# design 1

==> design_1/layer_met1.png <==
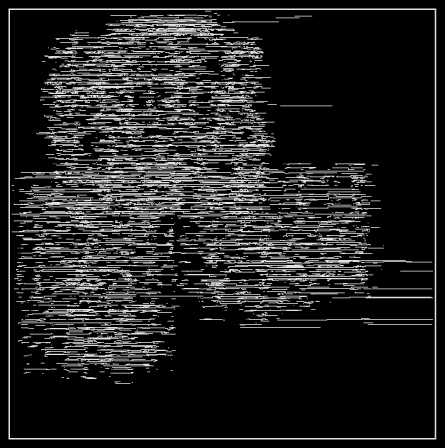

$ cat src/rtl/serial_link_top.sv
// APB3-controlled serial link: TX FIFO feeds a framed UART-style transmitter (header + COUNT
// data frames); the receiver (external or loopback line) fills an RX FIFO readable over APB.

module serial_link_fifo #(
    parameter int DEPTH = 16,
    parameter int W     = 8
) (
    input  logic         clk,
    input  logic         rst_n,
    input  logic         push,
    input  logic         pop,
    input  logic [W-1:0] wdata,
    output logic [W-1:0] rdata,
    output logic         empty,
    output logic         full
);
    localparam int AW = $clog2(DEPTH);

    logic [W-1:0] mem [DEPTH];
    logic [AW:0]  wr_ptr, rd_ptr;
    logic         do_push, do_pop;

    assign empty   = (wr_ptr == rd_ptr);
    assign full    = (wr_ptr[AW] != rd_ptr[AW]) && (wr_ptr[AW-1:0] == rd_ptr[AW-1:0]);
    assign do_push = push & ~full;
    assign do_pop  = pop & ~empty;
    assign rdata   = mem[rd_ptr[AW-1:0]];

    always_ff @(posedge clk or negedge rst_n) begin
        if (!rst_n) begin
            wr_ptr <= '0;
            rd_ptr <= '0;
        end else begin
            if (do_push) wr_ptr <= wr_ptr + 1'b1;
            if (do_pop)  rd_ptr <= rd_ptr + 1'b1;
        end
    end

    always_ff @(posedge clk) begin
        if (do_push) mem[wr_ptr[AW-1:0]] <= wdata;
    end
endmodule

module serial_link_top #(
    parameter int ADDRESSWIDTH = 3,
    parameter int DATAWIDTH    = 16,
    parameter int FIFO_DEPTH   = 16
) (
    input  logic                    PCLK,
    input  logic                    PRESETn,
    input  logic [ADDRESSWIDTH-1:0] PADDR_i,
    input  logic [DATAWIDTH-1:0]    PWDATA_i,
    input  logic                    PWRITE_i,
    input  logic                    PSELx_i,
    input  logic                    PENABLE_i,
    output logic [DATAWIDTH-1:0]    PRDATA_o,
    output logic                    PREADY_o,
    input  logic                    rx_i,
    output logic                    tx_o,
    output logic                    busy_o
);
    localparam logic [ADDRESSWIDTH-1:0] A_STATUS   = ADDRESSWIDTH'(0);
    localparam logic [ADDRESSWIDTH-1:0] A_CTRL     = ADDRESSWIDTH'(1);
    localparam logic [ADDRESSWIDTH-1:0] A_DATA     = ADDRESSWIDTH'(2);
    localparam logic [ADDRESSWIDTH-1:0] A_HDR      = ADDRESSWIDTH'(3);
    localparam logic [ADDRESSWIDTH-1:0] A_COUNT    = ADDRESSWIDTH'(4);
    localparam logic [ADDRESSWIDTH-1:0] A_PRESCALE = ADDRESSWIDTH'(5);

    typedef enum logic [1:0] {S_IDLE, S_HDR, S_DATA, S_DONE} tx_state_t;

    logic [7:0]  ctrl, hdr;
    logic [15:0] count, prescale, bit_len, half;
    logic        done, tx_ovf, rx_ovf, underrun;
    logic        wr_acc, rd_acc, stat_rd, launch;
    logic        tx_push, tx_pop, tx_empty, tx_full;
    logic        rx_push, rx_pop, rx_empty, rx_full;
    logic [7:0]  tx_rdata, rx_rdata;
    logic [8:0]  status;

    tx_state_t   state;
    logic [8:0]  tx_sh;
    logic [15:0] tx_cyc, remaining;
    logic [3:0]  tx_bit;
    logic        tx_active, bit_end, frame_last, done_set, underrun_set;

    logic        rx_s1, rx_s2, line, line_d, rx_act, rx_sample;
    logic [15:0] rx_off;
    logic [3:0]  rx_bit;
    logic [7:0]  rx_sh;

    assign PREADY_o = 1'b1;
    assign wr_acc   = PSELx_i & PENABLE_i & PWRITE_i;
    assign rd_acc   = PSELx_i & PENABLE_i & ~PWRITE_i;
    assign stat_rd  = rd_acc && (PADDR_i == A_STATUS);
    assign tx_push  = wr_acc && (PADDR_i == A_DATA);
    assign rx_pop   = rd_acc && (PADDR_i == A_DATA);
    assign bit_len  = (prescale == 16'd0) ? 16'd1 : prescale;
    assign half     = bit_len >> 1;

    // New EN value counts, so a single 0x90 write from idle still launches.
    assign launch = wr_acc && (PADDR_i == A_CTRL) && PWDATA_i[4] && !ctrl[4] &&
                    PWDATA_i[7] && !busy_o;

    assign tx_active    = (state == S_HDR) || (state == S_DATA);
    assign bit_end      = tx_cyc >= bit_len - 16'd1;
    assign frame_last   = tx_active && ctrl[7] && bit_end && (tx_bit == 4'd9);
    assign tx_pop       = frame_last && (remaining != 16'd0) && !tx_empty;
    assign done_set     = frame_last && !tx_pop;
    assign underrun_set = frame_last && (remaining != 16'd0) && tx_empty;

    assign line      = ctrl[6] ? tx_o : rx_s2;
    assign rx_sample = rx_act && (rx_bit != 4'd0) && (rx_off == half);
    assign rx_push   = rx_sample && (rx_bit == 4'd9) && line;

    assign status = {underrun, rx_ovf, tx_ovf, done, rx_full, rx_empty, tx_full, tx_empty, busy_o};

    serial_link_fifo #(.DEPTH(FIFO_DEPTH), .W(8)) u_tx_fifo (
        .clk(PCLK), .rst_n(PRESETn), .push(tx_push), .pop(tx_pop),
        .wdata(PWDATA_i[7:0]), .rdata(tx_rdata), .empty(tx_empty), .full(tx_full)
    );

    serial_link_fifo #(.DEPTH(FIFO_DEPTH), .W(8)) u_rx_fifo (
        .clk(PCLK), .rst_n(PRESETn), .push(rx_push), .pop(rx_pop),
        .wdata(rx_sh), .rdata(rx_rdata), .empty(rx_empty), .full(rx_full)
    );

    always_comb begin
        PRDATA_o = '0;
        if (PSELx_i && !PWRITE_i) begin
            case (PADDR_i)
                A_STATUS:   PRDATA_o = DATAWIDTH'(status);
                A_CTRL:     PRDATA_o = DATAWIDTH'(ctrl);
                A_DATA:     PRDATA_o = rx_empty ? '0 : DATAWIDTH'(rx_rdata);
                A_HDR:      PRDATA_o = DATAWIDTH'(hdr);
                A_COUNT:    PRDATA_o = DATAWIDTH'(count);
                A_PRESCALE: PRDATA_o = DATAWIDTH'(prescale);
                default:    PRDATA_o = '0;
            endcase
        end
    end

    // Sticky flags: a set in the same cycle as a STATUS read wins so no event is lost.
    always_ff @(posedge PCLK or negedge PRESETn) begin
        if (!PRESETn) begin
            ctrl     <= '0;
            hdr      <= '0;
            count    <= '0;
            prescale <= 16'd4;
            done     <= 1'b0;
            tx_ovf   <= 1'b0;
            rx_ovf   <= 1'b0;
            underrun <= 1'b0;
        end else begin
            if (wr_acc) begin
                case (PADDR_i)
                    A_CTRL:     ctrl     <= PWDATA_i[7:0];
                    A_HDR:      hdr      <= PWDATA_i[7:0];
                    A_COUNT:    count    <= PWDATA_i[15:0];
                    A_PRESCALE: prescale <= PWDATA_i[15:0];
                    default:    ;
                endcase
            end
            done     <= done_set | (done & ~stat_rd);
            tx_ovf   <= (tx_push & tx_full) | (tx_ovf & ~stat_rd);
            rx_ovf   <= (rx_push & rx_full) | (rx_ovf & ~stat_rd);
            underrun <= underrun_set | (underrun & ~stat_rd);
        end
    end

    always_ff @(posedge PCLK or negedge PRESETn) begin
        if (!PRESETn) begin
            state     <= S_IDLE;
            tx_o      <= 1'b1;
            busy_o    <= 1'b0;
            tx_sh     <= '1;
            tx_cyc    <= '0;
            tx_bit    <= '0;
            remaining <= '0;
        end else begin
            case (state)
                S_IDLE, S_DONE: begin
                    state <= S_IDLE;
                    if (launch) begin
                        state     <= S_HDR;
                        busy_o    <= 1'b1;
                        tx_o      <= 1'b0;
                        tx_sh     <= {1'b1, hdr};
                        tx_cyc    <= '0;
                        tx_bit    <= '0;
                        remaining <= count;
                    end
                end
                default: begin
                    if (!ctrl[7]) begin
                        state  <= S_IDLE;
                        tx_o   <= 1'b1;
                        busy_o <= 1'b0;
                    end else if (bit_end) begin
                        tx_cyc <= '0;
                        if (tx_bit != 4'd9) begin
                            tx_o   <= tx_sh[0];
                            tx_sh  <= {1'b1, tx_sh[8:1]};
                            tx_bit <= tx_bit + 4'd1;
                        end else if (tx_pop) begin
                            state     <= S_DATA;
                            tx_o      <= 1'b0;
                            tx_sh     <= {1'b1, tx_rdata};
                            tx_bit    <= '0;
                            remaining <= remaining - 16'd1;
                        end else begin
                            state  <= S_DONE;
                            busy_o <= 1'b0;
                        end
                    end else begin
                        tx_cyc <= tx_cyc + 16'd1;
                    end
                end
            endcase
        end
    end

    // Receiver: the falling-edge cycle is offset 0 of the start bit; the start bit itself is not re-checked.
    always_ff @(posedge PCLK or negedge PRESETn) begin
        if (!PRESETn) begin
            rx_s1  <= 1'b1;
            rx_s2  <= 1'b1;
            line_d <= 1'b1;
            rx_act <= 1'b0;
            rx_off <= '0;
            rx_bit <= '0;
            rx_sh  <= '0;
        end else begin
            rx_s1  <= rx_i;
            rx_s2  <= rx_s1;
            line_d <= line;
            if (!ctrl[5]) begin
                rx_act <= 1'b0;
            end else if (!rx_act) begin
                if (line_d && !line) begin
                    rx_act <= 1'b1;
                    rx_off <= (bit_len == 16'd1) ? 16'd0 : 16'd1;
                    rx_bit <= (bit_len == 16'd1) ? 4'd1 : 4'd0;
                end
            end else begin
                if (rx_sample) begin
                    if (rx_bit == 4'd9) rx_act <= 1'b0;
                    else                rx_sh  <= {line, rx_sh[7:1]};
                end
                if (rx_off >= bit_len - 16'd1) begin
                    rx_off <= '0;
                    rx_bit <= rx_bit + 4'd1;
                end else begin
                    rx_off <= rx_off + 16'd1;
                end
            end
        end
    end
endmodule

$ cat config.mk
export PLATFORM = sky130hd
export DESIGN_NAME = serial_link_top
export DESIGN_NICKNAME = d
export VERILOG_FILES = /design/src/rtl/serial_link_top.sv
export SDC_FILE = /design/constraint.sdc
export NUM_CORES = 1
export LEC_CHECK = 0
export ABC_AREA = 1
export CORE_AREA = 2 2 257 259
export CTS_CLUSTER_DIAMETER = 200
export CTS_CLUSTER_SIZE = 28
export DETAILED_ROUTE_END_ITERATION = 7
export DIE_AREA = 0 0 259 261
export REMOVE_ABC_BUFFERS = 1
export SYNTH_ARGS = -nofsm -noshare
export SYNTH_HDL_FRONTEND = slang
export SYNTH_SLANG_ARGS = --single-unit
export TNS_END_PERCENT = 50
$ cat constraint.sdc
create_clock -name PCLK -period 3.6 [get_ports PCLK]
set_input_delay 0.36 -clock PCLK [delete_from_list [all_inputs] [get_ports PCLK]]
set_output_delay 0.36 -clock PCLK [all_outputs]
set_load 0.01 [all_outputs]
# design 2

<file path="config.mk">
export PLATFORM = sky130hd
export DESIGN_NAME = mem_arbiter
export DESIGN_NICKNAME = d
export VERILOG_FILES = /design/src/rtl/mem_arbiter.sv
export SDC_FILE = /design/constraint.sdc
export NUM_CORES = 1
export LEC_CHECK = 0
export CAP_MARGIN = 40
export CORE_MARGIN = 2
export CORE_UTILIZATION = 22
export DETAILED_ROUTE_END_ITERATION = 7
export PLACE_DENSITY = 0.78
export SLEW_MARGIN = 40
export SYNTH_ARGS = -nofsm -noshare
export SYNTH_HDL_FRONTEND = slang
export SYNTH_SLANG_ARGS = --single-unit
</file>
<file path="constraint.sdc">
create_clock -name clk -period 2.5 [get_ports clk]
set_clock_uncertainty 0.2 [all_clocks]
set_input_delay 0.75 -clock clk [delete_from_list [all_inputs] [get_ports clk]]
set_output_delay 0.75 -clock clk [all_outputs]
set_load 0.02 [all_outputs]
</file>
<file path="src/rtl/mem_arbiter.sv">
// Two-master arbiter (video priority, CPU starvation guard) in front of a single-port RAM.
// Latency: grant is combinational in the request cycle; read data returns with rvalid one cycle later.
// Backpressure: a denied requester holds req and fields until gnt; one RAM access per cycle, no queueing.
module mem_arbiter #(
    parameter int WIDTH         = 16,
    parameter int RAM_ADDR_BITS = 16,
    parameter int STARVE_LIMIT  = 4
) (
    input  logic                     clk,
    input  logic                     reset,
    input  logic                     cpu_req,
    input  logic                     cpu_we,
    input  logic [RAM_ADDR_BITS-1:0] cpu_adr,
    input  logic [WIDTH-1:0]         cpu_wdata,
    output logic                     cpu_gnt,
    output logic                     cpu_rvalid,
    input  logic                     vid_req,
    input  logic                     vid_we,
    input  logic [RAM_ADDR_BITS-1:0] vid_adr,
    input  logic [WIDTH-1:0]         vid_wdata,
    output logic                     vid_gnt,
    output logic                     vid_rvalid,
    output logic [WIDTH-1:0]         rdata,
    output logic                     mem_en,
    output logic                     mem_write,
    output logic                     mem_read,
    output logic [RAM_ADDR_BITS-1:0] mem_adr,
    output logic [WIDTH-1:0]         mem_wdata,
    input  logic [WIDTH-1:0]         mem_rdata
);

    localparam logic [7:0] LIMIT = 8'(STARVE_LIMIT);

    logic [7:0] starve_cnt;
    logic       cpu_win;
    logic       vid_win;
    logic       cpu_rvalid_q;
    logic       vid_rvalid_q;

    // CPU wins when alone or once it has been denied LIMIT cycles in a row.
    assign cpu_win = cpu_req && (!vid_req || (starve_cnt >= LIMIT));
    assign vid_win = vid_req && !cpu_win;

    assign cpu_gnt = cpu_win && !reset;
    assign vid_gnt = vid_win && !reset;

    always_comb begin
        mem_en    = 1'b0;
        mem_write = 1'b0;
        mem_read  = 1'b0;
        mem_adr   = '0;
        mem_wdata = '0;
        if (cpu_gnt) begin
            mem_en    = 1'b1;
            mem_write = cpu_we;
            mem_read  = !cpu_we;
            mem_adr   = cpu_adr;
            mem_wdata = cpu_wdata;
        end else if (vid_gnt) begin
            mem_en    = 1'b1;
            mem_write = vid_we;
            mem_read  = !vid_we;
            mem_adr   = vid_adr;
            mem_wdata = vid_wdata;
        end
    end

    always_ff @(posedge clk) begin
        if (reset) begin
            starve_cnt   <= '0;
            cpu_rvalid_q <= 1'b0;
            vid_rvalid_q <= 1'b0;
        end else begin
            if (cpu_req && !cpu_gnt) begin
                if (starve_cnt < LIMIT)
                    starve_cnt <= starve_cnt + 8'd1;
            end else begin
                starve_cnt <= '0;
            end
            cpu_rvalid_q <= cpu_gnt && !cpu_we;
            vid_rvalid_q <= vid_gnt && !vid_we;
        end
    end

    // A read in flight when reset arrives must never surface as a valid.
    assign cpu_rvalid = cpu_rvalid_q && !reset;
    assign vid_rvalid = vid_rvalid_q && !reset;
    assign rdata      = mem_rdata;

endmodule

</file>
# design 3

## src/rtl/mult_share_arbiter.sv

```systemverilog
// Round-robin arbiter that time-shares one external signed Q5.11 multiplier among NUM_REQ requesters.
// Latency: accept at edge T, rsp_valid seen at edge T+2; backpressure holds RESP and deasserts every req_ready.
module mult_share_arbiter #(
    parameter int NUM_REQ = 4,
    parameter int ID_W    = 2
) (
    input  logic                    clk,
    input  logic                    rst_n,
    input  logic [NUM_REQ-1:0]      req_valid,
    output logic [NUM_REQ-1:0]      req_ready,
    input  logic [16*NUM_REQ-1:0]   req_a,
    input  logic [16*NUM_REQ-1:0]   req_b,
    output logic [15:0]             mul_in1,
    output logic [15:0]             mul_in2,
    input  logic [15:0]             mul_out,
    output logic                    rsp_valid,
    input  logic                    rsp_ready,
    output logic [15:0]             rsp_data,
    output logic [ID_W-1:0]         rsp_id,
    output logic                    busy
);

    typedef enum logic [1:0] {
        IDLE = 2'd0,
        CALC = 2'd1,
        RESP = 2'd2
    } state_t;

    state_t            state_q, state_d;
    logic [ID_W-1:0]   last_grant_q, last_grant_d;
    logic [15:0]       mul_in1_q, mul_in1_d;
    logic [15:0]       mul_in2_q, mul_in2_d;
    logic [15:0]       rsp_data_q, rsp_data_d;
    logic [ID_W-1:0]   rsp_id_q, rsp_id_d;

    logic              found_hi, found_lo;
    logic [ID_W-1:0]   grant_hi, grant_lo, grant;
    logic              any_vld;
    logic              accept;
    logic [15:0]       sel_a, sel_b;

    // Round robin: the first valid index above last_grant wins, else wrap to the lowest valid index.
    always_comb begin
        found_hi = 1'b0;
        found_lo = 1'b0;
        grant_hi = '0;
        grant_lo = '0;
        for (int i = 0; i < NUM_REQ; i++) begin
            if (req_valid[i] && !found_lo) begin
                found_lo = 1'b1;
                grant_lo = ID_W'(i);
            end
            if (req_valid[i] && !found_hi && (ID_W'(i) > last_grant_q)) begin
                found_hi = 1'b1;
                grant_hi = ID_W'(i);
            end
        end
        grant   = found_hi ? grant_hi : grant_lo;
        any_vld = found_lo;
    end

    always_comb begin
        sel_a = '0;
        sel_b = '0;
        for (int i = 0; i < NUM_REQ; i++) begin
            if (ID_W'(i) == grant) begin
                sel_a = req_a[16*i +: 16];
                sel_b = req_b[16*i +: 16];
            end
        end
    end

    assign accept = (state_q == IDLE) && any_vld;

    // FSM: state register
    always_ff @(posedge clk or negedge rst_n) begin
        if (!rst_n) begin
            state_q <= IDLE;
        end else begin
            state_q <= state_d;
        end
    end

    // FSM: next state
    always_comb begin
        state_d = state_q;
        case (state_q)
            IDLE:    if (any_vld)   state_d = CALC;
            CALC:                   state_d = RESP;
            RESP:    if (rsp_ready) state_d = IDLE;
            default:                state_d = IDLE;
        endcase
    end

    // FSM: outputs
    always_comb begin
        req_ready = '0;
        rsp_valid = (state_q == RESP);
        busy      = (state_q != IDLE);
        if (accept) begin
            for (int i = 0; i < NUM_REQ; i++) begin
                req_ready[i] = (ID_W'(i) == grant);
            end
        end
    end

    // Operand registers keep their last values between transactions.
    always_comb begin
        mul_in1_d    = mul_in1_q;
        mul_in2_d    = mul_in2_q;
        rsp_id_d     = rsp_id_q;
        last_grant_d = last_grant_q;
        rsp_data_d   = rsp_data_q;
        if (accept) begin
            mul_in1_d    = sel_a;
            mul_in2_d    = sel_b;
            rsp_id_d     = grant;
            last_grant_d = grant;
        end
        if (state_q == CALC) begin
            rsp_data_d = mul_out;
        end
    end

    always_ff @(posedge clk or negedge rst_n) begin
        if (!rst_n) begin
            mul_in1_q    <= '0;
            mul_in2_q    <= '0;
            rsp_data_q   <= '0;
            rsp_id_q     <= '0;
            last_grant_q <= ID_W'(NUM_REQ - 1);
        end else begin
            mul_in1_q    <= mul_in1_d;
            mul_in2_q    <= mul_in2_d;
            rsp_data_q   <= rsp_data_d;
            rsp_id_q     <= rsp_id_d;
            last_grant_q <= last_grant_d;
        end
    end

    assign mul_in1  = mul_in1_q;
    assign mul_in2  = mul_in2_q;
    assign rsp_data = rsp_data_q;
    assign rsp_id   = rsp_id_q;

endmodule

```

## config.mk

```make
export PLATFORM = sky130hd
export DESIGN_NAME = mult_share_arbiter
export DESIGN_NICKNAME = d
export VERILOG_FILES = /design/src/rtl/mult_share_arbiter.sv
export SDC_FILE = /design/constraint.sdc
export NUM_CORES = 1
export LEC_CHECK = 0
export CAP_MARGIN = 30
export CORE_ASPECT_RATIO = 0.6
export CORE_UTILIZATION = 37
export DETAILED_ROUTE_END_ITERATION = 7
export PLACE_DENSITY = 0.81
export SLEW_MARGIN = 40
export SYNTH_ARGS = -nofsm -noshare
export SYNTH_HDL_FRONTEND = slang
export SYNTH_SLANG_ARGS = --single-unit
```

## constraint.sdc

```tcl
create_clock -name clk -period 2 [get_ports clk]
set_input_delay 0.3 -clock clk [delete_from_list [all_inputs] [get_ports clk]]
set_output_delay 0.3 -clock clk [all_outputs]
set_load 0.02 [all_outputs]
```

==> design_3/layer_met3.png <==
The bar under the picture is 20 um long. Cells faint in the background.
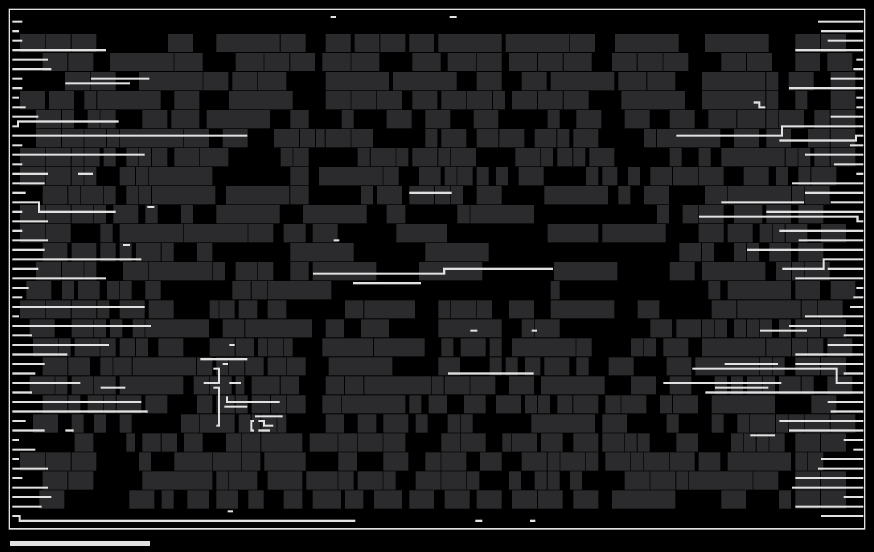
share of all routed wire: 8.0%
wire length on this layer: 978 um

==> design_3/layer_met4.png <==
The bar under the picture is 20 um long.
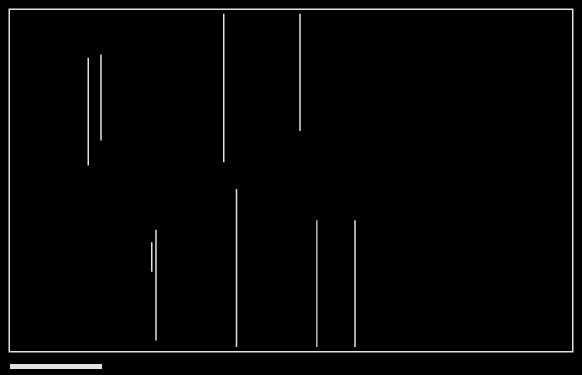
longest straight run: 34.0 um
nets with wire on the layer: 9
main direction: vertical
wire length on this layer: 217 um
share of all routed wire: 1.8%
routed wire length: 12200 um
via count: 3639

==> results.py, design 3 <==
# Physical implementation metrics
metrics = {
    "status": {
        "outcome": "complete, but fails checks",
        "violations": "setup timing",
    },
    "yosys": {
        "synth_seq_share_pct": 42.2,
        "fp_nets": 496,
        "top_area_share_pct": 40.6,
        "synth_xor_xnor_area_share_pct": 0.273,
        "ys_sh_adder_pct": 0,
        "ys_sh_simple_pct": 15.4,
        "netlist_area_mm2": 0.00320,
        "ys_async_sr_fraction_pct": 100,
    },
    "detailed_routing": {
        "wl_met1_um": 5100,
    },
    "power": {
        "switching_share_pct": 41.3,
        "p_total_mw": 7.91,
        "combPwrFrac_pct": 64.6,
    },
    "worst_setup_path": {
        "cp_num_buf_inv": 1,
        "worstRegToRegCells": 8,
        "cp-start-kind": "flip-flop",
    },
    "timing": {
        "min_period_over_period_pct": 100,
        "fmax_ghz": 0.499,
        "setup_viol": 1,
        "fin_ws_ps": -4.23,
        "finalSetupTns_ps": -4.23,
        "skew_ps": 6.42,
        "slew_violations": 0,
    },
    "global_route": {
        "antenna_found_initial": 0,
        "gr-total-overflow": 0,
        "grt_start_max_net_pins": 38,
    },
    "place": {
        "dp_slack_ps": -701,
        "detailed_place_hpwl_um": 9000,
    },
    "cells_and_area": {
        "post-route-util_pct": 69.9,
        "biggestCellCategory": "non-clock buffers",
        "nFillCells": 654,
    },
    "clocking": {
        "clockBufferDepth": 2,
        "clkTransAtPathRegs_ps": 70,
        "cts_tree": "done",
    },
}
-- design 3: power by group through the flow --
stage / Sequential [mW] / Combinational, mW / Clock, mW
floorplan: 2.51 / 2.30 / 0
global route: 2.02 / 5.50 / 0.899
global placement: 1.95 / 4.85 / 0
CTS: 1.97 / 5.06 / 0.860
finish: 1.97 / 5.11 / 0.832
detailed placement: 1.98 / 4.98 / 0
-- design 3: worst register-to-register path, delay by kind of cell (launching register included) --
family	cells	cell delay, ps
buffers and inverters	3	460
AND-OR/OR-AND	4	640
flip-flops	1	600
AND/OR/NAND/NOR	1	100
==> design_1/congestion.png <==
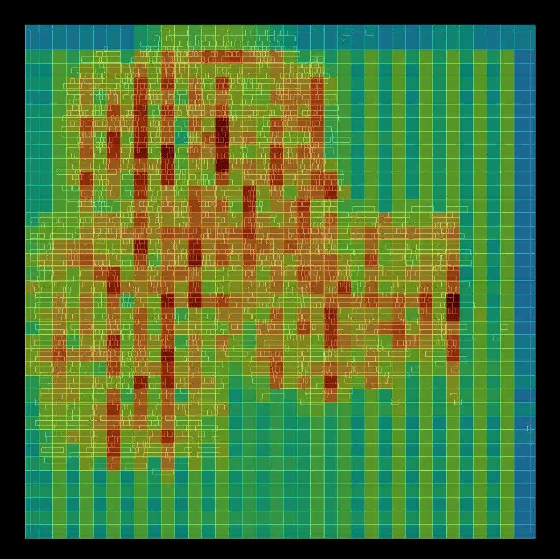
met1 usage: 21.2%
GR Layer Usage met3: 1.97%
GR Layer Usage met2: 22.7%

==> design_1/layer_met4.png <==
The bar under the picture is 100 um long.
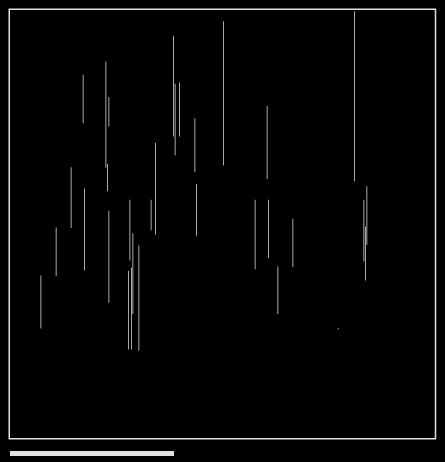
longest straight run: 103 um
main direction: vertical
share of all routed wire: 2.6%

Notes on design_1/layer_met1.png above:
share of all routed wire: 47%
wire length on this layer: 23.9 mm
longest straight run: 54.3 um

==> results.py, design 1 <==
# Physical implementation metrics
metrics = {
    "worst_setup_path": {
        "endpoint": "remaining[1]",
        "r2r_setup_slack_ps": 40,
    },
    "timing": {
        "finalSetupTns_ps": 0,
        "fin_crit_ps": 3560,
    },
    "yosys": {
        "ys_warn_count": 0,
        "top_logic_kind": "simple AND/OR/NAND/NOR gates",
        "compound_area_share_pct": 10.4,
        "numSynthFlops": 408,
        "synth_chip_area_mm2": 0.0193,
        "top_area_share_pct": 39.9,
    },
    "flow_run": {
        "drv_cap": 0,
    },
    "clocking": {
        "clock_latency_ps": 570,
    },
    "power": {
        "p_int_mw": 7.49,
    },
    "cells_and_area": {
        "num-nets-final": 2102,
    },
    "status": {
        "outcome": "finished clean",
    },
}
-- design 1: metal layers --
metal	global-route usage (%)	part of all wire (%)
met5	0	0.020
met4	4.38	2.6
met3	1.97	5.3
met2	22.7	45
met1	21.2	47
-- design 1: cells by family (layout without fill, tap and decap cells) --
logic type	after synthesis	after routing
AND/OR/NAND/NOR	810	813
adder cells (fa/ha/maj)	50	50
flip-flops	408	408
AND-OR/OR-AND	336	336
multiplexers	22	22
other	1	1
buffers and inverters	243	351
XOR/XNOR	58	58
==> design_2/placement_by_type.png <==
The bar under the picture is 20 um long.
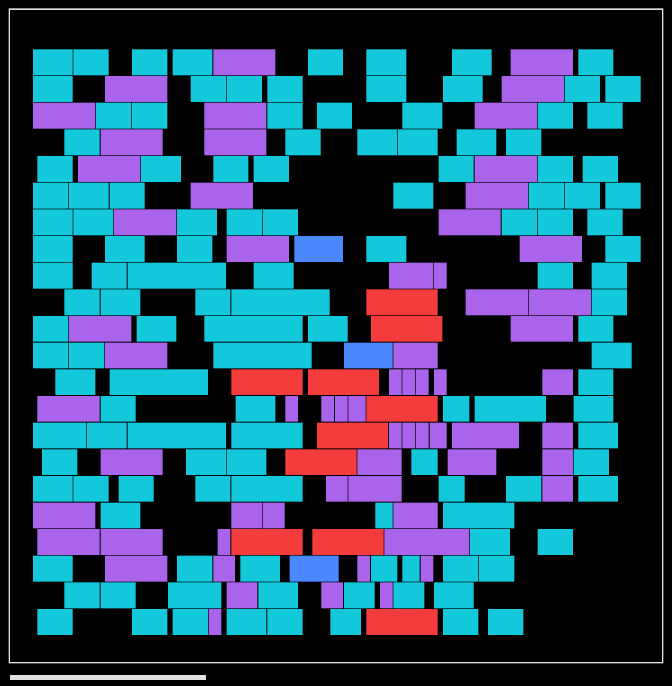
[blue] clock drivers | cells: 3
[red] flops | cells: 10
[purple] combinational and other logic | cells: 64
[cyan] other buffers and delay cells | cells: 129

==> results.py, design 2 <==
# Physical implementation metrics
metrics = {
    "timing": {
        "fin_ws_ps": -396,
        "hold_viol": 0,
        "setup_viol": 36,
    },
    "place": {
        "dp_slack_ps": -1160,
        "place.gp.congestion": 0.688,
        "detailed_place_hpwl_um": 3050,
        "place_area_mm2": 0.00218,
    },
    "detailed_routing": {
        "route.vias.total": 1179,
        "wl_met1_um": 1410,
        "detail_route.first_pass.iterations": 2,
    },
    "power": {
        "combPwrFrac_pct": 56.5,
        "switching_share_pct": 28.0,
        "p_total_mw": 0.754,
    },
    "yosys": {
        "yosys_most_used_dff": "dfxtp_1",
        "synth_xor_xnor_area_share_pct": 0,
        "synth_seq_share_pct": 23.3,
        "top_logic_kind": "AND-OR/OR-AND gates",
        "edf_count": 0,
        "ys_sh_mux_pct": 0,
        "common_cells": "a22o_1 (34), buf_4 (17), dfxtp_1 (10)",
        "synthCells": 93,
    },
    "status": {
        "violations": "setup timing",
        "outcome": "complete, but fails checks",
    },
    "cells_and_area": {
        "design_area_mm2": 0.00254,
        "post-route-util_pct": 68.2,
        "antennaDiodeCount": 0,
    },
    "worst_setup_path": {
        "cp_max_fo": 6,
        "crit_type": "in -> out",
        "critical_path_arrival_ps": 1950,
        "cp-start-kind": "primary input",
        "cp_num_cells": 8,
        "r2r-start": "starve_cnt[2]",
        "endpoint": "mem_adr[2]",
    },
    "die": {
        "fp.coreArea_mm2": 0.00372,
    },
    "clocking": {
        "h-tree-depth": 1,
        "numCtsBuffers": 3,
    },
    "global_route": {
        "antenna_found_initial": 0,
        "busiest_layer": "met2",
    },
}
-- design 2: final cells by class --
| class | count | area [um2] | share of cell area (%) |
|---|---|---|---|
| Multi-Input combinational cell | 59 | 741 | 29.2 |
| Clock buffer | 3 | 41.3 | 1.63 |
| Tap cell | 48 | 60.1 | 2.37 |
| Timing Repair Buffer | 129 | 1480 | 58.2 |
| Sequential cell | 10 | 200 | 7.89 |
| Inverter | 5 | 18.8 | 0.740 |
-- design 2: state kept, by name, summed over array words and instances (netlist names) --
name and cells:
cpu_rvalid_q 1, starve_cnt 8, vid_rvalid_q 1

==> gallery <==
M2 wires.
Plate I
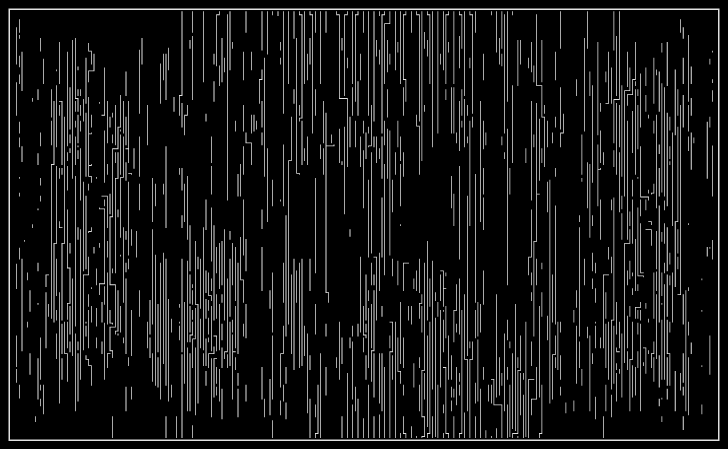
Plate II
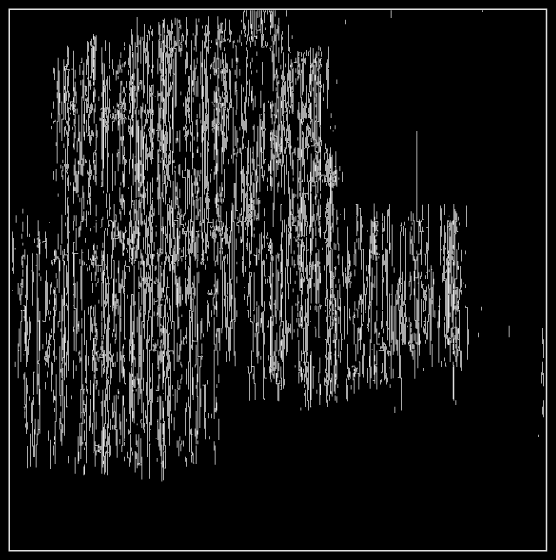
Plate III
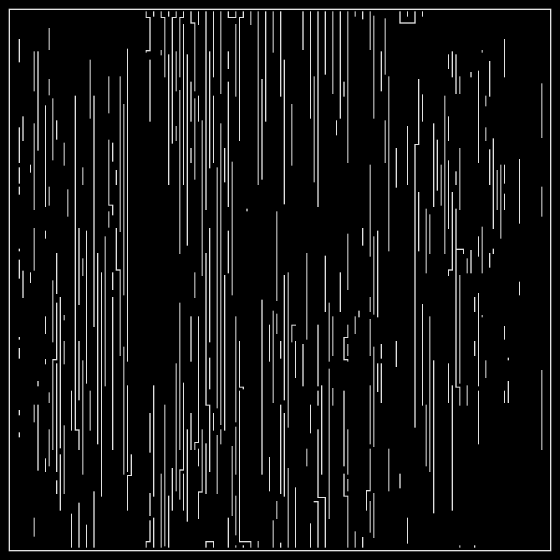
For design 2, see Plate III.
For design 1, see Plate II.
For design 3, see Plate I.


# design 4

==> design_4/layer_met3.png <==
The bar under the picture is 50 um long. Cells faint in the background.
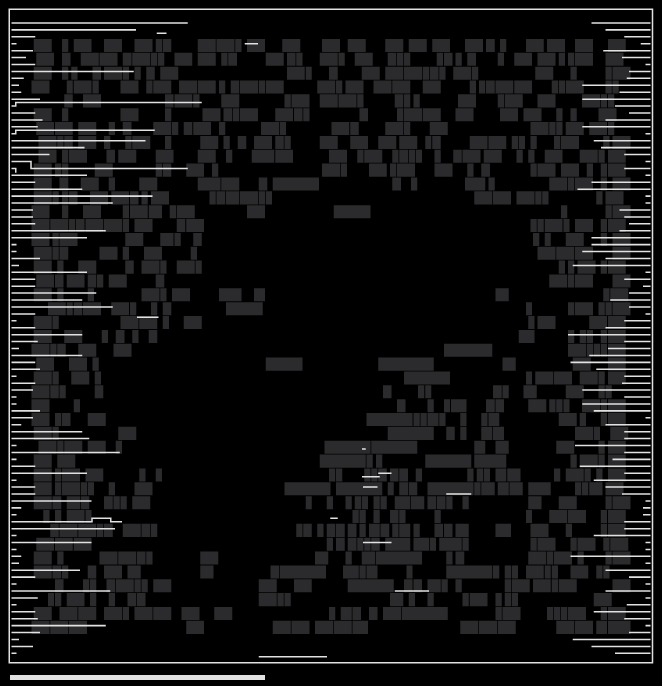

File: src/rtl/soc_pkg.sv
// Shared SoC constants: bus widths, arbiter state encoding, UART1 address.
package soc_pkg;

  localparam int unsigned ADR_W = 32;
  localparam int unsigned DAT_W = 32;
  localparam int unsigned SEL_W = 4;
  localparam int unsigned CNT_W = 8;

  localparam int unsigned TIMEOUT_DEF = 255;

  localparam logic [ADR_W-1:0] UART1_BASE = 32'h1000_0100;

  // One-hot arbiter states
  localparam int unsigned ST_W = 4;
  typedef logic [ST_W-1:0] arb_state_t;
  localparam arb_state_t ST_IDLE  = 4'b0001;
  localparam arb_state_t ST_GNT0  = 4'b0010;
  localparam arb_state_t ST_GNT1  = 4'b0100;
  localparam arb_state_t ST_ABORT = 4'b1000;

endpackage

File: src/rtl/wb_arb2_if.sv
// Two-master / one-slave Wishbone bundle around the UART arbiter.
interface wb_arb2_if;
  import soc_pkg::*;

  logic [ADR_W-1:0] m0_adr_i;
  logic [DAT_W-1:0] m0_dat_i;
  logic             m0_we_i;
  logic [SEL_W-1:0] m0_sel_i;
  logic             m0_stb_i;
  logic             m0_cyc_i;
  logic [DAT_W-1:0] m0_dat_o;
  logic             m0_ack_o;
  logic             m0_err_o;

  logic [ADR_W-1:0] m1_adr_i;
  logic [DAT_W-1:0] m1_dat_i;
  logic             m1_we_i;
  logic [SEL_W-1:0] m1_sel_i;
  logic             m1_stb_i;
  logic             m1_cyc_i;
  logic [DAT_W-1:0] m1_dat_o;
  logic             m1_ack_o;
  logic             m1_err_o;

  logic [ADR_W-1:0] s_adr_o;
  logic [DAT_W-1:0] s_dat_o;
  logic             s_we_o;
  logic [SEL_W-1:0] s_sel_o;
  logic             s_stb_o;
  logic             s_cyc_o;
  logic [DAT_W-1:0] s_dat_i;
  logic             s_ack_i;

  // Environment side: drives master requests and slave responses
  modport master (
    output m0_adr_i, m0_dat_i, m0_we_i, m0_sel_i, m0_stb_i, m0_cyc_i,
    input  m0_dat_o, m0_ack_o, m0_err_o,
    output m1_adr_i, m1_dat_i, m1_we_i, m1_sel_i, m1_stb_i, m1_cyc_i,
    input  m1_dat_o, m1_ack_o, m1_err_o,
    input  s_adr_o, s_dat_o, s_we_o, s_sel_o, s_stb_o, s_cyc_o,
    output s_dat_i, s_ack_i
  );

  // Arbiter side
  modport slave (
    input  m0_adr_i, m0_dat_i, m0_we_i, m0_sel_i, m0_stb_i, m0_cyc_i,
    output m0_dat_o, m0_ack_o, m0_err_o,
    input  m1_adr_i, m1_dat_i, m1_we_i, m1_sel_i, m1_stb_i, m1_cyc_i,
    output m1_dat_o, m1_ack_o, m1_err_o,
    output s_adr_o, s_dat_o, s_we_o, s_sel_o, s_stb_o, s_cyc_o,
    input  s_dat_i, s_ack_i
  );

endinterface

File: src/rtl/wb_arb2.sv
// Two-master Wishbone arbiter for the shared UART port, with bus lock,
// round-robin or fixed priority, and an ack-wait timeout that aborts the cycle.
module wb_arb2
  import soc_pkg::*;
#(
  parameter int unsigned TIMEOUT = TIMEOUT_DEF,
  parameter bit          RR_EN   = 1'b1
) (
  input  logic       clk_48_i,
  input  logic       rst_ni,
  wb_arb2_if.slave   bus,
  output logic [1:0] grant_o,
  output logic       timeout_o
);

  localparam logic [CNT_W-1:0] TMO = CNT_W'(TIMEOUT);

  arb_state_t       state_q, state_d;
  logic             owner_q, owner_d;   // granted master, or last granted when idle
  logic [CNT_W-1:0] cnt_q, cnt_d;
  logic             timeout_q;

  logic gnt0_c, gnt1_c, gnt_c, hit_c;
  logic cyc_own_c, stb_own_c;

  assign gnt0_c    = (state_q == ST_GNT0);
  assign gnt1_c    = (state_q == ST_GNT1);
  assign gnt_c     = gnt0_c | gnt1_c;
  assign cyc_own_c = owner_q ? bus.m1_cyc_i : bus.m0_cyc_i;
  assign stb_own_c = owner_q ? bus.m1_stb_i : bus.m0_stb_i;

  // State, owner, wait counter and sticky timeout registers
  always_ff @(posedge clk_48_i or negedge rst_ni) begin
    if (!rst_ni) begin
      state_q   <= ST_IDLE;
      owner_q   <= 1'b1;
      cnt_q     <= '0;
      timeout_q <= 1'b0;
    end else begin
      state_q   <= state_d;
      owner_q   <= owner_d;
      cnt_q     <= cnt_d;
      timeout_q <= timeout_q | hit_c;
    end
  end

  // Next-state, arbitration and timeout detection; a same-cycle ack beats the timeout
  always_comb begin
    state_d = state_q;
    owner_d = owner_q;
    cnt_d   = cnt_q;
    hit_c   = 1'b0;
    case (state_q)
      ST_IDLE: begin
        cnt_d = '0;
        if (bus.m0_cyc_i && bus.m1_cyc_i) begin
          owner_d = RR_EN ? ~owner_q : 1'b0;
        end else if (bus.m0_cyc_i) begin
          owner_d = 1'b0;
        end else if (bus.m1_cyc_i) begin
          owner_d = 1'b1;
        end
        if (bus.m0_cyc_i || bus.m1_cyc_i) begin
          state_d = owner_d ? ST_GNT1 : ST_GNT0;
        end
      end
      ST_GNT0, ST_GNT1: begin
        if (!cyc_own_c) begin
          state_d = ST_IDLE;
          cnt_d   = '0;
        end else if (bus.s_ack_i) begin
          cnt_d = '0;
        end else if (cnt_q == TMO) begin
          hit_c   = 1'b1;
          state_d = ST_ABORT;
          cnt_d   = '0;
        end else if (stb_own_c) begin
          cnt_d = cnt_q + CNT_W'(1);
        end
      end
      ST_ABORT: begin
        cnt_d = '0;
        if (!cyc_own_c) begin
          state_d = ST_IDLE;
        end
      end
      default: begin
        state_d = ST_IDLE;
        cnt_d   = '0;
      end
    endcase
  end

  // Slave port follows the granted master; zero outside a grant or on abort
  assign bus.s_cyc_o = gnt_c & ~hit_c;
  assign bus.s_stb_o = gnt_c & ~hit_c & stb_own_c & cyc_own_c;
  assign bus.s_adr_o = !gnt_c ? '0 : (owner_q ? bus.m1_adr_i : bus.m0_adr_i);
  assign bus.s_dat_o = !gnt_c ? '0 : (owner_q ? bus.m1_dat_i : bus.m0_dat_i);
  assign bus.s_we_o  = gnt_c & (owner_q ? bus.m1_we_i : bus.m0_we_i);
  assign bus.s_sel_o = !gnt_c ? '0 : (owner_q ? bus.m1_sel_i : bus.m0_sel_i);

  // Responses go only to the granted master
  assign bus.m0_ack_o = gnt0_c & bus.s_ack_i;
  assign bus.m1_ack_o = gnt1_c & bus.s_ack_i;
  assign bus.m0_dat_o = gnt0_c ? bus.s_dat_i : '0;
  assign bus.m1_dat_o = gnt1_c ? bus.s_dat_i : '0;
  assign bus.m0_err_o = hit_c & gnt0_c;
  assign bus.m1_err_o = hit_c & gnt1_c;

  assign grant_o   = {gnt1_c, gnt0_c};
  assign timeout_o = timeout_q;

endmodule

File: src/flat_wrapper.sv
// flat-port wrapper written by rule: the top's interface ports become plain ports
module wb_arb2_flat import soc_pkg::*;
#(
  parameter int unsigned TIMEOUT = TIMEOUT_DEF,
  parameter bit          RR_EN   = 1'b1
)
  (clk_48_i, rst_ni, grant_o, timeout_o, bus_m0_adr_i, bus_m0_dat_i, bus_m0_we_i, bus_m0_sel_i, bus_m0_stb_i, bus_m0_cyc_i, bus_m0_dat_o, bus_m0_ack_o, bus_m0_err_o, bus_m1_adr_i, bus_m1_dat_i, bus_m1_we_i, bus_m1_sel_i, bus_m1_stb_i, bus_m1_cyc_i, bus_m1_dat_o, bus_m1_ack_o, bus_m1_err_o, bus_s_adr_o, bus_s_dat_o, bus_s_we_o, bus_s_sel_o, bus_s_stb_o, bus_s_cyc_o, bus_s_dat_i, bus_s_ack_i);
  wb_arb2_if bus_i ();
  input  logic clk_48_i;
  input  logic rst_ni;
  output logic [1:0] grant_o;
  output logic timeout_o;
  input wire logic [$bits(bus_i.m0_adr_i)-1:0] bus_m0_adr_i;
  input wire logic [$bits(bus_i.m0_dat_i)-1:0] bus_m0_dat_i;
  input wire logic [$bits(bus_i.m0_we_i)-1:0] bus_m0_we_i;
  input wire logic [$bits(bus_i.m0_sel_i)-1:0] bus_m0_sel_i;
  input wire logic [$bits(bus_i.m0_stb_i)-1:0] bus_m0_stb_i;
  input wire logic [$bits(bus_i.m0_cyc_i)-1:0] bus_m0_cyc_i;
  output wire logic [$bits(bus_i.m0_dat_o)-1:0] bus_m0_dat_o;
  output wire logic [$bits(bus_i.m0_ack_o)-1:0] bus_m0_ack_o;
  output wire logic [$bits(bus_i.m0_err_o)-1:0] bus_m0_err_o;
  input wire logic [$bits(bus_i.m1_adr_i)-1:0] bus_m1_adr_i;
  input wire logic [$bits(bus_i.m1_dat_i)-1:0] bus_m1_dat_i;
  input wire logic [$bits(bus_i.m1_we_i)-1:0] bus_m1_we_i;
  input wire logic [$bits(bus_i.m1_sel_i)-1:0] bus_m1_sel_i;
  input wire logic [$bits(bus_i.m1_stb_i)-1:0] bus_m1_stb_i;
  input wire logic [$bits(bus_i.m1_cyc_i)-1:0] bus_m1_cyc_i;
  output wire logic [$bits(bus_i.m1_dat_o)-1:0] bus_m1_dat_o;
  output wire logic [$bits(bus_i.m1_ack_o)-1:0] bus_m1_ack_o;
  output wire logic [$bits(bus_i.m1_err_o)-1:0] bus_m1_err_o;
  output wire logic [$bits(bus_i.s_adr_o)-1:0] bus_s_adr_o;
  output wire logic [$bits(bus_i.s_dat_o)-1:0] bus_s_dat_o;
  output wire logic [$bits(bus_i.s_we_o)-1:0] bus_s_we_o;
  output wire logic [$bits(bus_i.s_sel_o)-1:0] bus_s_sel_o;
  output wire logic [$bits(bus_i.s_stb_o)-1:0] bus_s_stb_o;
  output wire logic [$bits(bus_i.s_cyc_o)-1:0] bus_s_cyc_o;
  input wire logic [$bits(bus_i.s_dat_i)-1:0] bus_s_dat_i;
  input wire logic [$bits(bus_i.s_ack_i)-1:0] bus_s_ack_i;
  assign bus_i.m0_adr_i = bus_m0_adr_i;
  assign bus_i.m0_dat_i = bus_m0_dat_i;
  assign bus_i.m0_we_i = bus_m0_we_i;
  assign bus_i.m0_sel_i = bus_m0_sel_i;
  assign bus_i.m0_stb_i = bus_m0_stb_i;
  assign bus_i.m0_cyc_i = bus_m0_cyc_i;
  assign bus_m0_dat_o = bus_i.m0_dat_o;
  assign bus_m0_ack_o = bus_i.m0_ack_o;
  assign bus_m0_err_o = bus_i.m0_err_o;
  assign bus_i.m1_adr_i = bus_m1_adr_i;
  assign bus_i.m1_dat_i = bus_m1_dat_i;
  assign bus_i.m1_we_i = bus_m1_we_i;
  assign bus_i.m1_sel_i = bus_m1_sel_i;
  assign bus_i.m1_stb_i = bus_m1_stb_i;
  assign bus_i.m1_cyc_i = bus_m1_cyc_i;
  assign bus_m1_dat_o = bus_i.m1_dat_o;
  assign bus_m1_ack_o = bus_i.m1_ack_o;
  assign bus_m1_err_o = bus_i.m1_err_o;
  assign bus_s_adr_o = bus_i.s_adr_o;
  assign bus_s_dat_o = bus_i.s_dat_o;
  assign bus_s_we_o = bus_i.s_we_o;
  assign bus_s_sel_o = bus_i.s_sel_o;
  assign bus_s_stb_o = bus_i.s_stb_o;
  assign bus_s_cyc_o = bus_i.s_cyc_o;
  assign bus_i.s_dat_i = bus_s_dat_i;
  assign bus_i.s_ack_i = bus_s_ack_i;
  wb_arb2 #(.TIMEOUT(TIMEOUT), .RR_EN(RR_EN)) u_core (.clk_48_i(clk_48_i), .rst_ni(rst_ni), .bus(bus_i), .grant_o(grant_o), .timeout_o(timeout_o));
endmodule
File: config.mk
export PLATFORM = sky130hd
export DESIGN_NAME = wb_arb2_flat
export DESIGN_NICKNAME = d
export VERILOG_FILES = /design/src/rtl/soc_pkg.sv /design/src/rtl/wb_arb2_if.sv /design/src/rtl/wb_arb2.sv /design/src/flat_wrapper.sv
export SDC_FILE = /design/constraint.sdc
export NUM_CORES = 1
export LEC_CHECK = 0
export ABC_AREA = 1
export CAP_MARGIN = 15
export CORE_AREA = 4 4 122 124
export DETAILED_ROUTE_END_ITERATION = 6
export DIE_AREA = 0 0 126 128
export GPL_TIMING_DRIVEN = 1
export SYNTH_ARGS = -nofsm -noshare
export SYNTH_HDL_FRONTEND = slang
export SYNTH_SLANG_ARGS = --single-unit
File: constraint.sdc
create_clock -name clk_48_i -period 2.9 [get_ports clk_48_i]
set_clock_uncertainty 0.15 [all_clocks]
set_input_delay 0.58 -clock clk_48_i [delete_from_list [all_inputs] [get_ports clk_48_i]]
set_output_delay 0.58 -clock clk_48_i [all_outputs]
set_load 0.005 [all_outputs]
# design 5

`src/rtl/upsp_frame_ctrl.sv`:
```
// Frame sequencer for the bicubic upsampler: admits one source frame per start, tags col/row/eol/eof,
// counts upscaled beats back and pulses done. Define UPSP_WDOG_EN to add a stall watchdog with a sticky cfg_err.
module upsp_frame_ctrl #(
    parameter int SRC_W       = 960,
    parameter int SRC_H       = 540,
    parameter int SCALE       = 4,
    parameter int PIX_W       = 24,
    parameter int OUT_PIX     = 1,
    parameter int WDOG_CYCLES = 4096
) (
    input  logic                                         clk,
    input  logic                                         rst,
    input  logic                                         cfg_start,
    output logic                                         cfg_busy,
    output logic                                         cfg_done,
    output logic [15:0]                                  frame_cnt,
`ifdef UPSP_WDOG_EN
    output logic                                         cfg_err,
`endif
    input  logic [PIX_W-1:0]                             ac_upsp_rdata,
    input  logic                                         ac_upsp_rvalid,
    output logic                                         upsp_ac_rready,
    output logic [PIX_W-1:0]                             core_rdata,
    output logic                                         core_rvalid,
    input  logic                                         core_rready,
    output logic [((SRC_W > 1) ? $clog2(SRC_W) : 1)-1:0] core_col,
    output logic [((SRC_H > 1) ? $clog2(SRC_H) : 1)-1:0] core_row,
    output logic                                         core_eol,
    output logic                                         core_eof,
    input  logic [PIX_W*OUT_PIX-1:0]                     core_wdata,
    input  logic                                         core_wvalid,
    output logic                                         core_wready,
    output logic [PIX_W*OUT_PIX-1:0]                     upsp_ac_wdata,
    output logic                                         upsp_ac_wvalid,
    input  logic                                         ac_upsp_wready
);

    localparam int COL_W     = (SRC_W > 1) ? $clog2(SRC_W) : 1;
    localparam int ROW_W     = (SRC_H > 1) ? $clog2(SRC_H) : 1;
    localparam int IN_BEATS  = SRC_W * SRC_H;
    localparam int OUT_BEATS = IN_BEATS * SCALE * SCALE / OUT_PIX;
    localparam int IN_CW     = $clog2(IN_BEATS) + 1;
    localparam int OUT_CW    = $clog2(OUT_BEATS) + 1;

    localparam logic [COL_W-1:0]  COL_LAST = COL_W'(SRC_W - 1);
    localparam logic [ROW_W-1:0]  ROW_LAST = ROW_W'(SRC_H - 1);
    localparam logic [IN_CW-1:0]  IN_TERM  = IN_CW'(IN_BEATS);
    localparam logic [OUT_CW-1:0] OUT_TERM = OUT_CW'(OUT_BEATS);

    if ((((SRC_W * SRC_H * SCALE * SCALE) % OUT_PIX) != 0) || (WDOG_CYCLES < 1)) begin : g_bad_cfg
        $error("upsp_frame_ctrl: invalid parameter set");
    end

    typedef enum logic [1:0] {
        S_IDLE  = 2'd0,
        S_FEED  = 2'd1,
        S_DRAIN = 2'd2,
        S_DONE  = 2'd3
    } state_t;

    state_t             state_q, state_d;
    logic [IN_CW-1:0]   in_cnt_q, in_cnt_d;
    logic [OUT_CW-1:0]  out_cnt_q, out_cnt_d;
    logic [COL_W-1:0]   col_q, col_d;
    logic [ROW_W-1:0]   row_q, row_d;
    logic [15:0]        frame_cnt_q, frame_cnt_d;

    logic in_open;
    logic out_open;
    logic in_hs;
    logic out_hs;
    logic start_acc;
    logic wdog_trip;

    assign start_acc = (state_q == S_IDLE) && cfg_start;
    assign in_open   = (state_q == S_FEED) && (in_cnt_q < IN_TERM);
    assign out_open  = ((state_q == S_FEED) || (state_q == S_DRAIN)) && (out_cnt_q < OUT_TERM);

    // Both streams are pure pass-through; the gates only mask valid/ready.
    always_comb begin
        core_rdata     = '0;
        core_rvalid    = 1'b0;
        upsp_ac_rready = 1'b0;
        upsp_ac_wdata  = '0;
        upsp_ac_wvalid = 1'b0;
        core_wready    = 1'b0;
        if (in_open) begin
            core_rdata     = ac_upsp_rdata;
            core_rvalid    = ac_upsp_rvalid;
            upsp_ac_rready = core_rready;
        end
        if (out_open) begin
            upsp_ac_wdata  = core_wdata;
            upsp_ac_wvalid = core_wvalid;
            core_wready    = ac_upsp_wready;
        end
    end

    assign in_hs  = core_rvalid & core_rready;
    assign out_hs = upsp_ac_wvalid & ac_upsp_wready;

    always_comb begin
        in_cnt_d  = in_cnt_q;
        out_cnt_d = out_cnt_q;
        col_d     = col_q;
        row_d     = row_q;
        if (start_acc) begin
            in_cnt_d  = '0;
            out_cnt_d = '0;
            col_d     = '0;
            row_d     = '0;
        end else begin
            if (in_hs) begin
                in_cnt_d = in_cnt_q + 1'b1;
                if (col_q == COL_LAST) begin
                    col_d = '0;
                    row_d = (row_q == ROW_LAST) ? '0 : row_q + 1'b1;
                end else begin
                    col_d = col_q + 1'b1;
                end
            end
            if (out_hs) begin
                out_cnt_d = out_cnt_q + 1'b1;
            end
        end
    end

`ifdef UPSP_WDOG_EN
    localparam int                 STALL_W    = $clog2(WDOG_CYCLES + 1);
    localparam logic [STALL_W-1:0] STALL_TERM = STALL_W'(WDOG_CYCLES);

    logic [STALL_W-1:0] stall_q, stall_d;
    logic               err_q, err_d;

    always_comb begin
        stall_d   = '0;
        err_d     = err_q;
        wdog_trip = 1'b0;
        if (start_acc) begin
            err_d = 1'b0;
        end
        if (((state_q == S_FEED) || (state_q == S_DRAIN)) && !in_hs && !out_hs) begin
            stall_d = stall_q + 1'b1;
            if (stall_d == STALL_TERM) begin
                stall_d   = '0;
                err_d     = 1'b1;
                wdog_trip = 1'b1;
            end
        end
    end

    always_ff @(posedge clk) begin
        if (rst) begin
            stall_q <= '0;
            err_q   <= 1'b0;
        end else begin
            stall_q <= stall_d;
            err_q   <= err_d;
        end
    end

    assign cfg_err = err_q;
`else
    assign wdog_trip = 1'b0;
`endif

    always_comb begin
        state_d     = state_q;
        frame_cnt_d = frame_cnt_q;
        case (state_q)
            S_IDLE: begin
                if (cfg_start) begin
                    state_d = S_FEED;
                end
            end
            S_FEED: begin
                // A last output beat landing together with the last input goes straight to DONE.
                if ((in_cnt_d == IN_TERM) && (out_cnt_d == OUT_TERM)) begin
                    state_d = S_DONE;
                end else if (in_cnt_d == IN_TERM) begin
                    state_d = S_DRAIN;
                end
            end
            S_DRAIN: begin
                if (out_cnt_d == OUT_TERM) begin
                    state_d = S_DONE;
                end
            end
            S_DONE: begin
                state_d     = S_IDLE;
                frame_cnt_d = frame_cnt_q + 16'd1;
            end
            default: begin
                state_d = S_IDLE;
            end
        endcase
        if (wdog_trip) begin
            state_d = S_IDLE;
        end
    end

    always_ff @(posedge clk) begin
        if (rst) begin
            state_q     <= S_IDLE;
            in_cnt_q    <= '0;
            out_cnt_q   <= '0;
            col_q       <= '0;
            row_q       <= '0;
            frame_cnt_q <= '0;
        end else begin
            state_q     <= state_d;
            in_cnt_q    <= in_cnt_d;
            out_cnt_q   <= out_cnt_d;
            col_q       <= col_d;
            row_q       <= row_d;
            frame_cnt_q <= frame_cnt_d;
        end
    end

    assign cfg_busy  = (state_q != S_IDLE);
    assign cfg_done  = (state_q == S_DONE);
    assign frame_cnt = frame_cnt_q;
    assign core_col  = col_q;
    assign core_row  = row_q;
    // Sideband is only meaningful while a pixel can be offered to the core.
    assign core_eol  = in_open && (col_q == COL_LAST);
    assign core_eof  = core_eol && (row_q == ROW_LAST);

endmodule

```
`config.mk`:
```
export PLATFORM = sky130hd
export DESIGN_NAME = upsp_frame_ctrl
export DESIGN_NICKNAME = d
export VERILOG_FILES = /design/src/rtl/upsp_frame_ctrl.sv
export SDC_FILE = /design/constraint.sdc
export NUM_CORES = 1
export LEC_CHECK = 0
export CAP_MARGIN = 20
export CORE_MARGIN = 4
export CORE_UTILIZATION = 48
export CTS_CLUSTER_DIAMETER = 100
export DETAILED_ROUTE_END_ITERATION = 8
export PLACE_DENSITY = 0.79
export SLEW_MARGIN = 25
export SYNTH_ARGS = -nofsm -noshare
export SYNTH_HDL_FRONTEND = slang
export SYNTH_SLANG_ARGS = --single-unit
```
`constraint.sdc`:
```
create_clock -name clk -period 3.87 [get_ports clk]
set_clock_uncertainty 0.2 [all_clocks]
set_input_delay 0.9675 -clock clk [delete_from_list [all_inputs] [get_ports clk]]
set_output_delay 0.9675 -clock clk [all_outputs]
set_load 0.02 [all_outputs]
```
# design 6

==> config.mk <==
export PLATFORM = sky130hd
export DESIGN_NAME = sram_bus_seq
export DESIGN_NICKNAME = d
export VERILOG_FILES = /design/src/rtl/sram_bus_seq.sv
export SDC_FILE = /design/constraint.sdc
export NUM_CORES = 1
export LEC_CHECK = 0
export CAP_MARGIN = 20
export CORE_MARGIN = 2
export CORE_UTILIZATION = 46
export DETAILED_ROUTE_END_ITERATION = 8
export MAX_ROUTING_LAYER = met4
export PLACE_DENSITY = 0.95
export SKIP_LAST_GASP = 1
export SYNTH_ARGS = -nofsm -noshare
export SYNTH_HDL_FRONTEND = slang
export SYNTH_SLANG_ARGS = --single-unit
==> constraint.sdc <==
create_clock -name clk -period 4.6 [get_ports clk]
set_clock_uncertainty 0.15 [all_clocks]
set_input_delay 0.69 -clock clk [delete_from_list [all_inputs] [get_ports clk]]
set_output_delay 0.69 -clock clk [all_outputs]
set_load 0.05 [all_outputs]
==> src/rtl/sram_bus_seq.sv <==
// Single-word request sequencer driving active-low SRAM strobes with setup/hold phasing.
// Optional write-verify read-back is enabled by defining SRAM_WR_VERIFY_EN.
module sram_bus_seq #(
    parameter int AW        = 7,
    parameter int DW        = 8,
    parameter int WE_CYCLES = 2,
    parameter int RD_WAIT   = 2
) (
    input  logic          clk,
    input  logic          rst,
    input  logic          req_valid,
    output logic          req_ready,
    input  logic          req_we,
    input  logic [AW-1:0] req_addr,
    input  logic [DW-1:0] req_wdata,
    output logic          rsp_valid,
    output logic [DW-1:0] rsp_data,
    output logic [AW-1:0] sram_addr,
    output logic [DW-1:0] sram_wdata,
    input  logic [DW-1:0] sram_rdata,
    output logic          sram_ce_n,
    output logic          sram_oe_n,
    output logic          sram_we_n,
    output logic          sram_lb_n,
    output logic          sram_ub_n,
    output logic          err
);

    // state    | meaning
    // IDLE     | ready for a request, strobes released
    // W_SETUP  | chip selected, address/data settling before we_n falls
    // W_STROBE | we_n low for WE_CYCLES
    // W_HOLD   | we_n back high, address/data held while write commits
    // R_SETUP  | chip and output enable asserted
    // R_WAIT   | access time padding (RD_WAIT-1 cycles)
    // R_CAPT   | sample read data, pulse response
    typedef enum logic [2:0] {
        IDLE, W_SETUP, W_STROBE, W_HOLD, R_SETUP, R_WAIT, R_CAPT
    } state_t;

    localparam int MAX_WAIT = (WE_CYCLES > RD_WAIT) ? WE_CYCLES : RD_WAIT;
    localparam int CW       = $clog2(MAX_WAIT) + 1;
    localparam logic [CW-1:0] WE_TC = CW'(WE_CYCLES - 1);
    localparam logic [CW-1:0] RD_TC = CW'((RD_WAIT > 1) ? RD_WAIT - 2 : 0);

    state_t        state;
    logic [CW-1:0] wait_cnt;

`ifdef SRAM_WR_VERIFY_EN
    logic vfy;
`else
    assign err = 1'b0;
`endif

    always_ff @(posedge clk or posedge rst) begin
        if (rst) begin
            state      <= IDLE;
            wait_cnt   <= '0;
            req_ready  <= 1'b0;
            rsp_valid  <= 1'b0;
            rsp_data   <= '0;
            sram_addr  <= '0;
            sram_wdata <= '0;
            sram_ce_n  <= 1'b1;
            sram_oe_n  <= 1'b1;
            sram_we_n  <= 1'b1;
            sram_lb_n  <= 1'b1;
            sram_ub_n  <= 1'b1;
`ifdef SRAM_WR_VERIFY_EN
            vfy        <= 1'b0;
            err        <= 1'b0;
`endif
        end else begin
            rsp_valid <= 1'b0;
            case (state)
                IDLE: begin
                    req_ready <= 1'b1;
                    if (req_valid && req_ready) begin
                        req_ready  <= 1'b0;
                        sram_addr  <= req_addr;
                        sram_wdata <= req_wdata;
                        sram_ce_n  <= 1'b0;
                        sram_lb_n  <= 1'b0;
                        sram_ub_n  <= 1'b0;
                        if (req_we) begin
                            state <= W_SETUP;
                        end else begin
                            sram_oe_n <= 1'b0;
                            state     <= R_SETUP;
                        end
                    end
                end
                W_SETUP: begin
                    sram_we_n <= 1'b0;
                    wait_cnt  <= '0;
                    state     <= W_STROBE;
                end
                W_STROBE: begin
                    if (wait_cnt == WE_TC) begin
                        sram_we_n <= 1'b1;
                        state     <= W_HOLD;
                    end else begin
                        wait_cnt <= wait_cnt + 1'b1;
                    end
                end
                W_HOLD: begin
`ifdef SRAM_WR_VERIFY_EN
                    // we_n is already high here, so oe_n can fall without overlap
                    sram_oe_n <= 1'b0;
                    vfy       <= 1'b1;
                    state     <= R_SETUP;
`else
                    sram_ce_n <= 1'b1;
                    sram_lb_n <= 1'b1;
                    sram_ub_n <= 1'b1;
                    req_ready <= 1'b1;
                    state     <= IDLE;
`endif
                end
                R_SETUP: begin
                    wait_cnt <= '0;
                    state    <= (RD_WAIT > 1) ? R_WAIT : R_CAPT;
                end
                R_WAIT: begin
                    if (wait_cnt == RD_TC) begin
                        state <= R_CAPT;
                    end else begin
                        wait_cnt <= wait_cnt + 1'b1;
                    end
                end
                R_CAPT: begin
                    sram_ce_n <= 1'b1;
                    sram_oe_n <= 1'b1;
                    sram_lb_n <= 1'b1;
                    sram_ub_n <= 1'b1;
                    req_ready <= 1'b1;
                    state     <= IDLE;
`ifdef SRAM_WR_VERIFY_EN
                    if (vfy) begin
                        vfy <= 1'b0;
                        if (sram_rdata != sram_wdata) begin
                            err <= 1'b1;
                        end
                    end else begin
                        rsp_data  <= sram_rdata;
                        rsp_valid <= 1'b1;
                    end
`else
                    rsp_data  <= sram_rdata;
                    rsp_valid <= 1'b1;
`endif
                end
                default: begin
                    state <= IDLE;
                end
            endcase
        end
    end

endmodule

# design 7

==> config.mk <==
export PLATFORM = sky130hd
export DESIGN_NAME = prt_scaler_hds
export DESIGN_NICKNAME = d
export VERILOG_FILES = /design/src/rtl/prt_scaler_hds.sv
export SDC_FILE = /design/constraint.sdc
export NUM_CORES = 1
export LEC_CHECK = 0
export CORE_MARGIN = 2
export CORE_UTILIZATION = 35
export CTS_CLUSTER_DIAMETER = 100
export DETAILED_ROUTE_END_ITERATION = 12
export PLACE_DENSITY = 0.65
export SYNTH_ARGS = -nofsm -noshare
export SYNTH_HDL_FRONTEND = slang
export SYNTH_SLANG_ARGS = --single-unit
export TNS_END_PERCENT = 5
==> constraint.sdc <==
create_clock -name CLK_IN -period 2.3 [get_ports CLK_IN]
set_clock_uncertainty 0.15 [all_clocks]
set_input_delay 0.23 -clock CLK_IN [delete_from_list [all_inputs] [get_ports CLK_IN]]
set_output_delay 0.23 -clock CLK_IN [all_outputs]
set_load 0.1 [all_outputs]
==> src/rtl/prt_scaler_hds.sv <==
// Horizontal 2:1 down scaler. Two consecutive input words (A then B) are
// reduced to one output word: each output pixel is the truncated average of
// an adjacent pixel pair, the low half of the output from A and the high half
// from B. A short phase FSM pairs the words, an HS rising edge restarts
// pairing, and a two-stage pipeline produces DAT_OUT/DE_OUT.
module prt_scaler_hds #(
  parameter int P_PPC = 4,
  parameter int P_BPC = 8
) (
  input  logic                     CLK_IN,
  input  logic                     RST_IN,
  input  logic                     CTL_RUN_IN,
  input  logic                     HS_IN,
  input  logic [P_PPC*P_BPC-1:0]   DAT_IN,
  input  logic                     WR_IN,
  output logic                     HS_OUT,
  output logic [P_PPC*P_BPC-1:0]   DAT_OUT,
  output logic                     DE_OUT
);

  localparam int W    = P_PPC * P_BPC;
  localparam int HALF = P_PPC / 2;

  typedef enum logic [1:0] {
    ST_IDLE = 2'd0,
    ST_PH_A = 2'd1,
    ST_PH_B = 2'd2
  } state_t;

  state_t state_q, state_d;
  logic   cap_a;      // current input word becomes word A
  logic   issue;      // current input word is word B: launch the pair

  logic         hs_d1_q;   // HS_IN one cycle late; doubles as edge-detect history
  logic         hs_out_q;
  logic         hs_edge;
  logic [W-1:0] a_q;

  logic [P_PPC-1:0][P_BPC:0] sum_d;
  logic [P_PPC-1:0][P_BPC:0] sum_q;
  logic                      s1_vld_q;
  logic [W-1:0]              avg_d;
  logic [W-1:0]              dat_q;
  logic                      de_q;

  assign hs_edge = HS_IN & ~hs_d1_q;

  // Next phase and capture strobes; a line-start edge always restarts at word A.
  always_comb begin
    state_d = state_q;
    cap_a   = 1'b0;
    issue   = 1'b0;
    if (!CTL_RUN_IN) begin
      state_d = ST_IDLE;
    end else begin
      case (state_q)
        ST_IDLE: state_d = ST_PH_A;
        ST_PH_A: begin
          if (WR_IN) begin
            cap_a   = 1'b1;
            state_d = ST_PH_B;
          end
        end
        ST_PH_B: begin
          if (hs_edge) begin
            // held word A is dropped; a coincident word starts the new line
            if (WR_IN) begin
              cap_a   = 1'b1;
              state_d = ST_PH_B;
            end else begin
              state_d = ST_PH_A;
            end
          end else if (WR_IN) begin
            issue   = 1'b1;
            state_d = ST_PH_A;
          end
        end
        default: state_d = ST_PH_A;
      endcase
    end
  end

  // Phase register and word-A holding register.
  always_ff @(posedge CLK_IN) begin
    if (!RST_IN) begin
      state_q <= ST_PH_A;
      a_q     <= '0;
    end else begin
      state_q <= state_d;
      if (cap_a) a_q <= DAT_IN;
    end
  end

  // Pair sums: low half of the output from word A, high half from word B (live input).
  generate
    for (genvar gi = 0; gi < P_PPC; gi++) begin : g_sum
      if (gi < HALF) begin : g_from_a
        assign sum_d[gi] = {1'b0, a_q[(2*gi)*P_BPC +: P_BPC]}
                         + {1'b0, a_q[(2*gi+1)*P_BPC +: P_BPC]};
      end else begin : g_from_b
        assign sum_d[gi] = {1'b0, DAT_IN[(2*gi-P_PPC)*P_BPC +: P_BPC]}
                         + {1'b0, DAT_IN[(2*gi-P_PPC+1)*P_BPC +: P_BPC]};
      end
      // halve by dropping the sum LSB (truncation, never overflows)
      assign avg_d[gi*P_BPC +: P_BPC] = P_BPC'(sum_q[gi] >> 1);
    end
  endgenerate

  // Stage 1: register the pair sums on the word-B cycle.
  always_ff @(posedge CLK_IN) begin
    if (!RST_IN) begin
      sum_q    <= '0;
      s1_vld_q <= 1'b0;
    end else begin
      s1_vld_q <= issue;
      if (issue) sum_q <= sum_d;
    end
  end

  // Stage 2: output word and one-cycle enable; data holds between pulses.
  always_ff @(posedge CLK_IN) begin
    if (!RST_IN) begin
      dat_q <= '0;
      de_q  <= 1'b0;
    end else begin
      de_q <= s1_vld_q;
      if (s1_vld_q) dat_q <= avg_d;
    end
  end

  // HS delay line matching the two-stage data latency; runs regardless of CTL_RUN_IN.
  always_ff @(posedge CLK_IN) begin
    if (!RST_IN) begin
      hs_d1_q  <= 1'b0;
      hs_out_q <= 1'b0;
    end else begin
      hs_d1_q  <= HS_IN;
      hs_out_q <= hs_d1_q;
    end
  end

  assign HS_OUT  = hs_out_q;
  assign DAT_OUT = dat_q;
  assign DE_OUT  = de_q;

endmodule

==> design_4/congestion.png <==
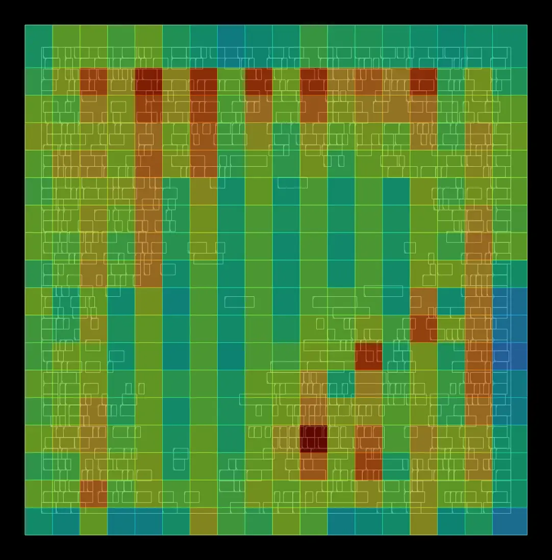
WL/cell: 14.6 um
Total Routing Usage GR: 15.5%
global route hottest layer: met2

==> design_4/flops_by_reg.png <==
The bar under the picture is 50 um long. Other sequential cells in the stronger grey, the rest of the logic in the fainter grey.
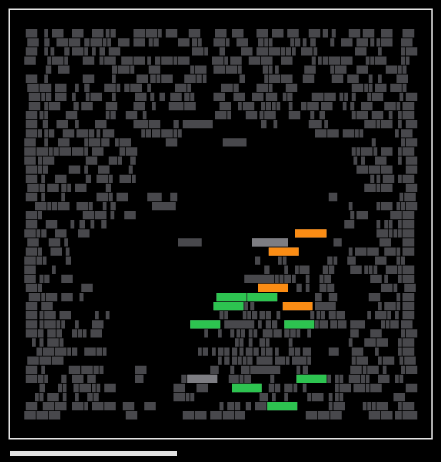
[orange] u_core.state_q | placed flops: 4
[green] u_core.cnt_q | placed flops: 8 | where: bottom middle
not coloured: 2

## Picture notes: design_4/layer_met3.png
longest straight run: 36.3 um
share of all routed wire: 10%
wire length on this layer: 1450 um
nets with wire on the layer: 192
main direction: horizontal

==> results.py, design 4 <==
# Physical implementation metrics
metrics = {
    "worst_setup_path": {
        "worstRegToRegCells": 10,
        "r2r_setup_slack_ps": 680,
    },
    "yosys": {
        "synth_chip_area_mm2": 0.00229,
        "top_cell": "nand2_1",
        "ys_warn_count": 0,
        "netlist_area_mm2": 0.00229,
    },
    "cells_and_area": {
        "n_all_inverters": 55,
        "logic_area_mm2": 0.00160,
    },
    "place": {
        "dp_slack_ps": 0.977,
    },
    "detailed_routing": {
        "met2_length_um": 7230,
        "drc": 0,
    },
    "clocking": {
        "h-tree-depth": 1,
    },
    "timing": {
        "worst-slew-pin-transition_ps": 674,
    },
    "flow_run": {
        "warnings": 26,
    },
    "status": {
        "outcome": "finished clean",
    },
    "die": {
        "fp.coreArea_mm2": 0.0138,
        "die_y_um": 128,
    },
}
## design 4: logic make-up after synthesis
kind of cell             synth area share, %
buffers and inverters                   15.7
AND/OR/NAND/NOR                         48.4
flip-flops                              15.4
adder cells (fa/ha/maj)                0.546
XOR/XNOR                               0.382
AND-OR/OR-AND                           19.5
## design 4: registers in the layout (all words and copies together), names as in the netlist
signal and cells:
u_core.timeout_o 1, u_core.owner_q 1, u_core.state_q 4, u_core.cnt_q 8
==> design_7/layer_met3.png <==
The bar under the picture is 20 um long. Cells faint in the background.
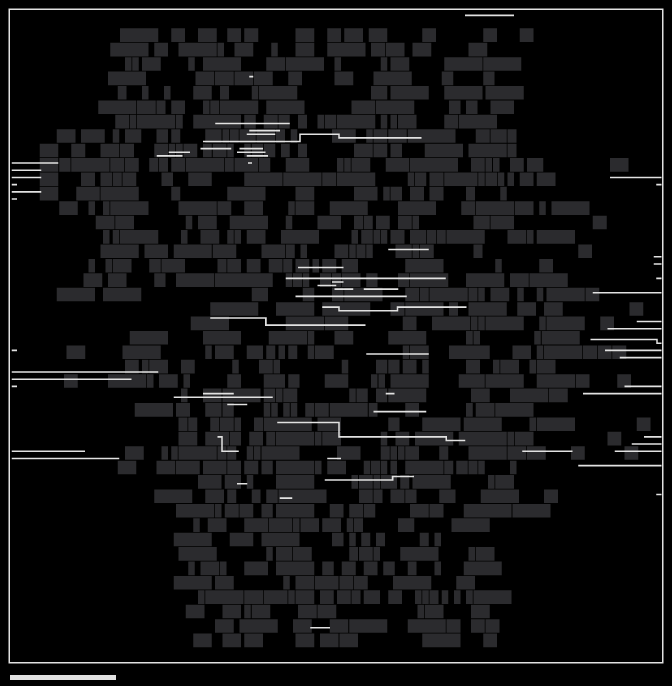
longest straight run: 29.9 um
wire length on this layer: 609 um
nets with wire on the layer: 56
main direction: horizontal
share of all routed wire: 5.1%

==> results.py, design 7 <==
# Physical implementation metrics
metrics = {
    "status": {
        "outcome": "finished clean",
    },
    "worst_setup_path": {
        "cp-start-kind": "flip-flop",
        "timing.critical_path.from": "a_q[8]",
        "cp_slowest_stage_delay_ps": 420,
        "critical_path_arrival_ps": 2250,
        "critical-path-slowest-cell": "fa_1",
        "required_ps": 2430,
    },
    "timing": {
        "worst-slew-pin-transition_ps": 409,
    },
    "die": {
        "initCoreUtil_pct": 35.7,
        "die_x_um": 123,
    },
    "cells_and_area": {
        "antennaDiodeCount": 0,
        "drive_above_1_share_pct": 13.5,
    },
    "place": {
        "place.gp.congestion": 0.843,
    },
    "yosys": {
        "synth_seq_share_pct": 41.1,
    },
    "clocking": {
        "postCtsSetupBuffers": 0,
    },
}
==> design 7: state kept, by name, summed over array words and instances, names as in the netlist <==
register  cells
DAT_OUT      32
DE_OUT        1
HS_OUT        1
a_q          32
avg_d        32
hs_d1_q       1
s1_vld_q      1
state_q       2
==> design 7: worst min-delay path: cells and delay by family, from the launching register on <==
| kind | cells | cell delay (ps) |
|---|---|---|
| flip-flops | 1 | 310 |
| AND-OR/OR-AND | 1 | 50 |
| AND/OR/NAND/NOR | 1 | 50 |
==> design_5/congestion.png <==
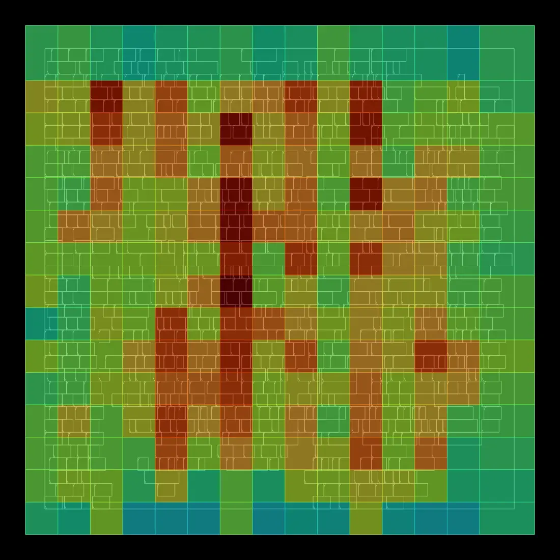
GR Layer Usage met2: 41.9%
WL/cell: 15.5 um

==> results.py, design 5 <==
# Physical implementation metrics
metrics = {
    "timing": {
        "rsz0062_at_grt": "no",
        "fin_ws_ps": 144,
    },
    "detailed_routing": {
        "drc": 0,
    },
    "global_route": {
        "gr-total-overflow": 0,
        "first_global_vias": 4850,
    },
    "yosys": {
        "top_area_cell": "dfxtp_1",
        "ys_warn_count": 0,
        "top_cell": "nor2_1",
        "yosys_most_used_dff": "dfxtp_1",
    },
    "status": {
        "outcome": "finished clean",
    },
    "cells_and_area": {
        "post-route-util_pct": 70.3,
        "seq_cells": 82,
    },
    "die": {
        "taps": 133,
        "dieArea_mm2": 0.0117,
    },
    "worst_setup_path": {
        "cp_num_buf_inv": 3,
    },
}
==> design 5: per-stage QoR <==
stage	setup TNS [ps]	instances
global route	0	906
finish	0	906
global placement	0	888
detailed placement	-51.7	888
floorplan	0	607
CTS	0	904
==> design 5: logic make-up (layout without fill, tap and decap cells) <==
family / count (synthesis) / count (layout) / synth area share [%]
xor+xnor: 66 / 66 / 12.0
flops: 82 / 82 / 34.0
simple gates: 339 / 340 / 37.7
buf+inv: 41 / 206 / 3.60
fa+ha+maj: 10 / 10 / 2.59
mux: 7 / 7 / 1.45
compound gates: 62 / 62 / 8.66
==> design_6/layer_met3.png <==
The bar under the picture is 20 um long. Cells faint in the background.
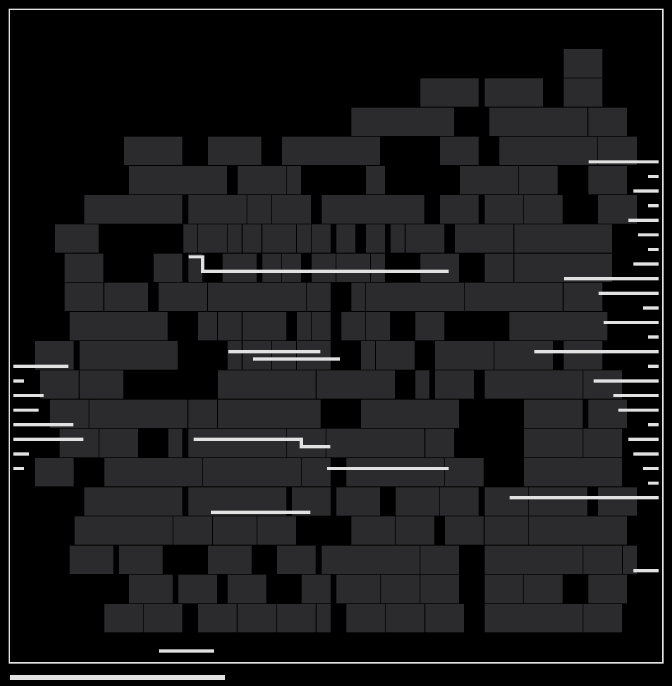
nets with wire on the layer: 37
wire length on this layer: 188 um
main direction: horizontal
share of all routed wire: 6.2%
longest straight run: 22.8 um
via count: 1036
GR Layer Usage met3: 5.97%
routed wire length: 3010 um

==> results.py, design 6 <==
# Physical implementation metrics
metrics = {
    "status": {
        "outcome": "finished clean",
    },
    "yosys": {
        "top_area_cell": "dfrtp_1",
        "synth_seq_share_pct": 56.0,
        "top_logic_kind": "multiplexers",
        "top_area_share_pct": 50.7,
        "ys_sh_mux_pct": 21.8,
        "ys_async_sr_fraction_pct": 100,
    },
    "cells_and_area": {
        "seq_cells": 33,
        "comb_share_pct": 27.0,
        "buf_share_pct": 27.1,
        "post-route-util_pct": 68.6,
        "logic_area_um2": 566,
        "drive_above_1_share_pct": 19.5,
        "nFillCells": 225,
        "syn_to_final_growth_pct": 41.6,
        "sh_seq_area_pct": 39.6,
        "seq_area_um2": 830,
        "comb_cells": 61,
        "design_area_mm2": 0.00210,
        "fin_cells": 208,
    },
    "worst_setup_path": {
        "critical_path.top_delay_family": "buffers and inverters",
        "cp_slowest_stage_delay_ps": 810,
        "worstRegToRegCells": 3,
        "cp_num_cells": 1,
        "critical_path_arrival_ps": 1710,
        "timing.critical_path.from": "sram_ub_n",
    },
    "place": {
        "dp_slack_ps": 1930,
        "place.gp.congestion": 0.813,
        "place_area_mm2": 0.00204,
        "detailed_place_hpwl_um": 2330,
    },
    "clocking": {
        "clkTransAtPathRegs_ps": 90,
        "cts_hold_buffers": 0,
        "h-tree-depth": 2,
        "clock_latency_ps": 320,
        "clockBufferDepth": 2,
    },
    "min_path": {
        "hold_class": "reg -> reg",
        "min_from": "sram_oe_n",
    },
    "timing": {
        "hold_viol": 0,
        "fmax_ghz": 0.392,
        "setup_viol": 0,
        "whs_ps": 337,
        "min_period_over_period_pct": 55.5,
    },
    "detailed_routing": {
        "drtAntennaViolNets": 0,
    },
    "die": {
        "io_pins": 58,
    },
}
design 6: worst min-delay path, delay by kind of cell, from the launching register on:
kind | cells | cell delay [ps]
AND-OR/OR-AND | 1 | 60
AND/OR/NAND/NOR | 1 | 50
flip-flops | 1 | 370
design 6: metal layers:
layer	global-route usage [%]	vias to the layer above	wire length [um]
li1	-	486	-
met1	20.8	502	1220
met2	33.9	46	1590
met3	5.97	2	187
met4	4.66	0	12
met5	-	-	0

==> notes/layouts.md <==
Pictures saved along the way, in no particular order.

Metal 1.
shot_01.png
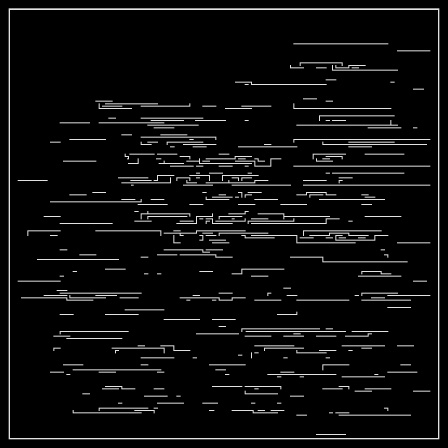
shot_02.png
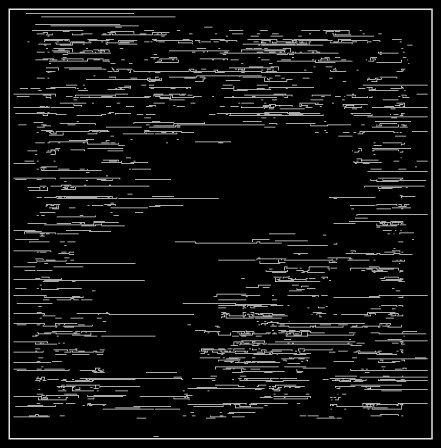
shot_03.png
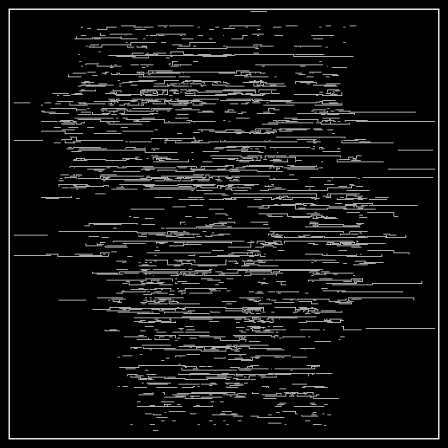
shot_04.png
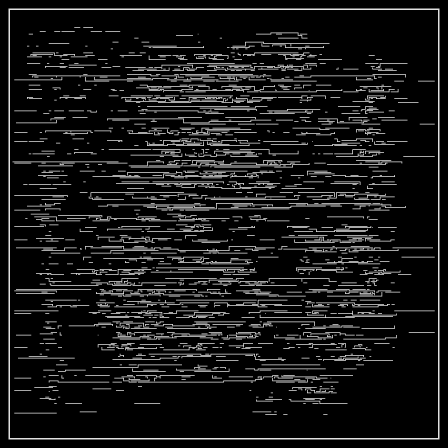
- design 6 = shot_01.png
- design 5 = shot_04.png
- design 7 = shot_03.png
- design 4 = shot_02.png



==> gallery <==
The metal 3 layer.
panel A
The bar under the picture is 20 um long. Cells faint in the background.
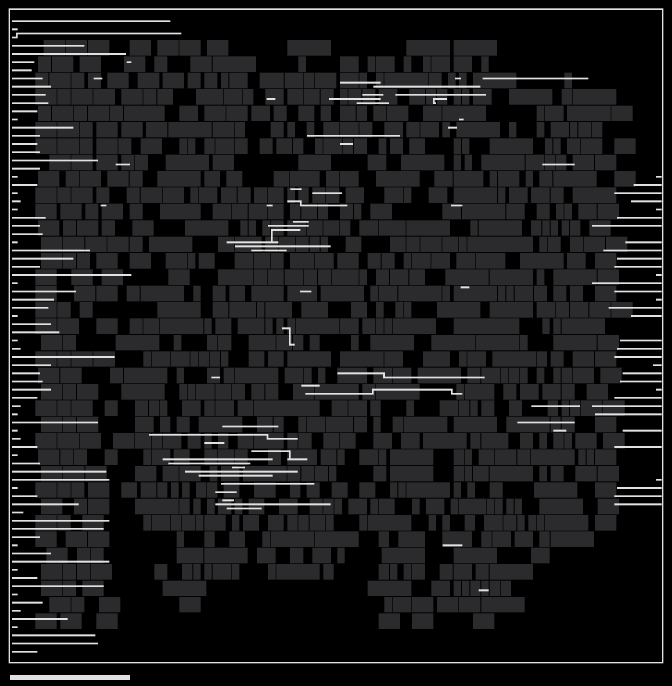
panel B
The bar under the picture is 20 um long. Cells faint in the background.
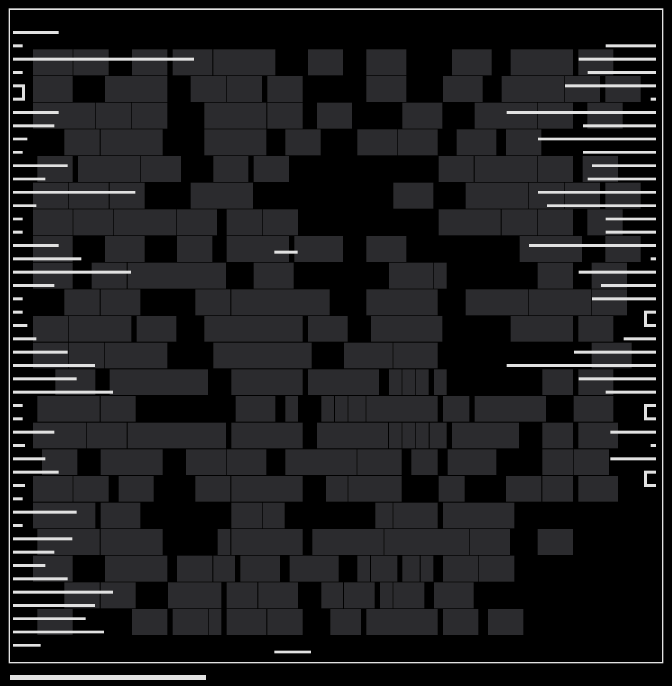
panel C
The bar under the picture is 100 um long. Cells faint in the background.
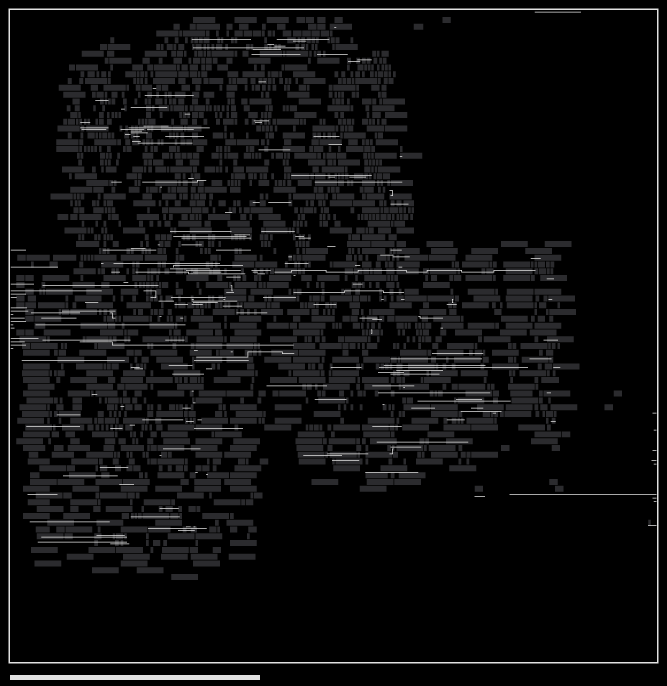
panel B -> design 2
panel C -> design 1
panel A -> design 5


==> notes/layouts.md <==
Pictures saved along the way, in no particular order.

M2 wires.
picture 1
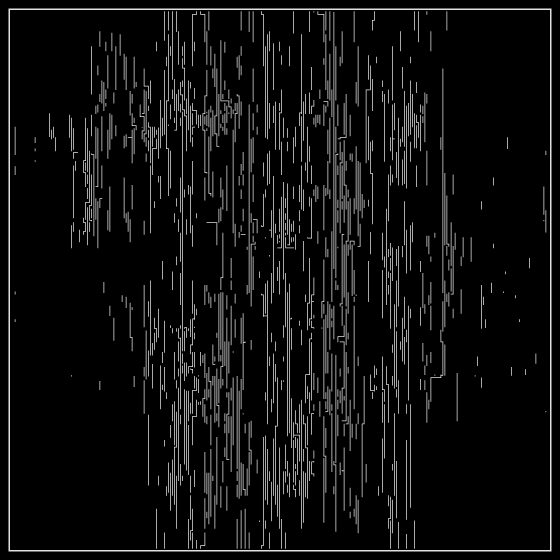
picture 2
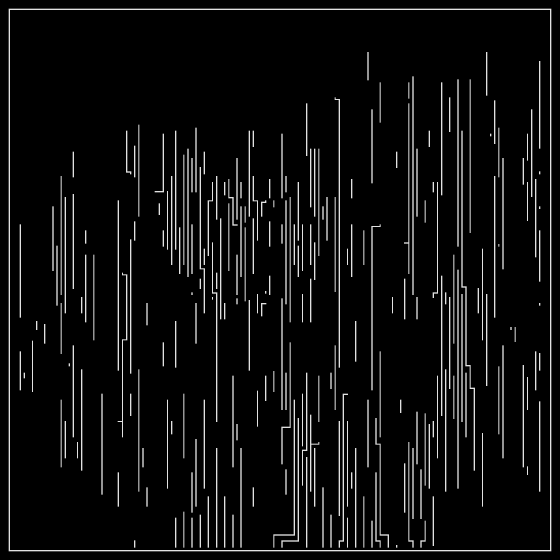
picture 3
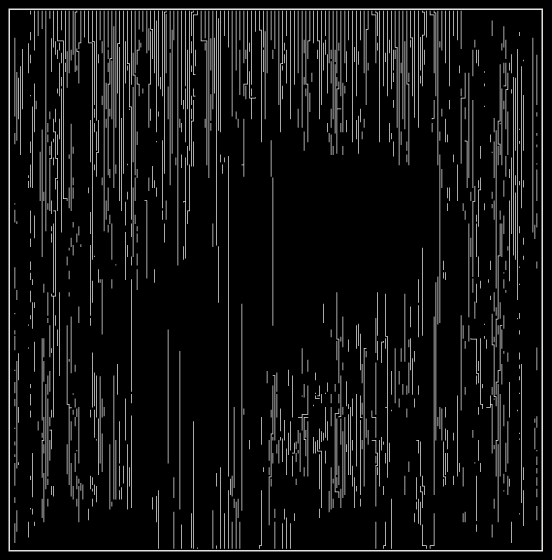
picture 4
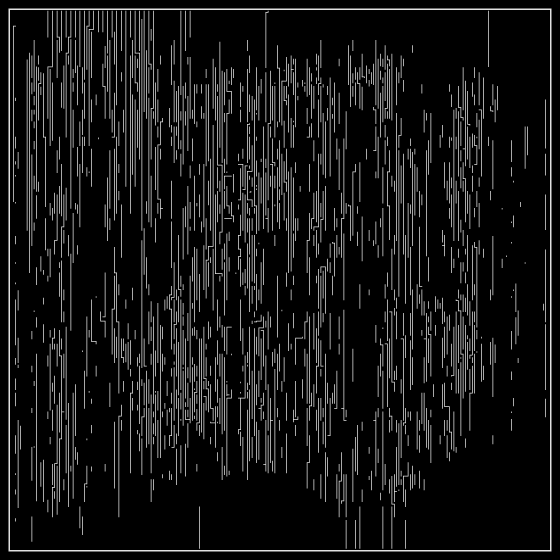
design 6: picture 2
design 4: picture 3
design 7: picture 1
design 5: picture 4

Power and IR drop assume default switching activity.
